=== block 1 ===
### A small window of the routed layout, block 1

The bar under the picture is 10 um long. Region (50, 50) to (75, 75) um. Cells in gray, sequential cells in the stronger gray; small squares are vias.
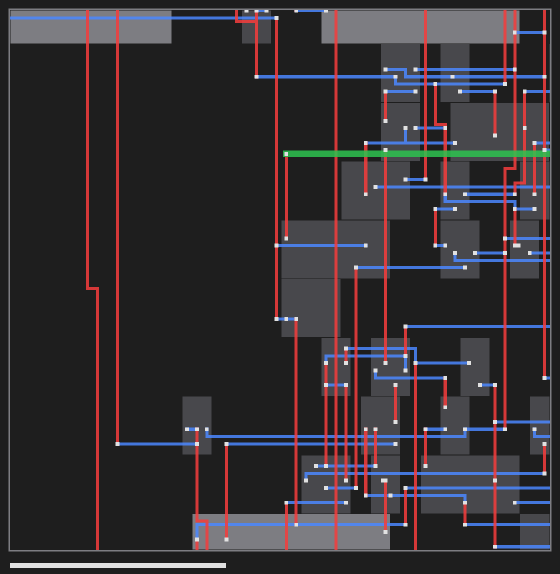

$ cat src/rtl/instruction_fetch_queue.sv
// Instruction fetch queue: issues in-order word fetches under a credit limit,
// buffers returned words with their PCs, and flushes/redirects on branch.
module instruction_fetch_queue #(
  parameter int unsigned DEPTH    = 4,
  parameter logic [31:0] RESET_PC = 32'h0000_0000
) (
  input  logic        i_Clock,
  input  logic        i_Reset,
  output logic        o_MemReqValid,
  output logic [31:0] o_MemReqAddr,
  input  logic        i_MemReqReady,
  input  logic        i_MemRespValid,
  input  logic [31:0] i_MemRespData,
  input  logic        i_Redirect,
  input  logic [31:0] i_RedirectPC,
  input  logic        i_Ready,
  output logic        o_InstructionWordValid,
  output logic [31:0] o_InstructionWord,
  output logic [31:0] o_PC,
  output logic [31:0] o_NextPC,
  output logic        o_InstructionAddressMisaligned
);

  localparam int unsigned PW = $clog2(DEPTH);
  localparam int unsigned CW = PW + 1;
  localparam logic [CW:0] DEPTH_S  = (CW + 1)'(DEPTH);
  localparam logic [31:0] NOP_WORD = 32'h0000_0013;

  typedef struct packed {
    logic [31:0] word;
    logic [31:0] pc;
    logic        misaligned;
  } entry_t;

  entry_t        q_mem  [DEPTH];
  logic [31:0]   oa_mem [DEPTH];

  logic [PW-1:0] q_rd_q, q_rd_d, q_wr_q, q_wr_d;
  logic [PW-1:0] oa_rd_q, oa_rd_d, oa_wr_q, oa_wr_d;
  logic [CW-1:0] q_cnt_q, q_cnt_d, out_cnt_q, out_cnt_d, drop_cnt_q, drop_cnt_d;
  logic [31:0]   pc_q, pc_d;
  logic          hold_q, hold_d, pend_q, pend_d;

  logic   credit_ok, req_fire, resp_fire, dropping;
  logic   resp_enq, fault_enq, enq, deq;
  entry_t head, enq_entry;

  // Requests + outstanding + queued never exceed DEPTH, so a response always finds room.
  assign credit_ok = ({1'b0, q_cnt_q} + {1'b0, out_cnt_q}) < DEPTH_S;

  assign o_MemReqValid = i_Reset && credit_ok && !i_Redirect && !hold_q;
  assign o_MemReqAddr  = pc_q;

  assign req_fire  = o_MemReqValid && i_MemReqReady;
  assign resp_fire = i_MemRespValid && (out_cnt_q != '0);
  assign dropping  = (drop_cnt_q != '0);
  assign resp_enq  = resp_fire && !dropping && !i_Redirect;
  assign fault_enq = pend_q && !dropping && !i_Redirect;
  assign enq       = resp_enq || fault_enq;

  assign head = q_mem[q_rd_q];

  assign o_InstructionWordValid         = (q_cnt_q != '0);
  assign o_InstructionWord              = o_InstructionWordValid ? head.word : '0;
  assign o_PC                           = o_InstructionWordValid ? head.pc : pc_q;
  assign o_NextPC                       = o_PC + 32'd4;
  assign o_InstructionAddressMisaligned = o_InstructionWordValid && head.misaligned;

  assign deq = o_InstructionWordValid && i_Ready && !i_Redirect;

  // A held fault fetches nothing, so pc_q still holds the faulting redirect target.
  always_comb begin
    enq_entry = '{word: i_MemRespData, pc: oa_mem[oa_rd_q], misaligned: 1'b0};
    if (fault_enq) begin
      enq_entry = '{word: NOP_WORD, pc: pc_q, misaligned: 1'b1};
    end
  end

  always_comb begin
    // NOTE: every next-state signal gets a default first so no path infers a latch.
    q_rd_d     = q_rd_q;
    q_wr_d     = q_wr_q;
    oa_rd_d    = oa_rd_q;
    oa_wr_d    = oa_wr_q;
    q_cnt_d    = q_cnt_q;
    out_cnt_d  = out_cnt_q;
    drop_cnt_d = drop_cnt_q;
    pc_d       = pc_q;
    hold_d     = hold_q;
    pend_d     = pend_q;

    if (req_fire)  oa_wr_d = oa_wr_q + PW'(1);
    if (resp_fire) oa_rd_d = oa_rd_q + PW'(1);
    case ({req_fire, resp_fire})
      2'b10:   out_cnt_d = out_cnt_q + CW'(1);
      2'b01:   out_cnt_d = out_cnt_q - CW'(1);
      default: out_cnt_d = out_cnt_q;
    endcase

    if (i_Redirect) begin
      pc_d       = i_RedirectPC;
      q_rd_d     = q_wr_q;
      q_cnt_d    = '0;
      drop_cnt_d = resp_fire ? out_cnt_q - CW'(1) : out_cnt_q;
      hold_d     = |i_RedirectPC[1:0];
      pend_d     = |i_RedirectPC[1:0];
    end else begin
      if (req_fire)             pc_d       = pc_q + 32'd4;
      if (resp_fire && dropping) drop_cnt_d = drop_cnt_q - CW'(1);
      if (fault_enq)            pend_d     = 1'b0;
      if (enq)                  q_wr_d     = q_wr_q + PW'(1);
      if (deq)                  q_rd_d     = q_rd_q + PW'(1);
      case ({enq, deq})
        2'b10:   q_cnt_d = q_cnt_q + CW'(1);
        2'b01:   q_cnt_d = q_cnt_q - CW'(1);
        default: q_cnt_d = q_cnt_q;
      endcase
    end
  end

  // NOTE: state registers use non-blocking assignments and clear asynchronously on i_Reset low.
  always_ff @(posedge i_Clock or negedge i_Reset) begin
    if (!i_Reset) begin
      q_rd_q     <= '0;
      q_wr_q     <= '0;
      oa_rd_q    <= '0;
      oa_wr_q    <= '0;
      q_cnt_q    <= '0;
      out_cnt_q  <= '0;
      drop_cnt_q <= '0;
      pc_q       <= RESET_PC;
      hold_q     <= 1'b0;
      pend_q     <= 1'b0;
    end else begin
      q_rd_q     <= q_rd_d;
      q_wr_q     <= q_wr_d;
      oa_rd_q    <= oa_rd_d;
      oa_wr_q    <= oa_wr_d;
      q_cnt_q    <= q_cnt_d;
      out_cnt_q  <= out_cnt_d;
      drop_cnt_q <= drop_cnt_d;
      pc_q       <= pc_d;
      hold_q     <= hold_d;
      pend_q     <= pend_d;
    end
  end

  // NOTE: storage arrays are not reset; counts gate every read, so stale contents are never visible.
  always_ff @(posedge i_Clock) begin
    if (req_fire) oa_mem[oa_wr_q] <= o_MemReqAddr;
    if (enq)      q_mem[q_wr_q]   <= enq_entry;
  end

endmodule

$ cat config.mk
export PLATFORM = sky130hd
export DESIGN_NAME = instruction_fetch_queue
export DESIGN_NICKNAME = d
export VERILOG_FILES = /design/src/rtl/instruction_fetch_queue.sv
export SDC_FILE = /design/constraint.sdc
export NUM_CORES = 1
export LEC_CHECK = 0
export ABC_AREA = 1
export CELL_PAD_IN_SITES_DETAIL_PLACEMENT = 1
export CELL_PAD_IN_SITES_GLOBAL_PLACEMENT = 1
export CORE_MARGIN = 3
export CORE_UTILIZATION = 35
export CTS_BUF_LIST = sky130_fd_sc_hd__clkbuf_2 sky130_fd_sc_hd__clkbuf_4 sky130_fd_sc_hd__clkbuf_8
export CTS_CLUSTER_DIAMETER = 200
export DETAILED_ROUTE_END_ITERATION = 7
export PLACE_DENSITY_LB_ADDON = 0.3
export SETUP_SLACK_MARGIN = 0.2
export SLEW_MARGIN = 30
export SYNTH_ARGS = -nofsm -noshare
export SYNTH_HDL_FRONTEND = slang
export SYNTH_SLANG_ARGS = --single-unit
$ cat constraint.sdc
create_clock -name i_Clock -period 5.1 [get_ports i_Clock]
set_input_delay 1.02 -clock i_Clock [delete_from_list [all_inputs] [get_ports i_Clock]]
set_output_delay 1.02 -clock i_Clock [all_outputs]
set_load 0.03 [all_outputs]
=== block 2 ===
==> src/rtl/cordic_vector_iter.sv <==
// cordic_vector_iter: iterative CORDIC vectoring (magnitude + binary angle); define CORDIC_GAIN_COMP_EN for 1/K gain compensation
module cordic_vector_iter #(
  parameter int WIDTH = 32,
  parameter int ITER  = 16
) (
  input  logic             clock,
  input  logic             reset,
  input  logic             start,
  input  logic [WIDTH-1:0] x_in,
  input  logic [WIDTH-1:0] y_in,
  output logic             busy,
  output logic             done,
  output logic [WIDTH+1:0] mag,
  output logic [WIDTH-1:0] angle
);
  localparam logic [1:0] IDLE = 2'd0;
  localparam logic [1:0] ROT  = 2'd1;
`ifdef CORDIC_GAIN_COMP_EN
  localparam logic [1:0] COMP = 2'd2;
`endif
  localparam logic [1:0] DONE = 2'd3;
  localparam int SH = 32 - WIDTH;
  localparam logic [32:0] RND = (33'd1 << SH) >> 1;
  localparam logic [5:0] LAST = 6'(ITER);
  localparam logic [31:0] ATAN [32] = '{
    32'h20000000, 32'h12E4051E, 32'h09FB385B, 32'h051111D4,
    32'h028B0D43, 32'h0145D7E1, 32'h00A2F61E, 32'h00517C55,
    32'h0028BE53, 32'h00145F2F, 32'h000A2F98, 32'h000517CC,
    32'h00028BE6, 32'h000145F3, 32'h0000A2FA, 32'h0000517D,
    32'h000028BE, 32'h0000145F, 32'h00000A30, 32'h00000518,
    32'h0000028C, 32'h00000146, 32'h000000A3, 32'h00000051,
    32'h00000029, 32'h00000014, 32'h0000000A, 32'h00000005,
    32'h00000003, 32'h00000001, 32'h00000001, 32'h00000000
  };
  logic [1:0] state;
  logic [5:0] cnt;
  logic signed [WIDTH+1:0] x, y, xs, ys, xe, ye;
  logic [WIDTH-1:0] z, da;
  logic zin, neg, accept;
  assign done = state == DONE;
`ifdef CORDIC_GAIN_COMP_EN
  assign busy = state == ROT || state == COMP;
`else
  assign busy = state == ROT;
`endif
  // per-step shifted cross terms, width-rounded arctangent and sign-extended operands
  always_comb begin
    xs = x >>> cnt;
    ys = y >>> cnt;
    da = WIDTH'(({1'b0, ATAN[cnt[4:0]]} + RND) >> SH);
    xe = {{2{x_in[WIDTH-1]}}, x_in};
    ye = {{2{y_in[WIDTH-1]}}, y_in};
    neg = x_in[WIDTH-1];
    accept = start && !busy;
  end
  // control FSM and datapath: left-half pre-rotation on load, micro-rotations driving y to zero, then result capture
  always_ff @(posedge clock) begin
    if (reset) begin
      state <= IDLE;
      cnt <= '0;
      x <= '0;
      y <= '0;
      z <= '0;
      zin <= 1'b0;
      mag <= '0;
      angle <= '0;
    end else if (accept) begin
      state <= ROT;
      cnt <= '0;
      x <= neg ? -xe : xe;
      y <= neg ? -ye : ye;
      z <= neg ? {1'b1, {(WIDTH-1){1'b0}}} : '0;
      zin <= x_in == '0 && y_in == '0;
    end else if (state == ROT && cnt != LAST) begin
      x <= y[WIDTH+1] ? x - ys : x + ys;
      y <= y[WIDTH+1] ? y + xs : y - xs;
      z <= y[WIDTH+1] ? z - da : z + da;
      cnt <= cnt + 6'd1;
    end else if (state == ROT) begin
`ifdef CORDIC_GAIN_COMP_EN
      state <= COMP;
`else
      state <= DONE;
      mag <= $unsigned(x);
      angle <= zin ? '0 : z;
`endif
    end
`ifdef CORDIC_GAIN_COMP_EN
    else if (state == COMP) begin
      state <= DONE;
      mag <= (WIDTH+2)'(((WIDTH+19)'($unsigned(x)) * (WIDTH+19)'(39797) + (WIDTH+19)'(32768)) >> 16);
      angle <= zin ? '0 : z;
    end
`endif
    else if (state == DONE) begin
      state <= IDLE;
    end
  end
endmodule

==> config.mk <==
export PLATFORM = sky130hd
export DESIGN_NAME = cordic_vector_iter
export DESIGN_NICKNAME = d
export VERILOG_FILES = /design/src/rtl/cordic_vector_iter.sv
export SDC_FILE = /design/constraint.sdc
export NUM_CORES = 1
export LEC_CHECK = 0
export CAP_MARGIN = 20
export CORE_MARGIN = 2
export CORE_UTILIZATION = 38
export CTS_CLUSTER_SIZE = 24
export DETAILED_ROUTE_END_ITERATION = 6
export HOLD_SLACK_MARGIN = 0.06
export PLACE_DENSITY = 0.6
export SLEW_MARGIN = 20
export SYNTH_ARGS = -nofsm -noshare
export SYNTH_HDL_FRONTEND = slang
export SYNTH_SLANG_ARGS = --single-unit
==> constraint.sdc <==
create_clock -name clock -period 8.6 [get_ports clock]
set_input_delay 2.58 -clock clock [delete_from_list [all_inputs] [get_ports clock]]
set_output_delay 2.58 -clock clock [all_outputs]
set_load 0.1 [all_outputs]
=== block 3 ===
[config.mk]
export PLATFORM = sky130hd
export DESIGN_NAME = alu_arbiter
export DESIGN_NICKNAME = d
export VERILOG_FILES = /design/src/rtl/alu_arb_pkg.sv /design/src/rtl/alu_arbiter_alu_core.sv /design/src/rtl/alu_arbiter.sv
export SDC_FILE = /design/constraint.sdc
export NUM_CORES = 1
export LEC_CHECK = 0
export CORE_MARGIN = 5
export CORE_UTILIZATION = 48
export CTS_CLUSTER_DIAMETER = 50
export DETAILED_ROUTE_END_ITERATION = 7
export GPL_TIMING_DRIVEN = 0
export HOLD_SLACK_MARGIN = 0.08
export PLACE_DENSITY = 0.8
export SETUP_SLACK_MARGIN = 0.02
export SLEW_MARGIN = 20
export SYNTH_ARGS = -nofsm -noshare
export SYNTH_HDL_FRONTEND = slang
export SYNTH_SLANG_ARGS = --single-unit
[constraint.sdc]
create_clock -name clk -period 3.42 [get_ports clk]
set_input_delay 0.684 -clock clk [delete_from_list [all_inputs] [get_ports clk]]
set_output_delay 0.684 -clock clk [all_outputs]
set_load 0.02 [all_outputs]
[src/rtl/alu_arb_pkg.sv]
// Shared types and constants for the two-requester ALU arbiter.
package alu_arb_pkg;

  typedef enum logic [1:0] {OP_ADD, OP_SUB, OP_OR, OP_AND} alu_op_t;

  typedef enum logic [1:0] {S_IDLE, S_EXEC, S_RESP} arb_state_t;

  localparam int FLAG_N = 3;
  localparam int FLAG_Z = 2;
  localparam int FLAG_C = 1;
  localparam int FLAG_V = 0;

endpackage

[src/rtl/alu_arbiter_alu_core.sv]
// Combinational P-bit ALU: ADD/SUB via one adder, plus OR/AND, with NZCV flags.
module alu_core
  import alu_arb_pkg::*;
#(
  parameter int P = 8
) (
  input  logic [P-1:0] a,
  input  logic [P-1:0] b,
  input  alu_op_t      op,
  output logic [P-1:0] result,
  output logic         n,
  output logic         z,
  output logic         c,
  output logic         v
);

  logic         is_sub;
  logic [P-1:0] b_eff;
  logic [P:0]   sum;

  always_comb begin
    is_sub = (op == OP_SUB);
    // SUB reuses the adder as a + ~b + 1, so carry-out means "no borrow".
    b_eff  = is_sub ? ~b : b;
    sum    = {1'b0, a} + {1'b0, b_eff} + {{P{1'b0}}, is_sub};
    result = '0;
    c      = 1'b0;
    v      = 1'b0;
    case (op)
      OP_ADD, OP_SUB: begin
        result = sum[P-1:0];
        c      = sum[P];
        v      = (a[P-1] == b_eff[P-1]) && (sum[P-1] != a[P-1]);
      end
      OP_OR:   result = a | b;
      OP_AND:  result = a & b;
      default: result = '0;
    endcase
    n = result[P-1];
    z = (result == '0);
  end

endmodule

[src/rtl/alu_arbiter.sv]
// Round-robin arbiter sharing one ALU between two requesters; one op in flight,
// sequenced IDLE -> EXEC -> RESP, response tagged with the requester id.
module alu_arbiter
  import alu_arb_pkg::*;
#(
  parameter int P     = 8,
  parameter int CNT_W = 16
) (
  input  logic             clk,
  input  logic             reset,
  input  logic             req0_valid,
  output logic             req0_ready,
  input  logic [P-1:0]     req0_a,
  input  logic [P-1:0]     req0_b,
  input  logic [1:0]       req0_op,
  input  logic             req1_valid,
  output logic             req1_ready,
  input  logic [P-1:0]     req1_a,
  input  logic [P-1:0]     req1_b,
  input  logic [1:0]       req1_op,
  output logic             rsp_valid,
  input  logic             rsp_ready,
  output logic             rsp_id,
  output logic [P-1:0]     rsp_result,
  output logic [3:0]       rsp_flags,
  output logic             busy,
  output logic [CNT_W-1:0] ops_done
);

  arb_state_t   state, state_nxt;
  logic         last_grant;
  logic         grant0, grant1, accept, win_id;
  logic [P-1:0] a_q, b_q;
  alu_op_t      op_q;
  logic         id_q;

  logic [P-1:0] alu_result;
  logic         alu_n, alu_z, alu_c, alu_v;
  logic [3:0]   alu_flags;

  alu_core #(.P(P)) u_alu (
    .a      (a_q),
    .b      (b_q),
    .op     (op_q),
    .result (alu_result),
    .n      (alu_n),
    .z      (alu_z),
    .c      (alu_c),
    .v      (alu_v)
  );

  always_comb begin
    alu_flags         = '0;
    alu_flags[FLAG_N] = alu_n;
    alu_flags[FLAG_Z] = alu_z;
    alu_flags[FLAG_C] = alu_c;
    alu_flags[FLAG_V] = alu_v;
  end

  // Contention goes to whichever requester was not granted last.
  always_comb begin
    grant0     = req0_valid && (!req1_valid || last_grant);
    grant1     = req1_valid && (!req0_valid || !last_grant);
    req0_ready = (state == S_IDLE) && grant0;
    req1_ready = (state == S_IDLE) && grant1;
    accept     = req0_ready || req1_ready;
    win_id     = req1_ready;
    state_nxt  = state;
    case (state)
      S_IDLE:  if (accept) state_nxt = S_EXEC;
      S_EXEC:  state_nxt = S_RESP;
      S_RESP:  if (rsp_ready) state_nxt = S_IDLE;
      default: state_nxt = S_IDLE;
    endcase
  end

  assign busy = (state != S_IDLE);

  always_ff @(posedge clk) begin
    if (reset) state <= S_IDLE;
    else       state <= state_nxt;
  end

  always_ff @(posedge clk) begin
    if (reset) begin
      last_grant <= 1'b1;
      a_q        <= '0;
      b_q        <= '0;
      op_q       <= OP_ADD;
      id_q       <= 1'b0;
      rsp_valid  <= 1'b0;
      rsp_id     <= 1'b0;
      rsp_result <= '0;
      rsp_flags  <= '0;
      ops_done   <= '0;
    end else begin
      if (accept) begin
        a_q        <= win_id ? req1_a : req0_a;
        b_q        <= win_id ? req1_b : req0_b;
        op_q       <= alu_op_t'(win_id ? req1_op : req0_op);
        id_q       <= win_id;
        last_grant <= win_id;
      end
      if (state == S_EXEC) begin
        rsp_result <= alu_result;
        rsp_flags  <= alu_flags;
        rsp_id     <= id_q;
        rsp_valid  <= 1'b1;
      end
      if (state == S_RESP && rsp_ready) begin
        rsp_valid <= 1'b0;
        ops_done  <= ops_done + {{(CNT_W-1){1'b0}}, 1'b1};
      end
    end
  end

endmodule

==> notes/layouts.md <==
Pictures saved along the way, in no particular order.

Sequential cells colored by netlist name.
image #1
The bar under the picture is 20 um long.
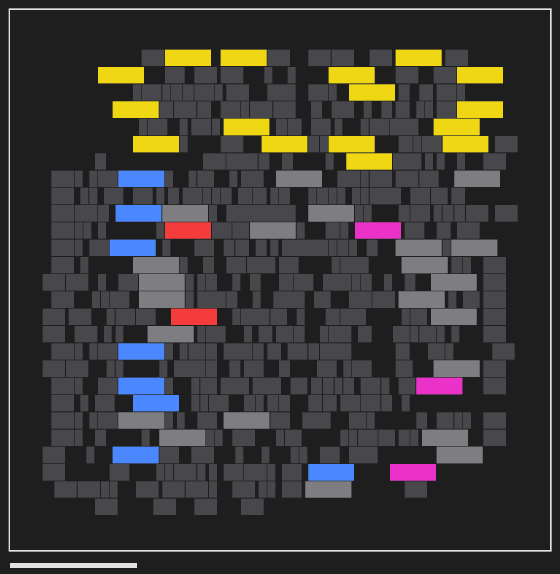
image #2
The bar under the picture is 50 um long.
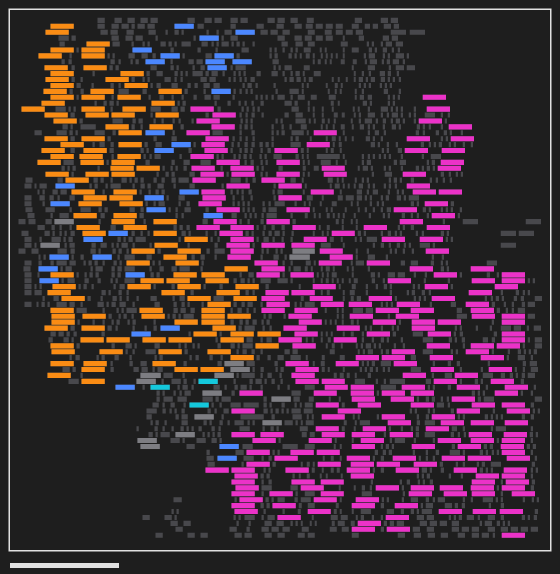
image #3
The bar under the picture is 50 um long.
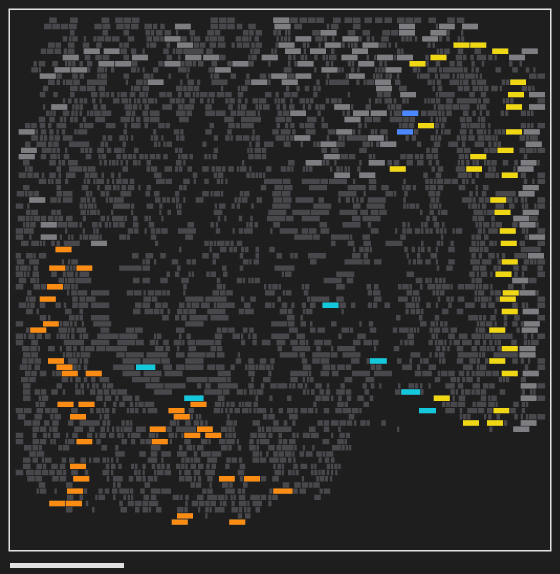
block 1 -> image #2
block 3 -> image #1
block 2 -> image #3
The one with the smallest die is image #1.

### Wires at chosen ports, followed through buffers, block 1

The bar under the picture is 50 um long.
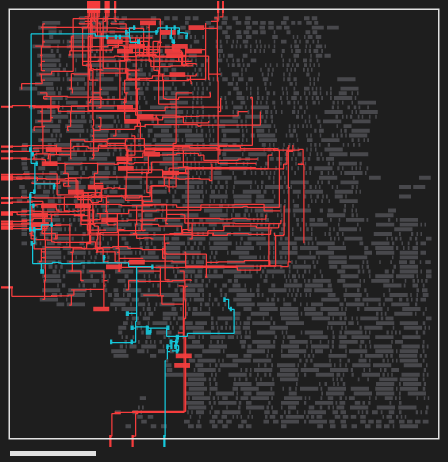
| port | color | direction | end cells | buffers | wire |
|---|---|---|---|---|---|
| o_MemReqAddr | red | output | 32 | 37 | 7,260 um |
| i_Redirect | cyan | input | 43 | 2 | 622 um |
Ports: 201
number of buffers inserted by port buffering: 200

## Picture notes: 'A small window of the routed layout' of block 1
| layer | color |
|---|---|
| metal 2 | red |
| metal 3 | green |
| metal 1 | blue |
cells with their middle in the window: 25
sequential cells in the window: 3
most frequent: inv_1 (4), o21ai_0 (4)

==> flow_summary.toml, block 1 <==
# flow metrics
[run]
maxCapViolCount = 0
openroad.warnings = 34

[logic_synthesis]
ys_top_cells_by_area = "sky130_fd_sc_hd__edfxtp_1, sky130_fd_sc_hd__nand2_1, sky130_fd_sc_hd__dfrtp_1"
number_of_instances_in_the_synthesized_netlist = 2084
yosys_warnings = 0
syn_nets = 2173
synthTopLogicFamily = "simple AND/OR/NAND/NOR gates"
dominantRegCellSynth = "sky130_fd_sc_hd__edfxtp_1"

[global_routing]
grt_start_max_net_pins = 68
antenna_violations_before_repair = 2

[pwr]
internal_power_w = 0.00862
power-per-cell-area_nw_per_um2 = 629
combinationalPower_w = 0.00767

[worst_setup_path]
slowest_cell_on_crit_path = "sky130_fd_sc_hd__clkdlybuf4s50_1"
critical_path_buf_inv_count = 3
r2r.worst_path.cells = 7
critical_path_depth = 12

[floorplan]
die.size.y_um = 248
row_count = 88
die.size.x_um = 248
floorplan.die_area_um2 = 61600

[final_layout]
sequential_cell_total = 439
mostFrequentLayoutCells = "sky130_fd_sc_hd__nand2_1, sky130_fd_sc_hd__edfxtp_1, sky130_fd_sc_hd__nor2_1, sky130_fd_sc_hd__inv_1, sky130_fd_sc_hd__clkdlybuf4s50_1"
combGateArea_um2 = 6250
final-nonclk-buf-share_pct = 9.65
layout-drive-gt1-share_pct = 10.8

[timing]
timing.fmax_mhz = 213

[clocking]
cts.path.max_buffers = 3
ctsHoldBuffers = 0
cts.reportedPaths.clkPinSlew_ps = 70

[detailed_routing]
post_drt_wl_per_cell_um = 21.6

[outcome]
status = "finished clean"

[placement]
gp_congestion = 0.885
==> block 1: metrics by stage <==
stage	hold slack [ps]	instance area [um^2]	setup slack, ps	power [W]
after floorplan	491	20500	293	0.00933
after global placement	516	23400	1020	0.0123
after detailed placement	543	23400	983	0.0125
after CTS	258	25000	241	0.0158
after global routing	272	25000	209	0.0166
final	293	25000	406	0.0157
==> block 1: layer usage <==
layer | GRT usage (%) | wire length [um]
met1 | 28.8 | 29600
met2 | 36.0 | 32800
met3 | 4.19 | 3750
met4 | 6.71 | 1720
met5 | 0 | 13
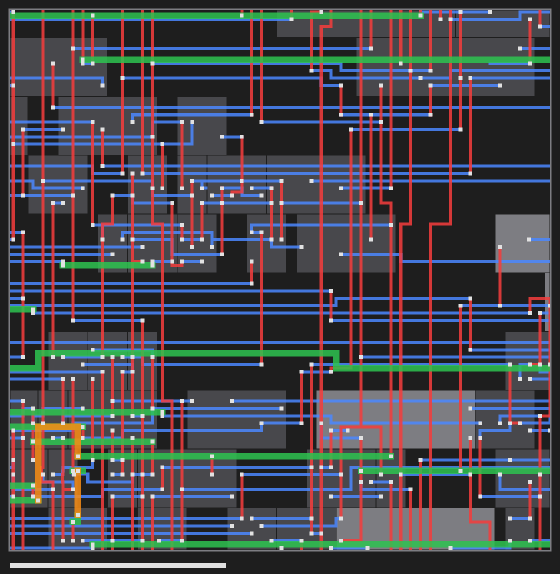
*A small window of the routed layout, block 2*
The bar under the picture is 10 um long. Region (47, 47) to (72, 72) um. Cells in gray, sequential cells in the stronger gray; small squares are vias.
| layer | color |
|---|---|
| metal 3 | green |
| metal 4 | orange |
| metal 2 | red |
| metal 1 | blue |
cells with their middle in the window: 37
sequential cells in the window: 2
netlist names of flops here include: y (2)
most frequent: nor2_1 (6), ha_1 (6), a21oi_1 (5)

==> flow_summary.toml, block 2 <==
# flow metrics
[outcome]
status = "finished clean"

[logic_synthesis]
number_of_instances_in_the_synthesized_netlist = 2714
ys_top_cells_by_area = "sky130_fd_sc_hd__dfxtp_1, sky130_fd_sc_hd__mux4_2, sky130_fd_sc_hd__a21oi_1"
postSynthAreaPerCell_um2 = 7.61
yosys_top_cell_by_area = "sky130_fd_sc_hd__dfxtp_1"
ys_sh_simple_pct = 21.3
synth_adder_area_share_pct = 6.90

[pwr]
power-per-cell-area_nw_per_um2 = 233

[global_routing]
grt_use_met2_pct = 47.6
antenna_violations_before_repair = 2

[worst_setup_path]
critPathLaunch = "cnt[1]$_SDFFE_PP0P_"
critical_path_depth = 22
slowest_cell_on_crit_path = "sky130_fd_sc_hd__dfxtp_4"
timing.critical_path.to_type = "flop"
critical_path_buf_inv_count = 0

[clocking]
clock_insertion_delay_worst_skew_ps = 510

[detailed_routing]
route.final.wire_length_um = 84100
drt-met1-wl_um = 35700
dr.max_layer_used = "met4"

[timing]
timing.fmax_mhz = 132
worst-slew-pin-transition_ps = 1110

[floorplan]
floorplan.die_area_um2 = 56200
fp.coreArea_um2 = 53800

[final_layout]
area_growth_syn_to_layout_pct = 12.2
final_core_utilization_pct = 43.0
[block 2: cell type report]
cell class	instances	area, um^2	share of cell area (%)
Multi-Input combinational cell	2282	16100	69.5
Sequential cell	175	3520	15.2
Timing Repair Buffer	196	1820	7.88
Tap cell	696	871	3.76
Clock buffer	18	429	1.85
Inverter	58	218	0.940
Clock inverter	14	189	0.816
Antenna cell	2	5.00	0.0216
[block 2: report_power, final]
part	leakage, nW	internal, W	switching, W
Sequential	1.43	0.000906	0.000239
Combinational	6.95	0.00142	0.00198
Clock	0.302	0.000422	0.000425
Total	8.69	0.00275	0.00264
### Wires at chosen ports, followed through buffers, block 3

The bar under the picture is 20 um long.
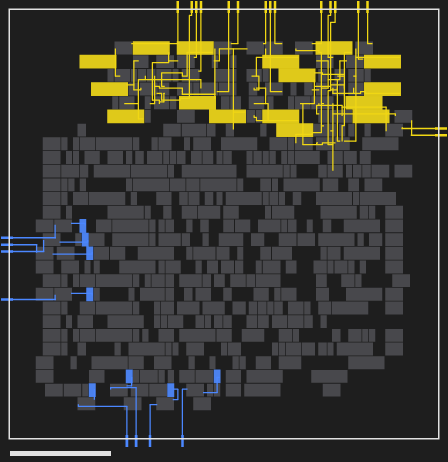
| port | color | direction | end cells | buffers | wire |
|---|---|---|---|---|---|
| ops_done | yellow | output | 16 | 16 | 594 um |
| req0_a | blue | input | 8 | 8 | 121 um |
Ports: 74
number of buffers inserted by port buffering: 72

==> flow_summary.toml, block 3 <==
# flow metrics
[worst_setup_path]
worst-setup-path-type = "primary input to output pin"
critical_path_buf_inv_count = 4
crit_fanout = 10
crit_top_cell = "sky130_fd_sc_hd__clkdlybuf4s50_1"
critPathMaxStageDelay_ps = 640
timing.critical_path.to_type = "output pin"
critical_path_arrival_ps = 2480

[detailed_routing]
post_drt_wl_per_cell_um = 13.3

[placement]
placement.cell_area_um2 = 3520

[timing]
hold_viol = 0
final.period_utilization_pct = 92.4
clock-skew-final_ps = 15.1
worst-slew-pin-transition_ps = 509

[final_layout]
layout-drive-gt1-share_pct = 6.68
sequential_cell_total = 51
n_antenna_cell = 0
n_clock_buffer = 5
seq_area_share_pct = 28.1

[run]
openroad.warnings = 27

[outcome]
status = "finished clean"

[logic_synthesis]
ys_ff = 51
yosys_top_cell_by_area = "sky130_fd_sc_hd__dfxtp_1"
yosys_warnings = 0
ys_top_cells_by_area = "sky130_fd_sc_hd__dfxtp_1, sky130_fd_sc_hd__nand2_1, sky130_fd_sc_hd__nor2_1"

[floorplan]
initCoreUtil_pct = 49.1
floorplan.die_area_um2 = 7240
die.size.y_um = 85.1

[clocking]
cts-root-buf = "sky130_fd_sc_hd__clkbuf_8"
cts_buffers = 5
postCtsSetupBuffers = 0
cts.reportedPaths.clkPinSlew_ps = 100

[global_routing]
grt_first_pass_wirelength_um = 11000
global_route.overflow_total = 0

[pwr]
pg_clk_w = 0.000426
power_switching_share_pct = 32.4
combinationalPower_w = 0.000510
power-per-cell-area_nw_per_um2 = 447
vdd_ir_drop_max_mv = 0.243
## block 3: routing by layer
metal	vias to the layer above	global-route usage (%)	part of all wire, %
li1	1339	-	-
met4	0	4.60	1.1
met1	1172	24.8	48
met3	6	3.59	5.1
met5	-	0	0
met2	60	30.2	46
## block 3: registers in the layout, summed over array words and instances, names as in the netlist
| register | flops |
|---|---|
| last_grant | 1 |
| ops_done | 16 |
| id_q | 1 |
| state | 2 |
| rsp_valid | 1 |
| a_q | 8 |
| rsp_flags | 3 |
| rsp_id | 1 |
| rsp_result | 8 |
| b_q | 8 |
| op_q | 2 |

=== block 4 ===
### Sequential cells colored by netlist name, block 4

The bar under the picture is 50 um long.
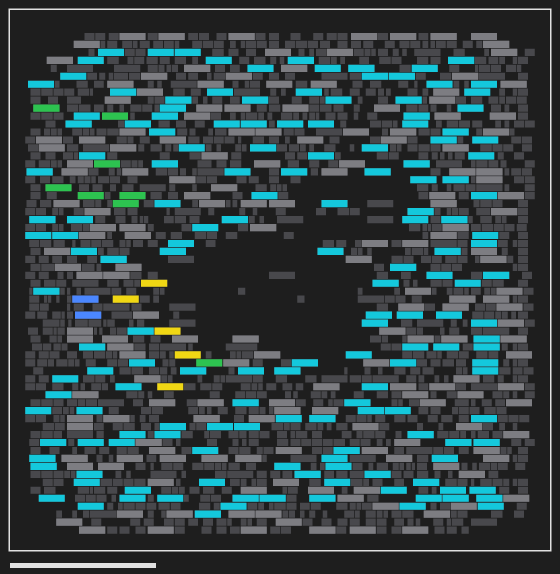

<file path="src/rtl/pipe_skid_stage.sv">
// Handshaked pipeline-boundary register with a 2-entry skid buffer and synchronous flush.
// Define PIPE_SKID_PERF_EN to add the stall_cnt / bubble_cnt performance counters.
module pipe_skid_stage #(
    parameter int DATA_W = 32,
    parameter int N_DATA = 5,
    parameter int CTRL_W = 8,
    parameter int RD_W   = 5
) (
    input  logic                     CLK,
    input  logic                     RST,
    input  logic                     flush,
    input  logic                     in_valid,
    output logic                     in_ready,
    input  logic [N_DATA*DATA_W-1:0] in_data,
    input  logic [CTRL_W-1:0]        in_ctrl,
    input  logic [RD_W-1:0]          in_rd,
    output logic                     out_valid,
    input  logic                     out_ready,
    output logic [N_DATA*DATA_W-1:0] out_data,
    output logic [CTRL_W-1:0]        out_ctrl,
    output logic [RD_W-1:0]          out_rd,
`ifdef PIPE_SKID_PERF_EN
    output logic [31:0]              stall_cnt,
    output logic [31:0]              bubble_cnt,
`endif
    output logic [1:0]               occupancy
);

    // Handshake: a bundle moves across a port on a rising edge when valid and ready
    // are both high in the preceding cycle; valid never depends on ready.
    typedef enum logic [1:0] {
        EMPTY = 2'd0,
        ONE   = 2'd1,
        FULL  = 2'd2
    } state_t;

    state_t                    state;
    logic                      rdy_q;
    logic [N_DATA*DATA_W-1:0]  main_data;
    logic [CTRL_W-1:0]         main_ctrl;
    logic [RD_W-1:0]           main_rd;
    logic [N_DATA*DATA_W-1:0]  skid_data;
    logic [CTRL_W-1:0]         skid_ctrl;
    logic [RD_W-1:0]           skid_rd;

    logic accept;
    logic drain;
    logic main_valid;
    logic skid_valid;

    assign main_valid = (state != EMPTY);
    assign skid_valid = (state == FULL);
    assign accept     = in_valid & rdy_q;
    assign drain      = main_valid & out_ready;

    always_ff @(posedge CLK or posedge RST) begin
        if (RST) begin
            state     <= EMPTY;
            rdy_q     <= 1'b0;
            main_data <= '0;
            main_ctrl <= '0;
            main_rd   <= '0;
            skid_data <= '0;
            skid_ctrl <= '0;
            skid_rd   <= '0;
        end else if (flush) begin
            // Squash drops valid bits only; any offered bundle is discarded.
            state <= EMPTY;
            rdy_q <= 1'b1;
        end else begin
            case (state)
                EMPTY: begin
                    rdy_q <= 1'b1;
                    if (accept) begin
                        main_data <= in_data;
                        main_ctrl <= in_ctrl;
                        main_rd   <= in_rd;
                        state     <= ONE;
                    end
                end
                ONE: begin
                    if (accept && drain) begin
                        main_data <= in_data;
                        main_ctrl <= in_ctrl;
                        main_rd   <= in_rd;
                        rdy_q     <= 1'b1;
                    end else if (accept) begin
                        skid_data <= in_data;
                        skid_ctrl <= in_ctrl;
                        skid_rd   <= in_rd;
                        state     <= FULL;
                        rdy_q     <= 1'b0;
                    end else if (drain) begin
                        state <= EMPTY;
                        rdy_q <= 1'b1;
                    end else begin
                        rdy_q <= 1'b1;
                    end
                end
                FULL: begin
                    // in_ready is low here, so the only legal move is skid -> main.
                    if (drain) begin
                        main_data <= skid_data;
                        main_ctrl <= skid_ctrl;
                        main_rd   <= skid_rd;
                        state     <= ONE;
                        rdy_q     <= 1'b1;
                    end else begin
                        rdy_q <= 1'b0;
                    end
                end
                default: begin
                    state <= EMPTY;
                    rdy_q <= 1'b1;
                end
            endcase
        end
    end

    assign in_ready  = rdy_q;
    assign out_valid = main_valid;
    assign out_data  = main_data;
    // Bubbles must never write the register file or memory.
    assign out_ctrl  = main_valid ? main_ctrl : '0;
    assign out_rd    = main_valid ? main_rd : '0;
    assign occupancy = {1'b0, main_valid} + {1'b0, skid_valid};

`ifdef PIPE_SKID_PERF_EN
    always_ff @(posedge CLK or posedge RST) begin
        if (RST) begin
            stall_cnt  <= '0;
            bubble_cnt <= '0;
        end else begin
            if (in_valid && !rdy_q) stall_cnt <= stall_cnt + 32'd1;
            if (out_ready && !main_valid) bubble_cnt <= bubble_cnt + 32'd1;
        end
    end
`endif

endmodule

</file>
<file path="config.mk">
export PLATFORM = sky130hd
export DESIGN_NAME = pipe_skid_stage
export DESIGN_NICKNAME = d
export VERILOG_FILES = /design/src/rtl/pipe_skid_stage.sv
export SDC_FILE = /design/constraint.sdc
export NUM_CORES = 1
export LEC_CHECK = 0
export ABC_CLOCK_PERIOD_IN_PS = 13800
export CORE_MARGIN = 5
export CORE_UTILIZATION = 50
export CTS_CLUSTER_SIZE = 16
export DETAILED_ROUTE_END_ITERATION = 16
export PLACE_DENSITY = 0.8
export RECOVER_POWER = 100
export SYNTH_ARGS = -nofsm -noshare
export SYNTH_HDL_FRONTEND = slang
export SYNTH_SLANG_ARGS = --single-unit
</file>
<file path="constraint.sdc">
create_clock -name CLK -period 13.8 [get_ports CLK]
set_input_delay 2.76 -clock CLK [delete_from_list [all_inputs] [get_ports CLK]]
set_output_delay 2.76 -clock CLK [all_outputs]
set_load 0.1 [all_outputs]
</file>
=== block 5 ===
==> src/rtl/hsv2rgb.sv <==
// hsv2rgb: three-stage pipelined HSV-to-RGB converter.
//
// Word packing matches the upstream RGB-to-HSV stage so the two can be
// chained directly.
//
// Ports
//   clk        system clock, rising edge
//   rst        synchronous reset, active-high (wins over clk_en)
//   clk_en     pipeline advance enable; all registers hold when 0
//   in_valid   HSV carries a sample this cycle
//   HSV[31:0]  [31:24] h (2-degree units), [23:16] s, [15:8] v, [7:0] ignored
//   out_valid  RGB holds a converted sample
//   RGB[31:0]  [31:24] B, [23:16] G, [15:8] R, [7:0] zero
//
// Build option
//   HSV2RGB_ROUND_EN  when defined, every 8x8 product is rounded half-up
//                     before the >>8 instead of truncated. Latency and
//                     interface are unchanged.
//
// Pipeline
//   S1: hue wrap, region/fraction decode, s/v capture
//   S2: p, s*frac, s*(1-frac) products
//   S3: q, t products, region mux, registered output

module hsv2rgb #(
  parameter int LATENCY = 3
) (
  input  logic        clk,
  input  logic        rst,
  input  logic        clk_en,
  input  logic        in_valid,
  input  logic [31:0] HSV,
  output logic        out_valid,
  output logic [31:0] RGB
);

  localparam int unused_latency = LATENCY;

  logic unused_low_bits;
  assign unused_low_bits = ^HSV[7:0];

  // (a*b)>>8 with optional round-half-up; result always fits in 8 bits
  // for 8-bit operands, the clamp only guards the rounded form.
  function automatic logic [7:0] scale(input logic [7:0] a, input logic [7:0] b);
    logic [15:0] prod;
    prod = 16'(a) * 16'(b);
`ifdef HSV2RGB_ROUND_EN
    begin
      logic [16:0] sum;
      sum = {1'b0, prod} + 17'd128;
      scale = (sum > 17'd65535) ? 8'hFF : 8'(sum >> 8);
    end
`else
    scale = 8'(prod >> 8);
`endif
  endfunction

  // ---------------- S1 combinational ----------------
  logic [7:0] h_in;
  logic [7:0] h_wrap;
  logic [2:0] region_c;
  logic [7:0] base_c;
  logic [7:0] rem_c;
  logic [7:0] frac_c;

  assign h_in   = HSV[31:24];
  assign h_wrap = (h_in >= 8'd180) ? (h_in - 8'd180) : h_in;

  // Compare ladder instead of a divide by 30.
  always_comb begin
    region_c = 3'd0;
    base_c   = 8'd0;
    if (h_wrap >= 8'd150) begin
      region_c = 3'd5;
      base_c   = 8'd150;
    end else if (h_wrap >= 8'd120) begin
      region_c = 3'd4;
      base_c   = 8'd120;
    end else if (h_wrap >= 8'd90) begin
      region_c = 3'd3;
      base_c   = 8'd90;
    end else if (h_wrap >= 8'd60) begin
      region_c = 3'd2;
      base_c   = 8'd60;
    end else if (h_wrap >= 8'd30) begin
      region_c = 3'd1;
      base_c   = 8'd30;
    end
  end

  assign rem_c  = h_wrap - base_c;
  // rem*17/2 maps 0..29 onto 0..246, a close stand-in for rem*255/30.
  assign frac_c = 8'((13'(rem_c) * 13'd17) >> 1);

  // ---------------- stage registers ----------------
  logic       s1_valid;
  logic [2:0] s1_region;
  logic [7:0] s1_frac;
  logic [7:0] s1_s;
  logic [7:0] s1_v;
  logic       s1_szero;

  logic       s2_valid;
  logic [2:0] s2_region;
  logic [7:0] s2_v;
  logic       s2_szero;
  logic [7:0] s2_p;
  logic [7:0] s2_sf;
  logic [7:0] s2_sg;

  // ---------------- S3 combinational ----------------
  logic [7:0] q_c;
  logic [7:0] t_c;
  logic [7:0] r_c;
  logic [7:0] g_c;
  logic [7:0] b_c;

  assign q_c = scale(s2_v, 8'd255 - s2_sf);
  assign t_c = scale(s2_v, 8'd255 - s2_sg);

  always_comb begin
    r_c = s2_v;
    g_c = s2_p;
    b_c = q_c;
    case (s2_region)
      3'd0: begin r_c = s2_v; g_c = t_c;  b_c = s2_p; end
      3'd1: begin r_c = q_c;  g_c = s2_v; b_c = s2_p; end
      3'd2: begin r_c = s2_p; g_c = s2_v; b_c = t_c;  end
      3'd3: begin r_c = s2_p; g_c = q_c;  b_c = s2_v; end
      3'd4: begin r_c = t_c;  g_c = s2_p; b_c = s2_v; end
      default: begin r_c = s2_v; g_c = s2_p; b_c = q_c; end
    endcase
    if (s2_szero) begin
      r_c = s2_v;
      g_c = s2_v;
      b_c = s2_v;
    end
  end

  always_ff @(posedge clk) begin
    if (rst) begin
      s1_valid  <= 1'b0;
      s1_region <= 3'd0;
      s1_frac   <= 8'd0;
      s1_s      <= 8'd0;
      s1_v      <= 8'd0;
      s1_szero  <= 1'b0;
      s2_valid  <= 1'b0;
      s2_region <= 3'd0;
      s2_v      <= 8'd0;
      s2_szero  <= 1'b0;
      s2_p      <= 8'd0;
      s2_sf     <= 8'd0;
      s2_sg     <= 8'd0;
      out_valid <= 1'b0;
      RGB       <= 32'd0;
    end else if (clk_en) begin
      s1_valid  <= in_valid;
      s1_region <= region_c;
      s1_frac   <= frac_c;
      s1_s      <= HSV[23:16];
      s1_v      <= HSV[15:8];
      s1_szero  <= (HSV[23:16] == 8'd0);

      s2_valid  <= s1_valid;
      s2_region <= s1_region;
      s2_v      <= s1_v;
      s2_szero  <= s1_szero;
      s2_p      <= scale(s1_v, 8'd255 - s1_s);
      s2_sf     <= scale(s1_s, s1_frac);
      s2_sg     <= scale(s1_s, 8'd255 - s1_frac);

      out_valid <= s2_valid;
      // RGB only updates on valid slots, so it stays 0 after reset until
      // the first real sample and otherwise shows the last valid result.
      if (s2_valid) begin
        RGB <= {b_c, g_c, r_c, 8'h00};
      end
    end
  end

endmodule

==> config.mk <==
export PLATFORM = sky130hd
export DESIGN_NAME = hsv2rgb
export DESIGN_NICKNAME = d
export VERILOG_FILES = /design/src/rtl/hsv2rgb.sv
export SDC_FILE = /design/constraint.sdc
export NUM_CORES = 1
export LEC_CHECK = 0
export CORE_ASPECT_RATIO = 0.5
export CORE_MARGIN = 3
export CORE_UTILIZATION = 35
export DETAILED_ROUTE_END_ITERATION = 10
export GPL_ROUTABILITY_DRIVEN = 0
export PLACE_DENSITY = 0.48
export SLEW_MARGIN = 20
export SYNTH_ARGS = -nofsm -noshare
export SYNTH_HDL_FRONTEND = slang
export SYNTH_SLANG_ARGS = --single-unit
==> constraint.sdc <==
create_clock -name clk -period 9.3 [get_ports clk]
set_clock_uncertainty 0.15 [all_clocks]
set_input_delay 1.395 -clock clk [delete_from_list [all_inputs] [get_ports clk]]
set_output_delay 1.395 -clock clk [all_outputs]
set_load 0.01 [all_outputs]
=== block 6 ===
## src/rtl/logic_unit_seq_pkg.sv

```systemverilog
// Shared ALU logic-op encodings and FSM states for the sliced logic unit.
// The ALU top-level decoder reuses the op encodings.
package logic_unit_seq_pkg;

  typedef enum logic [1:0] {
    OP_AND = 2'b00,
    OP_OR  = 2'b01,
    OP_XOR = 2'b10,
    OP_NOR = 2'b11
  } op_e;

  typedef enum logic [1:0] {
    S_IDLE = 2'd0,
    S_RUN  = 2'd1,
    S_DONE = 2'd2
  } state_e;

endpackage

```

## src/rtl/logic_slice.sv

```systemverilog
// Combinational SLICE-wide bitwise op; one instance is time-shared across
// all slices of the latched operands.
module logic_slice
  import logic_unit_seq_pkg::*;
#(
  parameter int SLICE = 4
) (
  input  logic [SLICE-1:0] a_i,
  input  logic [SLICE-1:0] b_i,
  input  op_e              op_i,
  output logic [SLICE-1:0] y_o
);

  always_comb begin
    y_o = '0;
    case (op_i)
      OP_AND:  y_o = a_i & b_i;
      OP_OR:   y_o = a_i | b_i;
      OP_XOR:  y_o = a_i ^ b_i;
      OP_NOR:  y_o = ~(a_i | b_i);
      default: y_o = '0;
    endcase
  end

endmodule

```

## src/rtl/logic_unit_seq.sv

```systemverilog
// Multi-cycle bitwise logic unit: computes WIDTH-bit AND/OR/XOR/NOR
// SLICE bits per clock with a start/busy/done handshake.
module logic_unit_seq
  import logic_unit_seq_pkg::*;
#(
  parameter int WIDTH = 32,
  parameter int SLICE = 4
) (
  input  logic             clk,
  input  logic             rst,
  input  logic             start,
  input  logic [1:0]       op,
  input  logic [WIDTH-1:0] a,
  input  logic [WIDTH-1:0] b,
  output logic             busy,
  output logic             done,
  output logic [WIDTH-1:0] result,
  output logic             zero
);

  localparam int N  = WIDTH / SLICE;
  localparam int IW = (N > 1) ? $clog2(N) : 1;
  localparam logic [WIDTH-1:0] SMASK = WIDTH'({SLICE{1'b1}});

  state_e           state_q;
  logic [IW-1:0]    idx_q;
  logic [WIDTH-1:0] a_q, b_q, result_q;
  op_e              op_q;
  logic             busy_q, done_q, zero_q;

  logic [31:0]      ofs;
  logic [WIDTH-1:0] a_sh, b_sh, res_d;
  logic [SLICE-1:0] y_sl;

  // Shift the active slice down to bit 0 rather than using a variable part-select.
  always_comb begin
    ofs  = 32'(idx_q) * 32'(SLICE);
    a_sh = a_q >> ofs;
    b_sh = b_q >> ofs;
  end

  logic_slice #(.SLICE(SLICE)) u_slice (
    .a_i  (a_sh[SLICE-1:0]),
    .b_i  (b_sh[SLICE-1:0]),
    .op_i (op_q),
    .y_o  (y_sl)
  );

  always_comb begin
    res_d = (result_q & ~(SMASK << ofs)) | (WIDTH'(y_sl) << ofs);
  end

  always_ff @(posedge clk or posedge rst) begin
    if (rst) begin
      state_q  <= S_IDLE;
      idx_q    <= '0;
      a_q      <= '0;
      b_q      <= '0;
      op_q     <= OP_AND;
      result_q <= '0;
      busy_q   <= 1'b0;
      done_q   <= 1'b0;
      zero_q   <= 1'b0;
    end else begin
      case (state_q)
        S_RUN: begin
          result_q <= res_d;
          if (idx_q == IW'(N - 1)) begin
            zero_q  <= (res_d == '0);
            busy_q  <= 1'b0;
            done_q  <= 1'b1;
            state_q <= S_DONE;
          end else begin
            idx_q <= idx_q + IW'(1);
          end
        end
        default: begin
          // IDLE and DONE both accept a new request.
          done_q <= 1'b0;
          if (start) begin
            a_q      <= a;
            b_q      <= b;
            op_q     <= op_e'(op);
            result_q <= '0;
            idx_q    <= '0;
            busy_q   <= 1'b1;
            state_q  <= S_RUN;
          end else begin
            busy_q  <= 1'b0;
            state_q <= S_IDLE;
          end
        end
      endcase
    end
  end

  assign busy   = busy_q;
  assign done   = done_q;
  assign result = result_q;
  assign zero   = zero_q;

endmodule

```

## config.mk

```make
export PLATFORM = sky130hd
export DESIGN_NAME = logic_unit_seq
export DESIGN_NICKNAME = d
export VERILOG_FILES = /design/src/rtl/logic_unit_seq_pkg.sv /design/src/rtl/logic_slice.sv /design/src/rtl/logic_unit_seq.sv
export SDC_FILE = /design/constraint.sdc
export NUM_CORES = 1
export LEC_CHECK = 0
export CORE_MARGIN = 2
export CORE_UTILIZATION = 55
export CTS_CLUSTER_DIAMETER = 120
export DETAILED_ROUTE_END_ITERATION = 8
export PLACE_DENSITY = 0.85
export SETUP_SLACK_MARGIN = 0.4
export SYNTH_ARGS = -nofsm -noshare
export SYNTH_HDL_FRONTEND = slang
export SYNTH_SLANG_ARGS = --single-unit
```

## constraint.sdc

```tcl
create_clock -name clk -period 9.3 [get_ports clk]
set_input_delay 0.93 -clock clk [delete_from_list [all_inputs] [get_ports clk]]
set_output_delay 0.93 -clock clk [all_outputs]
set_load 0.005 [all_outputs]
```

### Track usage over the die, block 5

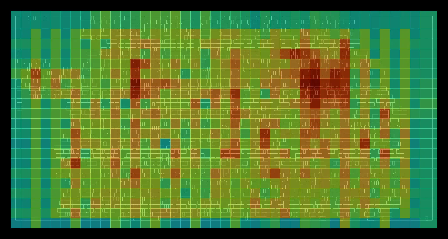
most heavily used metal layer in global routing: met2
met2 routing resource usage after global routing: 27.3%
overall track demand over capacity in global routing: 17.7%
met3 layer usage reported by global route: 2.64%
Wirelength per Cell: 16.8 um

### Sequential cells colored by netlist name, block 5

The bar under the picture is 100 um long.
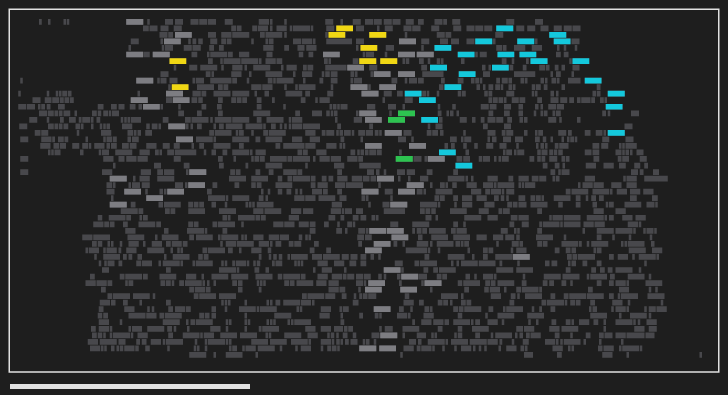
| signal | color | placed flops |
|---|---|---|
| RGB | cyan | 24 |
| s1_v | yellow | 8 |
| s2_region | green | 3 |
utilization after layout: 39.1%
footprint of the flip-flops and latches: 1820 um^2
register share of the cell area: 11.4%

==> flow_summary.toml, block 5 <==
# flow metrics
[floorplan]
fp.coreArea_um2 = 40800
n_tap_cell = 540

[final_layout]
non_clock_inverter_count = 262
stdcell_area_um2 = 16000
comb.multi_input.count = 1284
final-nonclk-buf-share_pct = 4.20
n_antenna_cell = 0

[logic_synthesis]
ys_ff = 91
synth_adder_area_share_pct = 39.7
ys_top_cells_by_area = "sky130_fd_sc_hd__fa_1, sky130_fd_sc_hd__ha_1, sky130_fd_sc_hd__dfxtp_1"
netlist_area_um2 = 14600
synth_chip_area_um2 = 14600
synth_top_area_share_pct = 24.3
postSynthAreaPerCell_um2 = 8.54
synth.yosys.num_cells = 1711
postSynthSeqShare_pct = 12.5

[global_routing]
grt_start_max_net_pins = 54
global_route.overflow_total = 0

[worst_setup_path]
timing.critical_path.to_type = "flop"
critPathLaunch = "HSV[26]"

[clocking]
cts.path.max_buffers = 2
ctsHoldBuffers = 0
cts.reportedPaths.clkPinSlew_ps = 70
cts_buffers = 9
clock_insertion_delay_worst_skew_ps = 360
postCtsSetupBuffers = 0
clock_sinks = 91

[detailed_routing]
wl_met2_um = 16200
initialDrtViolationCount = 515
drt-met1-wl_um = 20100
via_count = 11200

[run]
openroad.warnings = 35
maxCapViolCount = 0

[outcome]
status = "finished clean"

[timing]
maxSlewViolCount = 0
timing.setup.tns_ps = 0

[min_path]
hold_path.startpoint = "RGB[12]$_SDFFE_PP0P_"
hold_path_class = "flop to flop"
block 5: stage by stage:
stage          worst slack, ps  utilization, %
2_1_floorplan             3490               -
3_3_place_gp              2400            38.3
3_5_place_dp              2420            38.3
4_1_cts                   2770            39.1
5_1_grt                   2390            39.1
6_report                  2780            39.1
block 5: state kept, by name, summed over array words and instances (netlist names), 3 cells and up:
register and flops:
RGB 24, s1_frac 8, s1_region 3, s1_s 8
s1_v 8, s2_p 8, s2_region 3, s2_sf 8
s2_sg 8, s2_v 8
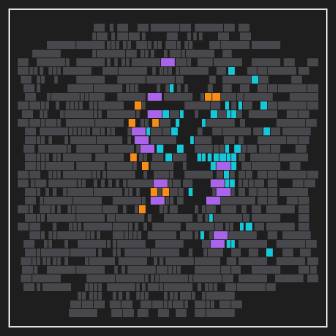
*Gate families picked out, block 6*
| family | color | cells | most used |
|---|---|---|---|
| adder and majority cells | purple | 14 | ha_1 |
| AND and OR gates | orange | 10 | and2_1 |
| NOR gates | cyan | 42 | nor2_1 |
multi-input combinational area share: 35.6%
commonest non-fill, non-tap cell in the layout: sky130_fd_sc_hd__nand2_1
Post-Layout Cell Count: 726

### A small window of the routed layout, block 6

The bar under the picture is 10 um long. Region (12, 12) to (37, 37) um. Cells in gray, sequential cells in the stronger gray; small squares are vias.
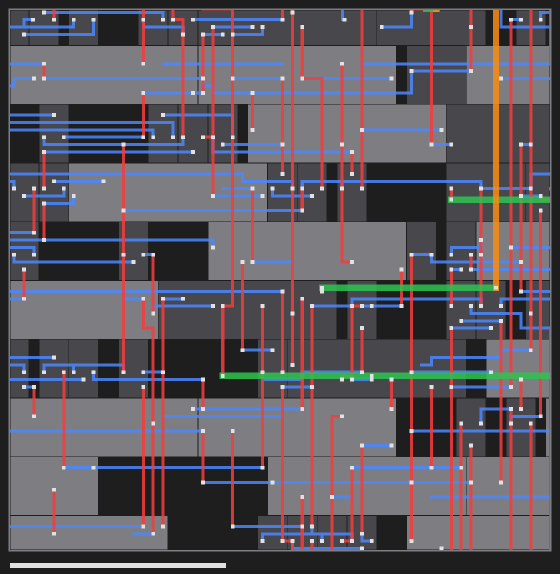
| layer | color |
|---|---|
| metal 4 | orange |
| metal 1 | blue |
| metal 3 | green |
| metal 2 | red |
netlist names of flops here include: b_q (10), a_q (1)
sequential cells in the window: 11
cells with their middle in the window: 51
most frequent: nand2_1 (32), dfrtp_1 (11), mux4_2 (3)

==> flow_summary.toml, block 6 <==
# flow metrics
[global_routing]
grt_pass1_vias = 3991

[worst_setup_path]
crit_path_max_delay_family = "simple AND/OR/NAND/NOR gates"
critPathMaxStageDelay_ps = 850
crit_path_cell_trace = "clkinv_1 > nand2_1 > and2_1 > ha_1 > mux2i_1 > nor2b_1 > o41ai_1 > nand4_1 > nor4_1 > a32o_1"

[logic_synthesis]
share_of_flip_flops_with_an_asynchronous_set_or_reset_after_synthesis_pct = 100
synth_chip_area_um2 = 5010
mux_area_share_pct = 8.02
netlist_area_um2 = 5010
synth.most_common_cell = "sky130_fd_sc_hd__nand2_1"
ys_ff = 104

[detailed_routing]
number_of_design_rule_violations_left_after_detail_routing = 0
drt.antenna.violating_nets = 0

[clocking]
cts_tree = "done"
clock_sinks = 104
clock_insertion_delay_worst_skew_ps = 370
cts_h_tree_depth = 3

[outcome]
status = "finished clean"

[final_layout]
n_antenna_cell = 0
final.fill_count = 643
num-nonclk-buffers = 107

[timing]
maxSlewViolCount = 0
## block 6: path summary, 6_finish.rpt
check | start | endpoint | slack [ps]
max | idx_q[2]$_DFFE_PP0P_ | zero$_DFFE_PP0P_ | 5680
min | b_q[13]$_DFFE_PP0P_ | b_q[13]$_DFFE_PP0P_ | 480
max reg2reg | idx_q[2]$_DFFE_PP0P_ | zero$_DFFE_PP0P_ | 5680
min reg2reg | b_q[13]$_DFFE_PP0P_ | b_q[13]$_DFFE_PP0P_ | 480
max in group asynchronous | rst | b_q[31]$_DFFE_PP0P_ | 7200
min in group asynchronous | rst | result[15]$_DFFE_PP0P_ | 930
### A small window of the routed layout, block 4

The bar under the picture is 10 um long. Region (34, 34) to (59, 59) um. Cells in gray, sequential cells in the stronger gray; small squares are vias.
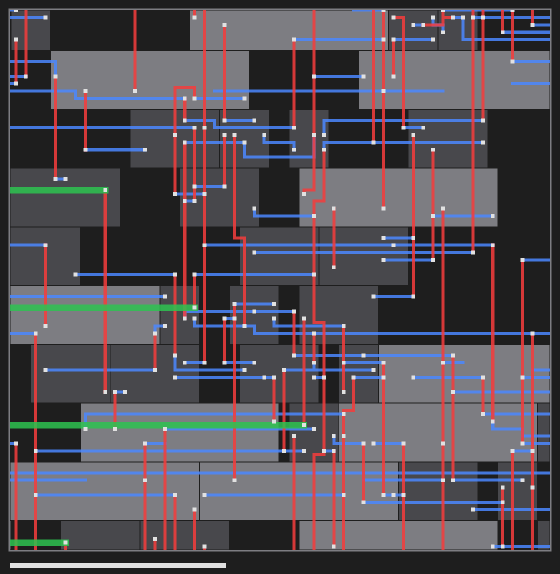
| layer | color |
|---|---|
| metal 3 | green |
| metal 1 | blue |
| metal 2 | red |
most frequent: dfrtp_1 (11), a21oi_1 (6)
sequential cells in the window: 11
netlist names of flops here include: skid_data (5), out_data (4)
cells with their middle in the window: 35

### Wires at chosen ports, followed through buffers, block 4

The bar under the picture is 50 um long.
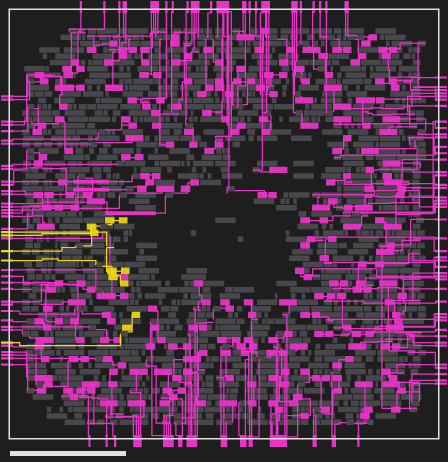
| port | color | direction | end cells | buffers | wire |
|---|---|---|---|---|---|
| in_data | magenta | input | 320 | 160 | 7,150 um |
| in_rd | yellow | input | 10 | 5 | 280 um |
number of buffers inserted by port buffering: 354
Ports: 355

## Picture notes: 'Sequential cells colored by netlist name' of block 4
| signal | color | placed flops |
|---|---|---|
| skid_data | cyan | 160 |
| skid_ctrl | green | 8 |
| main_rd | yellow | 5 |
| state | blue | 2 |
utilization after layout: 67.1%
register share of the cell area: 43.6%
footprint of the flip-flops and latches: 8730 um^2

==> flow_summary.toml, block 4 <==
# flow metrics
[logic_synthesis]
synth_adder_area_share_pct = 0.411
post_synth_ao_oa_area_fraction_pct = 13.3
number_of_instances_in_the_synthesized_netlist = 1201
syn_nets = 1384
synth_chip_area_um2 = 15200
synth.yosys.num_cells = 1201
mux_area_share_pct = 24.2
postSynthSeqShare_pct = 57.4

[detailed_routing]
route.final.wire_length_um = 38600
drt.antenna.violating_nets = 0
number_of_design_rule_violations_left_after_detail_routing = 0

[outcome]
violations = "max-capacitance violations, max-slew violations"
status = "complete, but fails checks"

[clocking]
cts_tree = "done"
cts.reportedPaths.clkPinSlew_ps = 60

[worst_setup_path]
critPathMaxStageDelay_ps = 2930

[floorplan]
die.size.x_um = 184
row_count = 63

[final_layout]
mostFrequentLayoutCells = "sky130_fd_sc_hd__dfrtp_1, sky130_fd_sc_hd__dlygate4sd3_1, sky130_fd_sc_hd__a21oi_1, sky130_fd_sc_hd__clkdlybuf4s50_1"
layout-drive-gt1-share_pct = 14.3

[timing]
maxSlewViolCount = 523
timing.final.crit_period_ps = 9430
timing.fmax_mhz = 106

[run]
maxCapViolCount = 7
-- block 4: layer usage --
layer  track usage (%)  share of wire [%]
met1              29.9                 42
met2              34.5                 47
met3              6.20                8.0
met4              7.93                3.5
met5                 0               0.12
-- block 4: cell type report --
class / instances / area, um^2
fill: 2193 / 9830
sequential: 349 / 8730
multi-input combinational: 728 / 5910
timing repair buffer: 370 / 3650
clock buffer: 58 / 1150
tap: 390 / 488
clock inverter: 8 / 73.8
inverter: 7 / 27.5
antenna: 2 / 5.00

=== block 7 ===
### A small window of the routed layout, block 7

The bar under the picture is 10 um long. Region (0, 0) to (25, 25) um. Cells in gray, sequential cells in the stronger gray; small squares are vias.
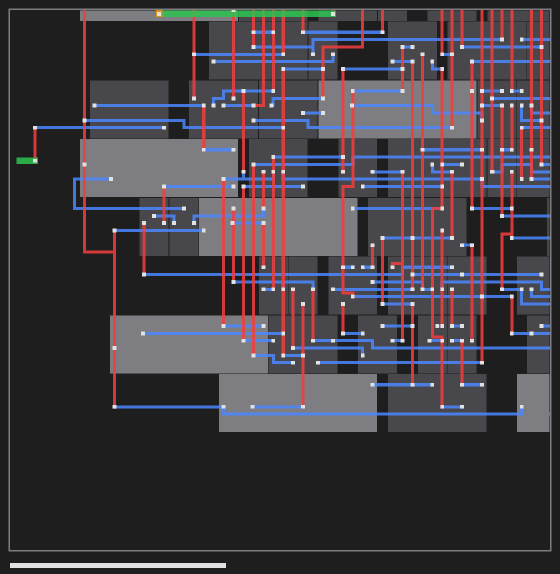

--- config.mk ---
export PLATFORM = sky130hd
export DESIGN_NAME = pc_redirect_ctrl
export DESIGN_NICKNAME = d
export VERILOG_FILES = /design/src/rtl/pc_ctrl_pkg.sv /design/src/rtl/pc_redirect_ctrl_next_pc_sel.sv /design/src/rtl/pc_redirect_ctrl.sv
export SDC_FILE = /design/constraint.sdc
export NUM_CORES = 1
export LEC_CHECK = 0
export CORE_MARGIN = 3
export CORE_UTILIZATION = 44
export CTS_CLUSTER_SIZE = 40
export DETAILED_ROUTE_END_ITERATION = 12
export PLACE_DENSITY_LB_ADDON = 0.15
export SLEW_MARGIN = 10
export SYNTH_ARGS = -nofsm -noshare
export SYNTH_HDL_FRONTEND = slang
export SYNTH_SLANG_ARGS = --single-unit
--- constraint.sdc ---
create_clock -name clk -period 3.29 [get_ports clk]
set_input_delay 0.658 -clock clk [delete_from_list [all_inputs] [get_ports clk]]
set_output_delay 0.658 -clock clk [all_outputs]
set_load 0.02 [all_outputs]
--- src/rtl/pc_ctrl_pkg.sv ---
// Shared definitions for the next-PC sequencer: PC-source select codes,
// FSM state encoding and the default PC width.
package pc_ctrl_pkg;

    localparam int DEFAULT_PC_W = 7;

    localparam logic [1:0] PCSRC_SEQ = 2'd0;
    localparam logic [1:0] PCSRC_BR  = 2'd1;
    localparam logic [1:0] PCSRC_JR  = 2'd2;
    localparam logic [1:0] PCSRC_J   = 2'd3;

    typedef enum logic [1:0] {
        BOOT  = 2'd0,
        RUN   = 2'd1,
        STALL = 2'd2
    } state_t;

endpackage

--- src/rtl/pc_redirect_ctrl_next_pc_sel.sv ---
// Next-PC target select: 4:1 mux indexed by the PC-source code.
module next_pc_sel
    import pc_ctrl_pkg::*;
#(
    parameter int PC_W = DEFAULT_PC_W
) (
    input  logic [1:0]      pcsrc,
    input  logic [PC_W-1:0] pc_plus1,
    input  logic [PC_W-1:0] pc_branch,
    input  logic [PC_W-1:0] jr_target,
    input  logic [PC_W-1:0] jump_target,
    output logic [PC_W-1:0] next_pc
);

    // Pick the next Fetch PC from the resolved source code.
    always_comb begin
        next_pc = pc_plus1;
        case (pcsrc)
            PCSRC_BR: next_pc = pc_branch;
            PCSRC_JR: next_pc = jr_target;
            PCSRC_J:  next_pc = jump_target;
            default:  next_pc = pc_plus1;
        endcase
    end

endmodule

--- src/rtl/pc_redirect_ctrl.sv ---
// Next-PC sequencer: owns the Fetch PC, resolves branch/JR/J in Decode,
// stalls F/D on operand hazards and flushes the wrong-path Fetch slot.
// Optional feature: define REDIRECT_CNT_EN to add the redirect_cnt output.
module pc_redirect_ctrl
    import pc_ctrl_pkg::*;
#(
    parameter int              PC_W      = DEFAULT_PC_W,
    parameter logic [PC_W-1:0] RESET_PC  = '0,
    parameter int              MAX_STALL = 3,
    parameter int              CNT_W     = 16
) (
    input  logic            clk,
    input  logic            rst,
    input  logic            fetch_en,
    input  logic            branch_d,
    input  logic            branch_taken_d,
    input  logic            jr_d,
    input  logic            jump_d,
    input  logic            operand_hazard_d,
    input  logic [PC_W-1:0] pc_branch_d,
    input  logic [PC_W-1:0] jr_target_d,
    input  logic [PC_W-1:0] jump_target_d,
    output logic [PC_W-1:0] pc_f,
    output logic [1:0]      pcsrc_d,
    output logic            stall_f,
    output logic            stall_d,
    output logic            flush_d,
    output logic            hazard_err
`ifdef REDIRECT_CNT_EN
    ,
    output logic [CNT_W-1:0] redirect_cnt
`endif
);

    localparam int SCNT_W = (MAX_STALL < 1) ? 1 : $clog2(MAX_STALL + 1);

    state_t            state;
    logic [SCNT_W-1:0] stall_cnt;
    logic [PC_W-1:0]   pc_plus1;
    logic [PC_W-1:0]   next_pc;
    logic              hz_stall;
    logic              advance;

    assign pc_plus1 = pc_f + 1'b1;

    next_pc_sel #(
        .PC_W(PC_W)
    ) u_next_pc_sel (
        .pcsrc      (pcsrc_d),
        .pc_plus1   (pc_plus1),
        .pc_branch  (pc_branch_d),
        .jr_target  (jr_target_d),
        .jump_target(jump_target_d),
        .next_pc    (next_pc)
    );

    // Same-cycle Decode resolution: select, stall and flush from state and inputs.
    always_comb begin
        pcsrc_d  = PCSRC_SEQ;
        stall_f  = 1'b0;
        stall_d  = 1'b0;
        flush_d  = 1'b0;
        hz_stall = 1'b0;
        advance  = 1'b0;
        if (rst) begin
            flush_d = 1'b1;
        end else if (state == BOOT) begin
            flush_d = 1'b1;
            advance = 1'b1;
        end else if (!fetch_en) begin
            stall_f = 1'b1;
            stall_d = 1'b1;
        end else if ((branch_d | jr_d) & operand_hazard_d) begin
            stall_f  = 1'b1;
            stall_d  = 1'b1;
            hz_stall = 1'b1;
        end else begin
            advance = 1'b1;
            if (jr_d)
                pcsrc_d = PCSRC_JR;
            else if (jump_d)
                pcsrc_d = PCSRC_J;
            else if (branch_d & branch_taken_d)
                pcsrc_d = PCSRC_BR;
            flush_d = (pcsrc_d != PCSRC_SEQ);
        end
    end

    // FSM, Fetch PC register, stall-run counter and sticky hazard error.
    always_ff @(posedge clk) begin
        if (rst) begin
            state      <= BOOT;
            pc_f       <= RESET_PC;
            stall_cnt  <= '0;
            hazard_err <= 1'b0;
        end else if (state == BOOT) begin
            pc_f  <= next_pc;
            state <= RUN;
        end else if (fetch_en) begin
            if (hz_stall) begin
                state <= STALL;
                if (int'(stall_cnt) < MAX_STALL)
                    stall_cnt <= stall_cnt + 1'b1;
                if (int'(stall_cnt) + 1 >= MAX_STALL)
                    hazard_err <= 1'b1;
            end else begin
                state     <= RUN;
                pc_f      <= next_pc;
                stall_cnt <= '0;
            end
        end
    end

`ifdef REDIRECT_CNT_EN
    // Saturating count of taken redirects (PC not sequential, no stall).
    always_ff @(posedge clk) begin
        if (rst)
            redirect_cnt <= '0;
        else if (advance && (pcsrc_d != PCSRC_SEQ) && (redirect_cnt != '1))
            redirect_cnt <= redirect_cnt + 1'b1;
    end
`else
    // CNT_W only sizes the optional counter; keep it referenced here.
    logic [CNT_W-1:0] unused_cnt_w;
    assign unused_cnt_w = '0;
`endif

endmodule

=== block 8 ===
File: src/rtl/wb_pkg.sv
// ---------------------------------------------------------------
// wb_pkg : shared types and constants for the writeback arbiter
// Rev 1.0
// ---------------------------------------------------------------
`default_nettype none

package wb_pkg;

  localparam int WIDTH          = 32;
  localparam int SELECTOR       = 5;
  localparam int NUM_REGS       = 2 ** SELECTOR;
  localparam int FIFO_DEPTH_DEF = 4;

  typedef struct packed {
    logic [SELECTOR-1:0] rd;
    logic [WIDTH-1:0]    data;
  } wb_req_t;

  typedef enum logic [1:0] {
    SRC_NONE = 2'd0,
    SRC_ALU  = 2'd1,
    SRC_MEM  = 2'd2
  } wb_src_e;

endpackage

`default_nettype wire

File: src/rtl/wb_fifo.sv
// ---------------------------------------------------------------
// wb_fifo : strict-order buffer of load results (wb_req_t entries)
// Rev 1.0
// ---------------------------------------------------------------
`default_nettype none

module wb_fifo
  import wb_pkg::*;
#(
  parameter int DEPTH = FIFO_DEPTH_DEF
) (
  input  logic                     clk,
  input  logic                     rst,
  input  logic                     push_i,
  input  logic                     pop_i,
  input  wb_req_t                  wdata_i,
  output wb_req_t                  head_o,
  output logic                     full_o,
  output logic                     empty_o,
  output logic [$clog2(DEPTH):0]   count_o
);

  localparam int AW = $clog2(DEPTH);
  localparam logic [AW:0] FULL_CNT = (AW+1)'(DEPTH);

  wb_req_t       mem_q [DEPTH];
  logic [AW-1:0] wptr_q, rptr_q;
  logic [AW:0]   count_q;
  logic          w_push, w_pop;

  assign w_push  = push_i && (count_q != FULL_CNT);
  assign w_pop   = pop_i && (count_q != '0);
  assign full_o  = (count_q == FULL_CNT);
  assign empty_o = (count_q == '0);
  assign count_o = count_q;
  assign head_o  = mem_q[rptr_q];

  // DEPTH is a power of two, so pointers wrap by natural overflow.
  always_ff @(posedge clk or negedge rst) begin
    if (!rst) begin
      wptr_q  <= '0;
      rptr_q  <= '0;
      count_q <= '0;
    end else begin
      if (w_push) wptr_q <= wptr_q + 1'b1;
      if (w_pop)  rptr_q <= rptr_q + 1'b1;
      case ({w_push, w_pop})
        2'b10:   count_q <= count_q + 1'b1;
        2'b01:   count_q <= count_q - 1'b1;
        default: count_q <= count_q;
      endcase
    end
  end

  always_ff @(posedge clk) begin
    if (w_push) mem_q[wptr_q] <= wdata_i;
  end

endmodule

`default_nettype wire

File: src/rtl/wb_arbiter.sv
// ---------------------------------------------------------------
// wb_arbiter : ALU/load writeback merge, load scoreboard, r0 guard
// Optional macro WB_STALL_CNT_EN adds stall_cnt_o.   Rev 1.0
// ---------------------------------------------------------------
`default_nettype none

module wb_arbiter #(
  parameter int  WIDTH      = 32,
  parameter int  SELECTOR   = 5,
  parameter int  FIFO_DEPTH = 4,
  localparam int NUM_REGS   = 2 ** SELECTOR
) (
  input  logic                clk,
  input  logic                rst,
  input  logic                alu_valid_i,
  output logic                alu_ready_o,
  input  logic [SELECTOR-1:0] alu_rd_i,
  input  logic [WIDTH-1:0]    alu_data_i,
  input  logic                mem_valid_i,
  output logic                mem_ready_o,
  input  logic [SELECTOR-1:0] mem_rd_i,
  input  logic [WIDTH-1:0]    mem_data_i,
  input  logic                issue_i,
  input  logic [SELECTOR-1:0] issue_rd_i,
  output logic [NUM_REGS-1:0] busy_o,
  output logic                Reg_Write_o,
  output logic [SELECTOR-1:0] Write_Register_o,
  output logic [WIDTH-1:0]    Write_Data_o
`ifdef WB_STALL_CNT_EN
  ,
  output logic [31:0]         stall_cnt_o
`endif
);

  import wb_pkg::*;

  localparam int CW = $clog2(FIFO_DEPTH);
  localparam logic [CW:0] FULL_CNT = (CW+1)'(FIFO_DEPTH);

  // wb_req_t is sized by the package, so overrides must agree with it.
  if (WIDTH != wb_pkg::WIDTH || SELECTOR != wb_pkg::SELECTOR) begin : g_param_check
    $error("wb_arbiter: WIDTH/SELECTOR must match wb_pkg");
  end

  wb_req_t             w_alu_req, w_mem_req, w_head, w_sel;
  wb_src_e             w_src;
  logic                w_full, w_empty, w_push, w_pop;
  logic [CW:0]         w_count;
  logic [NUM_REGS-1:0] busy_q, busy_d;
  logic                wr_q;
  logic [SELECTOR-1:0] wreg_q;
  logic [WIDTH-1:0]    wdata_q;

  assign w_alu_req = '{rd: alu_rd_i, data: alu_data_i};
  assign w_mem_req = '{rd: mem_rd_i, data: mem_data_i};

  wb_fifo #(.DEPTH(FIFO_DEPTH)) u_fifo (
    .clk     (clk),
    .rst     (rst),
    .push_i  (w_push),
    .pop_i   (w_pop),
    .wdata_i (w_mem_req),
    .head_o  (w_head),
    .full_o  (w_full),
    .empty_o (w_empty),
    .count_o (w_count)
  );

  assign mem_ready_o = rst && (w_count != FULL_CNT);
  assign alu_ready_o = rst && !w_full;
  assign w_push      = mem_valid_i && mem_ready_o;
  assign w_pop       = (w_src == SRC_MEM);

  // A full buffer forces a drain so loads cannot starve behind the ALU.
  always_comb begin
    w_src = SRC_NONE;
    w_sel = '0;
    if (w_full) begin
      w_src = SRC_MEM;
      w_sel = w_head;
    end else if (alu_valid_i) begin
      w_src = SRC_ALU;
      w_sel = w_alu_req;
    end else if (!w_empty) begin
      w_src = SRC_MEM;
      w_sel = w_head;
    end
  end

  always_comb begin
    busy_d = busy_q;
    if (w_pop) busy_d[w_head.rd] = 1'b0;
    if (issue_i && (issue_rd_i != '0)) busy_d[issue_rd_i] = 1'b1;
  end

  always_ff @(posedge clk or negedge rst) begin
    if (!rst) begin
      busy_q  <= '0;
      wr_q    <= 1'b0;
      wreg_q  <= '0;
      wdata_q <= '0;
    end else begin
      busy_q <= busy_d;
      if (w_src != SRC_NONE) begin
        wr_q    <= (w_sel.rd != '0);
        wreg_q  <= w_sel.rd;
        wdata_q <= w_sel.data;
      end else begin
        wr_q    <= 1'b0;
      end
    end
  end

  assign busy_o           = busy_q;
  assign Reg_Write_o      = wr_q;
  assign Write_Register_o = wreg_q;
  assign Write_Data_o     = wdata_q;

`ifdef WB_STALL_CNT_EN
  logic [31:0] stall_q;

  always_ff @(posedge clk or negedge rst) begin
    if (!rst) begin
      stall_q <= '0;
    end else if (alu_valid_i && !alu_ready_o && (stall_q != 32'hFFFF_FFFF)) begin
      stall_q <= stall_q + 32'd1;
    end
  end

  assign stall_cnt_o = stall_q;
`endif

`ifndef SYNTHESIS
  a_issue_not_busy: assert property (@(posedge clk) disable iff (!rst)
    issue_i |-> !busy_q[issue_rd_i]);
`endif

endmodule

`default_nettype wire

File: config.mk
export PLATFORM = sky130hd
export DESIGN_NAME = wb_arbiter
export DESIGN_NICKNAME = d
export VERILOG_FILES = /design/src/rtl/wb_pkg.sv /design/src/rtl/wb_fifo.sv /design/src/rtl/wb_arbiter.sv
export SDC_FILE = /design/constraint.sdc
export NUM_CORES = 1
export LEC_CHECK = 0
export CAP_MARGIN = 20
export CORE_ASPECT_RATIO = 0.5
export CORE_UTILIZATION = 53
export CTS_CLUSTER_DIAMETER = 200
export DETAILED_ROUTE_END_ITERATION = 12
export GPL_TIMING_DRIVEN = 0
export PLACE_DENSITY = 0.77
export SYNTH_ARGS = -nofsm -noshare
export SYNTH_HDL_FRONTEND = slang
export SYNTH_SLANG_ARGS = --single-unit
File: constraint.sdc
create_clock -name clk -period 2.9 [get_ports clk]
set_input_delay 0.87 -clock clk [delete_from_list [all_inputs] [get_ports clk]]
set_output_delay 0.87 -clock clk [all_outputs]
set_load 0.01 [all_outputs]
=== block 9 ===
===== src/rtl/traffic_countdown_display_pkg.sv =====
// traffic_pkg: shared types and constants for the traffic countdown display.
//   scan_state_e : digit scan sequence (units, gap, tens, gap)
//   SEG_*        : active-low segment codes, bit order {g,f,e,d,c,b,a}
//   CNT_W        : width of the per-light countdown values
//   bcd_split    : 5-bit value -> {tens, units}, both 4-bit BCD
package traffic_pkg;

  localparam int unsigned CNT_W = 5;

  typedef enum logic [1:0] {
    S_UNITS,
    S_GAP1,
    S_TENS,
    S_GAP2
  } scan_state_e;

  localparam logic [6:0] SEG_BLANK = 7'b1111111;
  localparam logic [6:0] SEG_DASH  = 7'b0111111;
  localparam logic [6:0] SEG_0     = 7'b1000000;
  localparam logic [6:0] SEG_1     = 7'b1111001;
  localparam logic [6:0] SEG_2     = 7'b0100100;
  localparam logic [6:0] SEG_3     = 7'b0110000;
  localparam logic [6:0] SEG_4     = 7'b0011001;
  localparam logic [6:0] SEG_5     = 7'b0010010;
  localparam logic [6:0] SEG_6     = 7'b0000010;
  localparam logic [6:0] SEG_7     = 7'b1111000;
  localparam logic [6:0] SEG_8     = 7'b0000000;
  localparam logic [6:0] SEG_9     = 7'b0010000;

  // Range compare instead of a divider: the value never exceeds 31.
  function automatic logic [7:0] bcd_split(input logic [CNT_W-1:0] v);
    logic [3:0] t;
    logic [3:0] u;
    if (v >= 5'd30) begin
      t = 4'd3;
      u = 4'(v - 5'd30);
    end else if (v >= 5'd20) begin
      t = 4'd2;
      u = 4'(v - 5'd20);
    end else if (v >= 5'd10) begin
      t = 4'd1;
      u = 4'(v - 5'd10);
    end else begin
      t = 4'd0;
      u = 4'(v);
    end
    return {t, u};
  endfunction

endpackage


===== src/rtl/traffic_countdown_display_seg7_decode.sv =====
// seg7_decode: combinational BCD to seven-segment decoder.
//   bcd_i   : 4-bit BCD digit (10..15 decode to blank)
//   blank_i : force all segments off
//   seg_n_o : segments {g,f,e,d,c,b,a}, active-low
module seg7_decode
  import traffic_pkg::*;
(
  input  logic [3:0] bcd_i,
  input  logic       blank_i,
  output logic [6:0] seg_n_o
);

  always_comb begin
    seg_n_o = SEG_BLANK;
    if (!blank_i) begin
      case (bcd_i)
        4'd0:    seg_n_o = SEG_0;
        4'd1:    seg_n_o = SEG_1;
        4'd2:    seg_n_o = SEG_2;
        4'd3:    seg_n_o = SEG_3;
        4'd4:    seg_n_o = SEG_4;
        4'd5:    seg_n_o = SEG_5;
        4'd6:    seg_n_o = SEG_6;
        4'd7:    seg_n_o = SEG_7;
        4'd8:    seg_n_o = SEG_8;
        4'd9:    seg_n_o = SEG_9;
        default: seg_n_o = SEG_BLANK;
      endcase
    end
  end

endmodule


===== src/rtl/traffic_countdown_display.sv =====
// traffic_countdown_display: two-digit multiplexed countdown display driven
// by the traffic-light controller outputs.
//   clk, rst                 : clock, synchronous active-low reset
//   red, green, yellow       : light state (one-hot when legal)
//   count_red/green/yellow   : remaining seconds per light, 0..31
//   seg_n                    : active-low segments {g,f,e,d,c,b,a}, registered
//   an_n                     : active-low digit enables, [0]=units [1]=tens
//   fault                    : light state not one-hot, registered
module traffic_countdown_display
  import traffic_pkg::*;
#(
  parameter int unsigned REFRESH_DIV = 4,
  parameter int unsigned BLINK_DIV   = 8
) (
  input  logic             clk,
  input  logic             rst,
  input  logic             red,
  input  logic             green,
  input  logic             yellow,
  input  logic [CNT_W-1:0] count_red,
  input  logic [CNT_W-1:0] count_green,
  input  logic [CNT_W-1:0] count_yellow,
  output logic [6:0]       seg_n,
  output logic [1:0]       an_n,
  output logic             fault
);

  localparam int unsigned DWELL_W = (REFRESH_DIV > 1) ? $clog2(REFRESH_DIV) : 1;
  localparam int unsigned BLINK_W = (BLINK_DIV > 1) ? $clog2(BLINK_DIV) : 1;
  localparam logic [DWELL_W-1:0] DWELL_LAST = DWELL_W'(REFRESH_DIV - 1);
  localparam logic [BLINK_W-1:0] BLINK_LAST = BLINK_W'(BLINK_DIV - 1);

  // Input stage
  logic             red_q, green_q, yellow_q;
  logic [CNT_W-1:0] cnt_red_q, cnt_green_q, cnt_yellow_q;

  // Scan, blink and output registers
  scan_state_e      state_q, state_d;
  logic [DWELL_W-1:0] dwell_q, dwell_d;
  logic [BLINK_W-1:0] blink_cnt_q, blink_cnt_d;
  logic             phase_on_q, phase_on_d;
  logic [6:0]       seg_q, seg_d;
  logic [1:0]       an_q, an_d;
  logic             fault_q;

  logic             is_fault;
  logic             is_gap;
  logic             blink_on;
  logic [CNT_W-1:0] value;
  logic [3:0]       tens, units;
  logic [3:0]       dig;
  logic             dig_blank;
  logic [6:0]       dec_seg;

  assign is_fault = !({red_q, green_q, yellow_q} inside {3'b100, 3'b010, 3'b001});
  assign is_gap   = (state_q == S_GAP1) || (state_q == S_GAP2);
  assign blink_on = yellow_q && !is_fault;

  always_comb begin
    value = cnt_yellow_q;
    if (red_q) begin
      value = cnt_red_q;
    end else if (green_q) begin
      value = cnt_green_q;
    end
  end

  assign {tens, units} = bcd_split(value);

  // Single decoder shared by both digits; gaps reuse its blank path.
  always_comb begin
    dig       = units;
    dig_blank = 1'b0;
    case (state_q)
      S_UNITS: begin
        dig       = units;
        dig_blank = 1'b0;
      end
      S_TENS: begin
        dig       = tens;
        dig_blank = (tens == 4'd0);
      end
      default: begin
        dig       = units;
        dig_blank = 1'b1;
      end
    endcase
  end

  seg7_decode u_dec (
    .bcd_i   (dig),
    .blank_i (dig_blank),
    .seg_n_o (dec_seg)
  );

  always_comb begin
    if (is_gap) begin
      seg_d = SEG_BLANK;
    end else if (is_fault) begin
      seg_d = SEG_DASH;
    end else if (blink_on && !phase_on_q) begin
      seg_d = SEG_BLANK;
    end else begin
      seg_d = dec_seg;
    end
  end

  always_comb begin
    case (state_q)
      S_UNITS: an_d = 2'b10;
      S_TENS:  an_d = 2'b01;
      default: an_d = 2'b11;
    endcase
  end

  always_comb begin
    state_d = state_q;
    dwell_d = dwell_q + 1'b1;
    case (state_q)
      S_UNITS: begin
        if (dwell_q == DWELL_LAST) begin
          state_d = S_GAP1;
          dwell_d = '0;
        end
      end
      S_GAP1: begin
        state_d = S_TENS;
        dwell_d = '0;
      end
      S_TENS: begin
        if (dwell_q == DWELL_LAST) begin
          state_d = S_GAP2;
          dwell_d = '0;
        end
      end
      default: begin
        state_d = S_UNITS;
        dwell_d = '0;
      end
    endcase
  end

  // Holding the counter at 0/ON outside yellow makes the first yellow
  // cycle restart the blink without a separate edge detector.
  always_comb begin
    blink_cnt_d = blink_cnt_q + 1'b1;
    phase_on_d  = phase_on_q;
    if (!blink_on) begin
      blink_cnt_d = '0;
      phase_on_d  = 1'b1;
    end else if (blink_cnt_q == BLINK_LAST) begin
      blink_cnt_d = '0;
      phase_on_d  = !phase_on_q;
    end
  end

  always_ff @(posedge clk) begin
    if (!rst) begin
      red_q        <= 1'b0;
      green_q      <= 1'b0;
      yellow_q     <= 1'b0;
      cnt_red_q    <= '0;
      cnt_green_q  <= '0;
      cnt_yellow_q <= '0;
      state_q      <= S_UNITS;
      dwell_q      <= '0;
      blink_cnt_q  <= '0;
      phase_on_q   <= 1'b1;
      seg_q        <= SEG_BLANK;
      an_q         <= 2'b11;
      fault_q      <= 1'b0;
    end else begin
      red_q        <= red;
      green_q      <= green;
      yellow_q     <= yellow;
      cnt_red_q    <= count_red;
      cnt_green_q  <= count_green;
      cnt_yellow_q <= count_yellow;
      state_q      <= state_d;
      dwell_q      <= dwell_d;
      blink_cnt_q  <= blink_cnt_d;
      phase_on_q   <= phase_on_d;
      seg_q        <= seg_d;
      an_q         <= an_d;
      fault_q      <= is_fault;
    end
  end

  assign seg_n = seg_q;
  assign an_n  = an_q;
  assign fault = fault_q;

endmodule


===== config.mk =====
export PLATFORM = sky130hd
export DESIGN_NAME = traffic_countdown_display
export DESIGN_NICKNAME = d
export VERILOG_FILES = /design/src/rtl/traffic_countdown_display_pkg.sv /design/src/rtl/traffic_countdown_display_seg7_decode.sv /design/src/rtl/traffic_countdown_display.sv
export SDC_FILE = /design/constraint.sdc
export NUM_CORES = 1
export LEC_CHECK = 0
export ABC_AREA = 1
export CAP_MARGIN = 20
export CORE_ASPECT_RATIO = 0.5
export CORE_MARGIN = 5
export CORE_UTILIZATION = 59
export CTS_BUF_LIST = sky130_fd_sc_hd__clkbuf_8
export DETAILED_ROUTE_END_ITERATION = 8
export PLACE_DENSITY_LB_ADDON = 0.05
export REMOVE_ABC_BUFFERS = 1
export SETUP_SLACK_MARGIN = 0.1
export SYNTH_ARGS = -nofsm -noshare
export SYNTH_HDL_FRONTEND = slang
export SYNTH_SLANG_ARGS = --single-unit

===== constraint.sdc =====
create_clock -name clk -period 4.4 [get_ports clk]
set_input_delay 0.88 -clock clk [delete_from_list [all_inputs] [get_ports clk]]
set_output_delay 0.88 -clock clk [all_outputs]
set_load 0.1 [all_outputs]

=== block 10 ===
<file path="src/rtl/rst_seq_pkg.sv">
// Shared types and elaboration helpers for the reset sequencer.
package rst_seq_pkg;

  typedef enum logic [1:0] {
    ST_ASSERT  = 2'd0,
    ST_HOLD    = 2'd1,
    ST_RELEASE = 2'd2,
    ST_DONE    = 2'd3
  } seq_state_e;

  // ceil(log2(value)), never less than one bit
  function automatic int clog2_min1(input int value);
    int w;
    w = 0;
    for (int p = 1; p < value; p = p * 2) w++;
    return (w < 1) ? 1 : w;
  endfunction

  function automatic int clamp_stages(input int stages);
    return (stages < 2) ? 2 : stages;
  endfunction

endpackage

</file>
<file path="src/rtl/reset_sequencer_bit_sync.sv">
// One-bit multi-flop synchroniser with a synchronous active-low reset to a chosen value.
module bit_sync
  import rst_seq_pkg::*;
#(
  parameter int STAGES = 2
) (
  input  logic i_clk,
  input  logic i_rst_n,
  input  logic i_rst_val,
  input  logic i_d,
  output logic o_q
);

  localparam int N = clamp_stages(STAGES);

  (* ASYNC_REG = "TRUE", shreg_extract = "no" *) logic [N-1:0] sync_q;

  always_ff @(posedge i_clk) begin
    if (!i_rst_n) sync_q <= {N{i_rst_val}};
    else          sync_q <= {sync_q[N-2:0], i_d};
  end

  assign o_q = sync_q[N-1];

endmodule

</file>
<file path="src/rtl/reset_sequencer.sv">
// Multi-channel reset sequencer: merged requests assert all outputs, release is ordered from channel 0.
// Optional build macro RST_SEQ_FILTER_EN adds a per-channel minimum-assertion-length filter.
//
// state   | meaning
// ASSERT  | all outputs held, waiting for requests to go quiet
// HOLD    | quiet period counting down before channel 0 releases
// RELEASE | releasing channels 1..CHANNELS-1, one per step period
// DONE    | all channels released, watching for a new request
module reset_sequencer
  import rst_seq_pkg::*;
#(
  parameter int CHANNELS      = 4,
  parameter int STAGES        = 2,
  parameter int HOLD_CYCLES   = 16,
  parameter int STEP_CYCLES   = 4,
  parameter int FILTER_CYCLES = 3
) (
  input  logic                i_clk,
  input  logic                i_rst_n,
  input  logic [CHANNELS-1:0] i_req_n,
  output logic [CHANNELS-1:0] o_rst,
  output logic                o_busy,
  output logic [CHANNELS-1:0] o_cause
);

  localparam int SYNC_STAGES = clamp_stages(STAGES);
  localparam int CNT_W = clog2_min1((HOLD_CYCLES > STEP_CYCLES) ? HOLD_CYCLES : STEP_CYCLES);
  localparam int IDX_W = clog2_min1(CHANNELS);
  localparam logic [CNT_W-1:0] HOLD_LOAD = CNT_W'(HOLD_CYCLES - 1);
  localparam logic [CNT_W-1:0] STEP_LOAD = CNT_W'(STEP_CYCLES - 1);
  localparam logic [IDX_W-1:0] LAST_IDX  = IDX_W'(CHANNELS - 1);

  logic [CHANNELS-1:0] req_s;
  logic [CHANNELS-1:0] req_f;
  logic                r_any;
  seq_state_e          state;
  logic [CNT_W-1:0]    cnt;
  logic [IDX_W-1:0]    idx;

  // Synchronisers reset to "request active" so nothing releases until real inputs are seen.
  for (genvar c = 0; c < CHANNELS; c++) begin : g_sync
    bit_sync #(.STAGES(SYNC_STAGES)) u_sync (
      .i_clk     (i_clk),
      .i_rst_n   (i_rst_n),
      .i_rst_val (1'b1),
      .i_d       (~i_req_n[c]),
      .o_q       (req_s[c])
    );
  end

`ifdef RST_SEQ_FILTER_EN
  localparam int FILT_W = clog2_min1(FILTER_CYCLES);
  localparam logic [FILT_W-1:0] FILT_MAX = FILT_W'(FILTER_CYCLES - 1);

  logic [FILT_W-1:0] filt_cnt [CHANNELS];

  // Saturated at reset so the post-reset request window matches the unfiltered timing.
  always_ff @(posedge i_clk) begin
    for (int c = 0; c < CHANNELS; c++) begin
      if (!i_rst_n)                   filt_cnt[c] <= FILT_MAX;
      else if (!req_s[c])             filt_cnt[c] <= '0;
      else if (filt_cnt[c] != FILT_MAX) filt_cnt[c] <= filt_cnt[c] + FILT_W'(1);
    end
  end

  always_comb begin
    req_f = '0;
    for (int c = 0; c < CHANNELS; c++) begin
      req_f[c] = req_s[c] && (filt_cnt[c] == FILT_MAX);
    end
  end
`else
  // A filter length below one is illegal; such a build never reacts.
  assign req_f = req_s & {CHANNELS{(FILTER_CYCLES >= 1)}};
`endif

  assign r_any = |req_f;

  always_ff @(posedge i_clk) begin
    if (!i_rst_n) begin
      state   <= ST_ASSERT;
      cnt     <= '0;
      idx     <= '0;
      o_rst   <= '1;
      o_busy  <= 1'b1;
      o_cause <= '0;
    end else begin
      case (state)
        ST_ASSERT: begin
          o_rst   <= '1;
          o_busy  <= 1'b1;
          idx     <= '0;
          o_cause <= o_cause | req_f;
          if (!r_any) begin
            state <= ST_HOLD;
            cnt   <= HOLD_LOAD;
          end
        end
        ST_HOLD: begin
          o_cause <= o_cause | req_f;
          if (r_any) begin
            state <= ST_ASSERT;
          end else if (cnt == '0) begin
            o_rst[0] <= 1'b0;
            if (CHANNELS == 1) begin
              state  <= ST_DONE;
              o_busy <= 1'b0;
            end else begin
              state <= ST_RELEASE;
              idx   <= IDX_W'(1);
              cnt   <= STEP_LOAD;
            end
          end else begin
            cnt <= cnt - CNT_W'(1);
          end
        end
        ST_RELEASE: begin
          o_cause <= o_cause | req_f;
          if (r_any) begin
            state <= ST_ASSERT;
            o_rst <= '1;
          end else if (cnt == '0) begin
            o_rst[idx] <= 1'b0;
            if (idx == LAST_IDX) begin
              state  <= ST_DONE;
              o_busy <= 1'b0;
            end else begin
              idx <= idx + IDX_W'(1);
              cnt <= STEP_LOAD;
            end
          end else begin
            cnt <= cnt - CNT_W'(1);
          end
        end
        ST_DONE: begin
          if (r_any) begin
            state   <= ST_ASSERT;
            o_rst   <= '1;
            o_busy  <= 1'b1;
            o_cause <= req_f;
          end
        end
      endcase
    end
  end

endmodule

</file>
<file path="config.mk">
export PLATFORM = sky130hd
export DESIGN_NAME = reset_sequencer
export DESIGN_NICKNAME = d
export VERILOG_FILES = /design/src/rtl/rst_seq_pkg.sv /design/src/rtl/reset_sequencer_bit_sync.sv /design/src/rtl/reset_sequencer.sv
export SDC_FILE = /design/constraint.sdc
export NUM_CORES = 1
export LEC_CHECK = 0
export CAP_MARGIN = 10
export CORE_MARGIN = 2
export CORE_UTILIZATION = 46
export DETAILED_ROUTE_END_ITERATION = 8
export HOLD_SLACK_MARGIN = 0.06
export PLACE_DENSITY_LB_ADDON = 0.3
export SETUP_SLACK_MARGIN = 0.2
export SKIP_CTS_REPAIR_TIMING = 1
export SYNTH_ARGS = -nofsm -noshare
export SYNTH_HDL_FRONTEND = slang
export SYNTH_SLANG_ARGS = --single-unit
</file>
<file path="constraint.sdc">
create_clock -name i_clk -period 1.8 [get_ports i_clk]
set_input_delay 0.36 -clock i_clk [delete_from_list [all_inputs] [get_ports i_clk]]
set_output_delay 0.36 -clock i_clk [all_outputs]
set_load 0.005 [all_outputs]
</file>

## Gallery

Track usage over the die.
shot_01.png
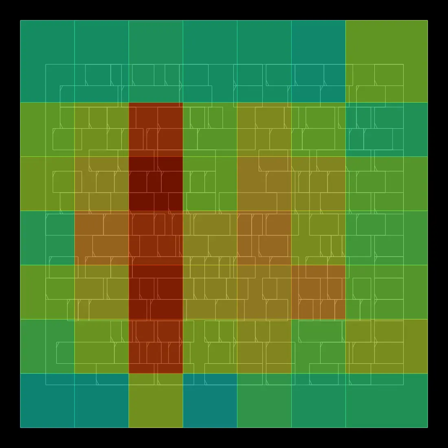
shot_02.png
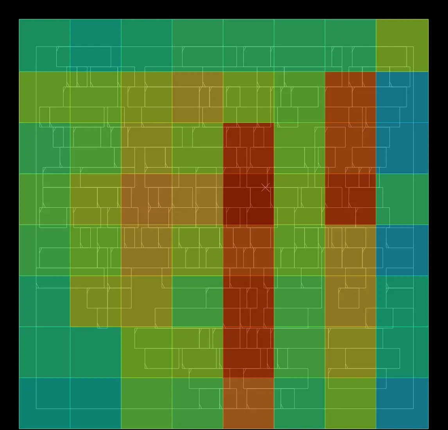
shot_03.png
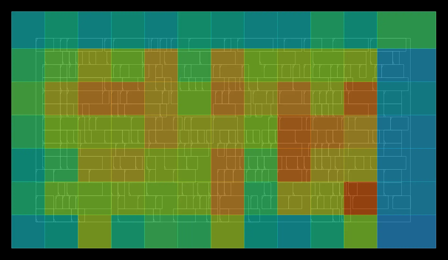
shot_04.png
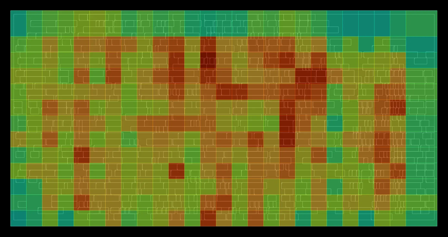
block 10 -> shot_02.png
block 8 -> shot_04.png
block 9 -> shot_03.png
block 7 -> shot_01.png

### Sequential cells colored by netlist name, block 8

The bar under the picture is 50 um long.
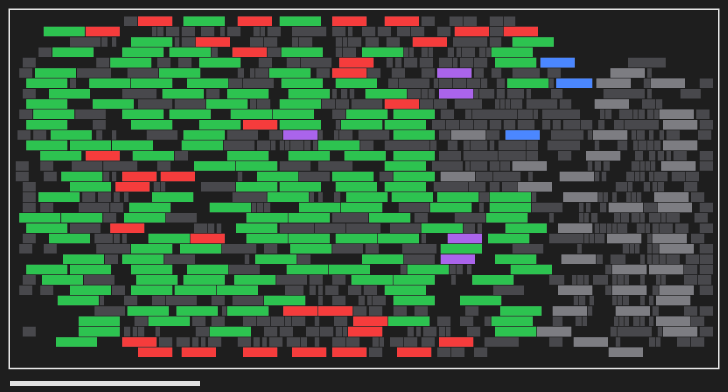
| signal | color | placed flops |
|---|---|---|
| Write_Data_o | red | 32 |
| Write_Register_o | purple | 5 |
| u_fifo.mem_q | green | 148 |
| u_fifo.count_o | blue | 3 |
not colored: 37
footprint of the flip-flops and latches: 6370 um^2
register share of the cell area: 54.7%
sequential cell power: 0.00459 W
utilization after layout: 70.7%

==> flow_summary.toml, block 8 <==
# flow metrics
[logic_synthesis]
synth.yosys.num_cells = 564
post_synth_num_cell_types = 43
dominantRegCellSynth = "sky130_fd_sc_hd__edfxtp_1"
syn_nets = 654
yosys_top_cell_by_area = "sky130_fd_sc_hd__edfxtp_1"

[clocking]
clock_sinks = 225
clock_insertion_delay_worst_skew_ps = 500

[worst_setup_path]
worst-setup-path-type = "flop to output pin"

[global_routing]
grt_most_used_layer = "met2"
grt_first_pass_wirelength_um = 30800
global_route.usage.met3_pct = 4.77

[detailed_routing]
dr.max_layer_used = "met4"

[final_layout]
final_layout_top_logic_cell = "sky130_fd_sc_hd__clkdlybuf4s50_1"
layout.clock.cell_area_share_pct = 5.37

[outcome]
status = "finished clean"

[floorplan]
die.size.y_um = 94.1
block 8: critical path, delay by kind of cell, from the launching register on:
kind          cells  cell delay [ps]
simple gates      2              630
flops             1              460
buf+inv           2              400
block 8: timing repair:
item / in CTS / in global routing
endpoints found under the setup margin: 2 / 25
gates cloned: 2 / 0
resized: 6 / 2
block 8: state kept, by name, indices dropped and copies added (netlist names):
name              cells
u_fifo.mem_q        148
u_fifo.rptr_q         2
Reg_Write_o           1
u_fifo.wptr_q         2
Write_Data_o         32
busy_o               32
Write_Register_o      5
u_fifo.count_o        3
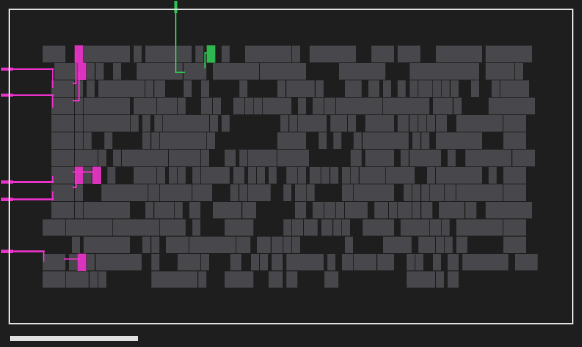
*Wires at chosen ports, followed through buffers, block 9*
The bar under the picture is 20 um long.
| port | color | direction | end cells | buffers | wire |
|---|---|---|---|---|---|
| count_green | magenta | input | 5 | 5 | 57.3 um |
| yellow | green | input | 1 | 1 | 13.6 um |
Ports: 30
number of buffers inserted by port buffering: 29

### Gate families picked out, block 9

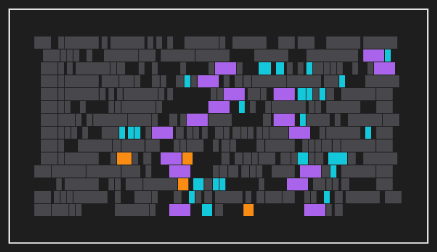
| family | color | cells | most used |
|---|---|---|---|
| NOR gates | cyan | 24 | nor2_1 |
| adder and majority cells | purple | 17 | ha_1 |
| AND and OR gates | orange | 4 | or2_1 |
commonest non-fill, non-tap cell in the layout: sky130_fd_sc_hd__nand2_1
Post-Layout Cell Count: 312
multi-input combinational area share: 39.9%

==> flow_summary.toml, block 9 <==
# flow metrics
[logic_synthesis]
yosys.area_share.xor_xnor_pct = 0.487
netlist_top_cells_count = "sky130_fd_sc_hd__nand2_1, sky130_fd_sc_hd__inv_1, sky130_fd_sc_hd__dfxtp_1"
synth_adder_area_share_pct = 11.8

[floorplan]
row_count = 14
die.size.x_um = 88.1

[worst_setup_path]
worst_r2r_endpoint = "seg_n[3]$_SDFF_PP1_"
ff2ff_setup_slack_ps = 1720
critical_path_arrival_ps = 2840
critical_path_buf_inv_count = 4
crit_fanout = 7
critPathLaunch = "green_q$_SDFF_PN0_"
timing.critical_path.to_type = "flop"

[placement]
gp_congestion = 0.822

[detailed_routing]
wl_met2_um = 1430
via_count = 1429
initialDrtViolationCount = 41

[final_layout]
n_antenna_cell = 0
footprint_of_the_flip_flops_and_latches_um2 = 721
layout-drive-gt1-share_pct = 11.4

[clocking]
clock_sinks = 36
postCtsSetupBuffers = 0

[global_routing]
grt_use_met1_pct = 19.4
groute.usage.overall_pct = 16.2
global_route.overflow_total = 0

[timing]
timing.final.crit_period_ps = 2680
final.period_utilization_pct = 61.0

[outcome]
status = "finished clean"
[block 9: power by group]
group / internal [W] / switching, W
Combinational: 0.0000901 / 0.000200
Clock: 0.000166 / 0.000111
Sequential: 0.000353 / 0.0000103
[block 9: registers in the layout (all words and copies together), names as in the netlist, 2 cells and up]
register and flops:
seg_n 7, cnt_green_q 5, cnt_red_q 5, cnt_yellow_q 5, blink_cnt_q 3, an_n 2
dwell_q 2, state_q 2
[block 9: area by class of cell]
type,instances,area share (%)
multi-input combinational,152,39.9
sequential,36,32.2
timing repair buffer,29,13.0
inverter,47,7.88
clock buffer,5,3.07
tap,40,2.23
clock inverter,3,1.73
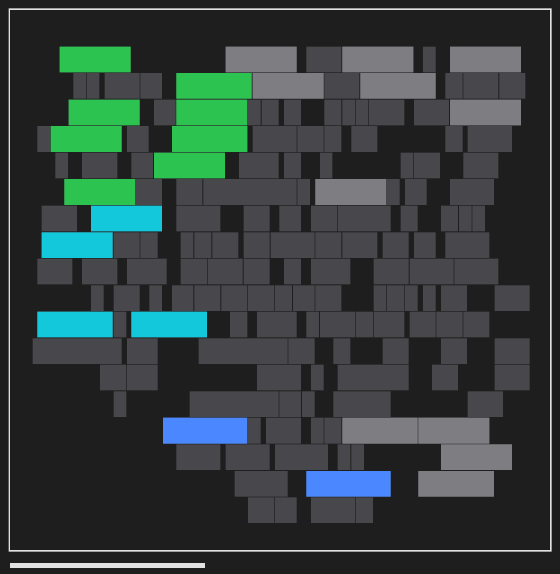
*Sequential cells colored by netlist name, block 10*
The bar under the picture is 20 um long.
| signal | color | placed flops |
|---|---|---|
| g_sync.u_sync.sync_q | green | 8 |
| state | blue | 2 |
| cnt | cyan | 4 |
not colored: 11
utilization after layout: 66.3%
sequential cell power: 0.000610 W

==> flow_summary.toml, block 10 <==
# flow metrics
[pwr]
internal_power_w = 0.000814
power.static_leakage_nw = 0.644
power-per-cell-area_nw_per_um2 = 692
total_switching_power_w = 0.000331
pg_clk_w = 0.000260

[logic_synthesis]
synth_top_area_share_pct = 41.2
ys_ff = 25
synthTopLogicFamily = "AND-OR/OR-AND gates"

[timing]
maxSlewHeadroom_pct = 76.9
worst-slew-pin-transition_ps = 347
worst_hold_slack_ps = 424
timing.setup.tns_ps = 0

[outcome]
violations = "design-rule violations"
status = "complete, but fails checks"

[final_layout]
combGateArea_um2 = 772
layout-drive-gt1-share_pct = 34.0
sequential_cell_total = 25

[global_routing]
grt_first_pass_wirelength_um = 4400
grt_use_met2_pct = 31.1
groute.usage.overall_pct = 17.4

[run]
maxCapViolCount = 0
openroad.warnings = 37

[placement]
detailedPlace.worstSlack_ps = 28.7

[worst_setup_path]
category_of_the_worst_setup_path_launch_point = "flop"
r2r.worst_path.cells = 6
crit_path_end = "state[1]$_SDFFE_PN0P_"
critical_path_buf_inv_count = 1

[detailed_routing]
number_of_design_rule_violations_left_after_detail_routing = 2
drt_first_pass_iters = 7

[floorplan]
die.size.x_um = 55.4
block 10: worst reg2reg max path, stage by stage (launching register included):
cell and delay (ps):
sky130_fd_sc_hd__dfxtp_2 360, sky130_fd_sc_hd__inv_2 60, sky130_fd_sc_hd__ha_4 130, sky130_fd_sc_hd__or3b_4 420, sky130_fd_sc_hd__a211oi_4 360, sky130_fd_sc_hd__a2111oi_2 120, sky130_fd_sc_hd__a41o_1 210
block 10: sequential cells by signal, indices dropped and copies added, names as in the netlist:
register / cells
cnt: 4
g_sync.u_sync.sync_q: 8
idx: 2
o_busy: 1
o_cause: 4
o_rst: 4
state: 2
### Sequential cells colored by netlist name, block 7

The bar under the picture is 20 um long.
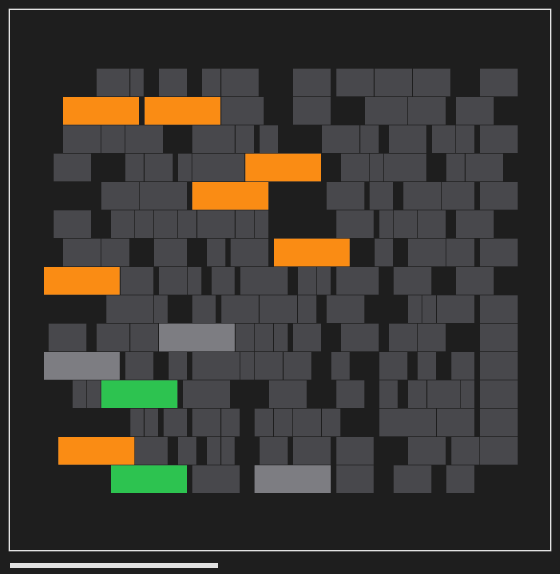
| signal | color | placed flops |
|---|---|---|
| pc_f | orange | 7 |
| stall_cnt | green | 2 |
not colored: 3
footprint of the flip-flops and latches: 240 um^2
utilization after layout: 75.6%

Notes on 'A small window of the routed layout' of block 7 above:
| layer | color |
|---|---|
| metal 4 | orange |
| metal 3 | green |
| metal 2 | red |
| metal 1 | blue |
netlist names of flops here include: stall_cnt (2)
most frequent: nor2_1 (6), dfxtp_1 (5), ha_1 (4)
sequential cells in the window: 5
cells with their middle in the window: 33

==> flow_summary.toml, block 7 <==
# flow metrics
[logic_synthesis]
synth_adder_area_share_pct = 5.41
ys_top_cells_by_area = "sky130_fd_sc_hd__dfxtp_1, sky130_fd_sc_hd__a21oi_1, sky130_fd_sc_hd__ha_1"

[timing]
hold_viol = 0
timing.setup.tns_ps = 0
final.period_utilization_pct = 93.7

[final_layout]
n_clock_buffer = 4
num-nonclk-buffers = 46
stdcell_area_um2 = 1410
comb.multi_input.count = 92

[worst_setup_path]
crit_top_cell = "sky130_fd_sc_hd__clkdlybuf4s50_1"
crit_path_end = "flush_d"
critical_path_arrival_ps = 2420
r2r.worst_path.cells = 4

[placement]
port-buffer-count = 41
gp_congestion = 0.849

[detailed_routing]
wl_met2_um = 1310
drt-met1-wl_um = 1290

[outcome]
status = "finished clean"

[pwr]
share_seq_of_total_power_pct = 38.5

[min_path]
min_to = "hazard_err$_SDFFE_PP0P_"
-- block 7: placed cells by master, fill, tap and decap left out, drive strengths merged, types with 4 or more instances in the layout --
master / netlist / final
o21ai: 4 / 4
a21oi: 15 / 15
a211oi: 5 / 5
nor2: 11 / 11
dfxtp: 12 / 12
nand2: 5 / 5
clkdlybuf4s50: 0 / 41
clkbuf: 3 / 4
ha: 4 / 4
nand3: 4 / 4
buf: 3 / 5
-- block 7: routing by layer --
metal | global-route usage, % | vias to the layer above
li1 | - | 530
met1 | 29.9 | 492
met2 | 37.4 | 53
met3 | 4.30 | 6
met4 | 7.86 | 0
met5 | 0 | -


==> notes/layouts.md <==
Pictures saved along the way, in no particular order.

A small window of the routed layout.
panel A
The bar under the picture is 10 um long. Region (9, 9) to (34, 34) um. Cells in gray, sequential cells in the stronger gray; small squares are vias.
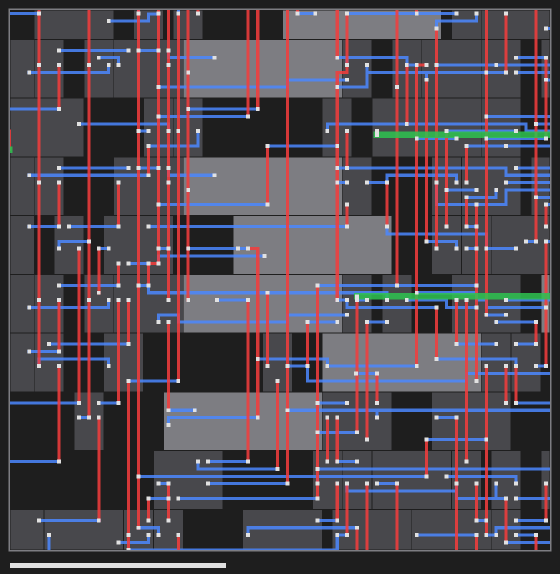
panel B
The bar under the picture is 10 um long. Region (34, 11) to (59, 36) um. Cells in gray, sequential cells in the stronger gray; small squares are vias.
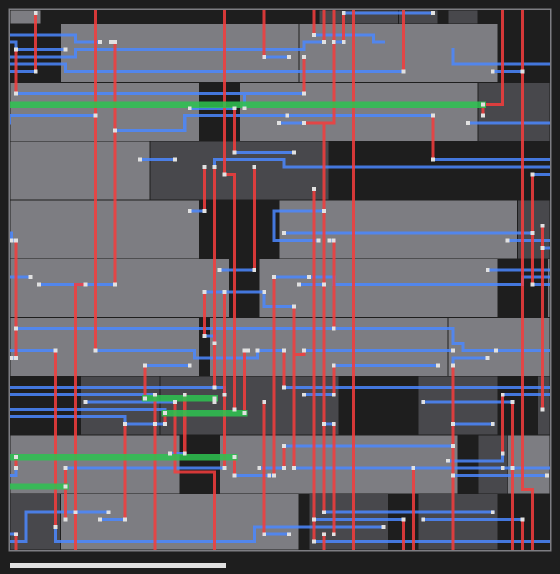
panel C
The bar under the picture is 10 um long. Region (10, 0) to (35, 25) um. Cells in gray, sequential cells in the stronger gray; small squares are vias.
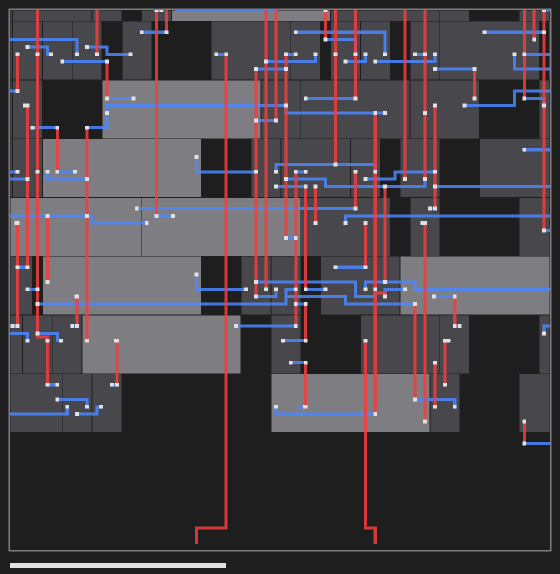
panel D
The bar under the picture is 10 um long. Region (1, 1) to (26, 26) um. Cells in gray, sequential cells in the stronger gray; small squares are vias.
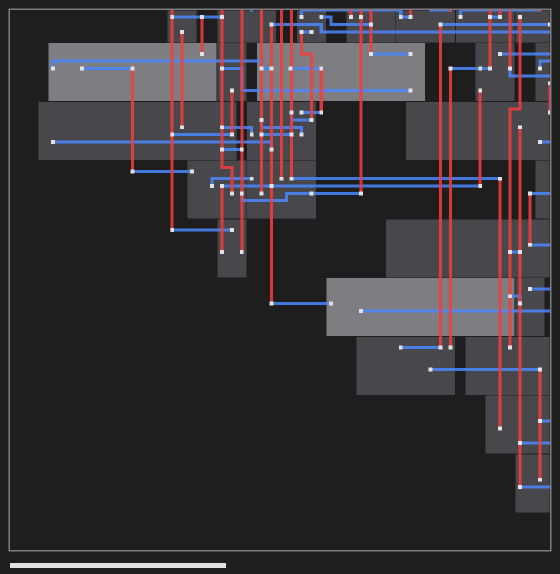
panel E
The bar under the picture is 10 um long. Region (61, 25) to (86, 50) um. Cells in gray, sequential cells in the stronger gray; small squares are vias.
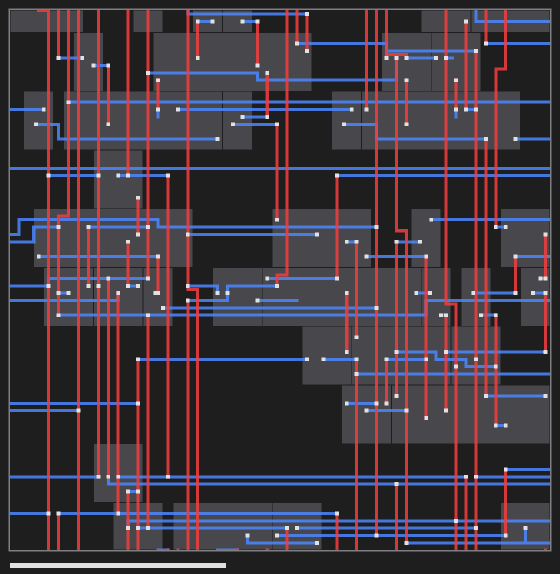
- smallest die: panel D
block 10: panel D
block 9: panel C
block 5: panel E
block 3: panel A
block 8: panel B

Key to panel B:
| layer | color |
|---|---|
| metal 1 | blue |
| metal 3 | green |
| metal 2 | red |
netlist names of flops here include: u_fifo.mem_q (13), Write_Data_o (1)
most frequent: edfxtp_1 (13), clkdlybuf4s50_1 (3)
cells with their middle in the window: 22
sequential cells in the window: 14


==> layout pictures side by side <==
Track usage over the die.
(a)
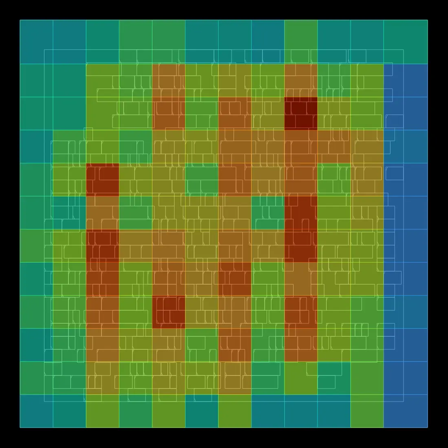
(b)
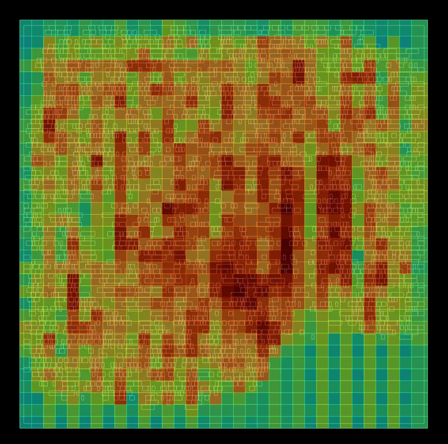
(c)
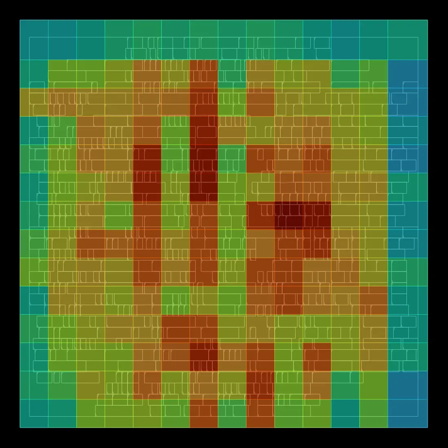
(d)
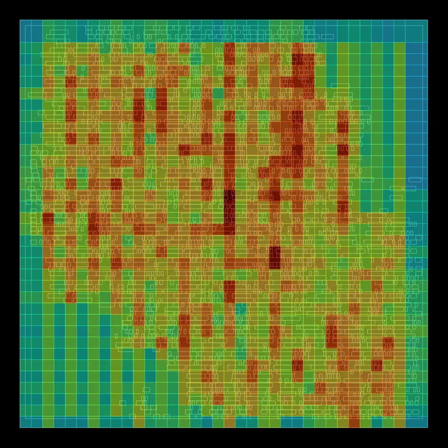
(e)
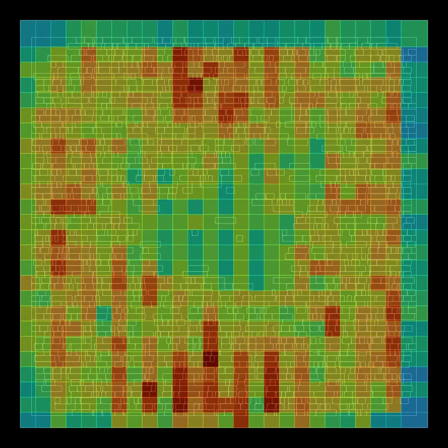
block 2: (b)
block 3: (a)
block 4: (e)
block 6: (c)
block 1: (d)

Power and IR drop assume default switching activity.
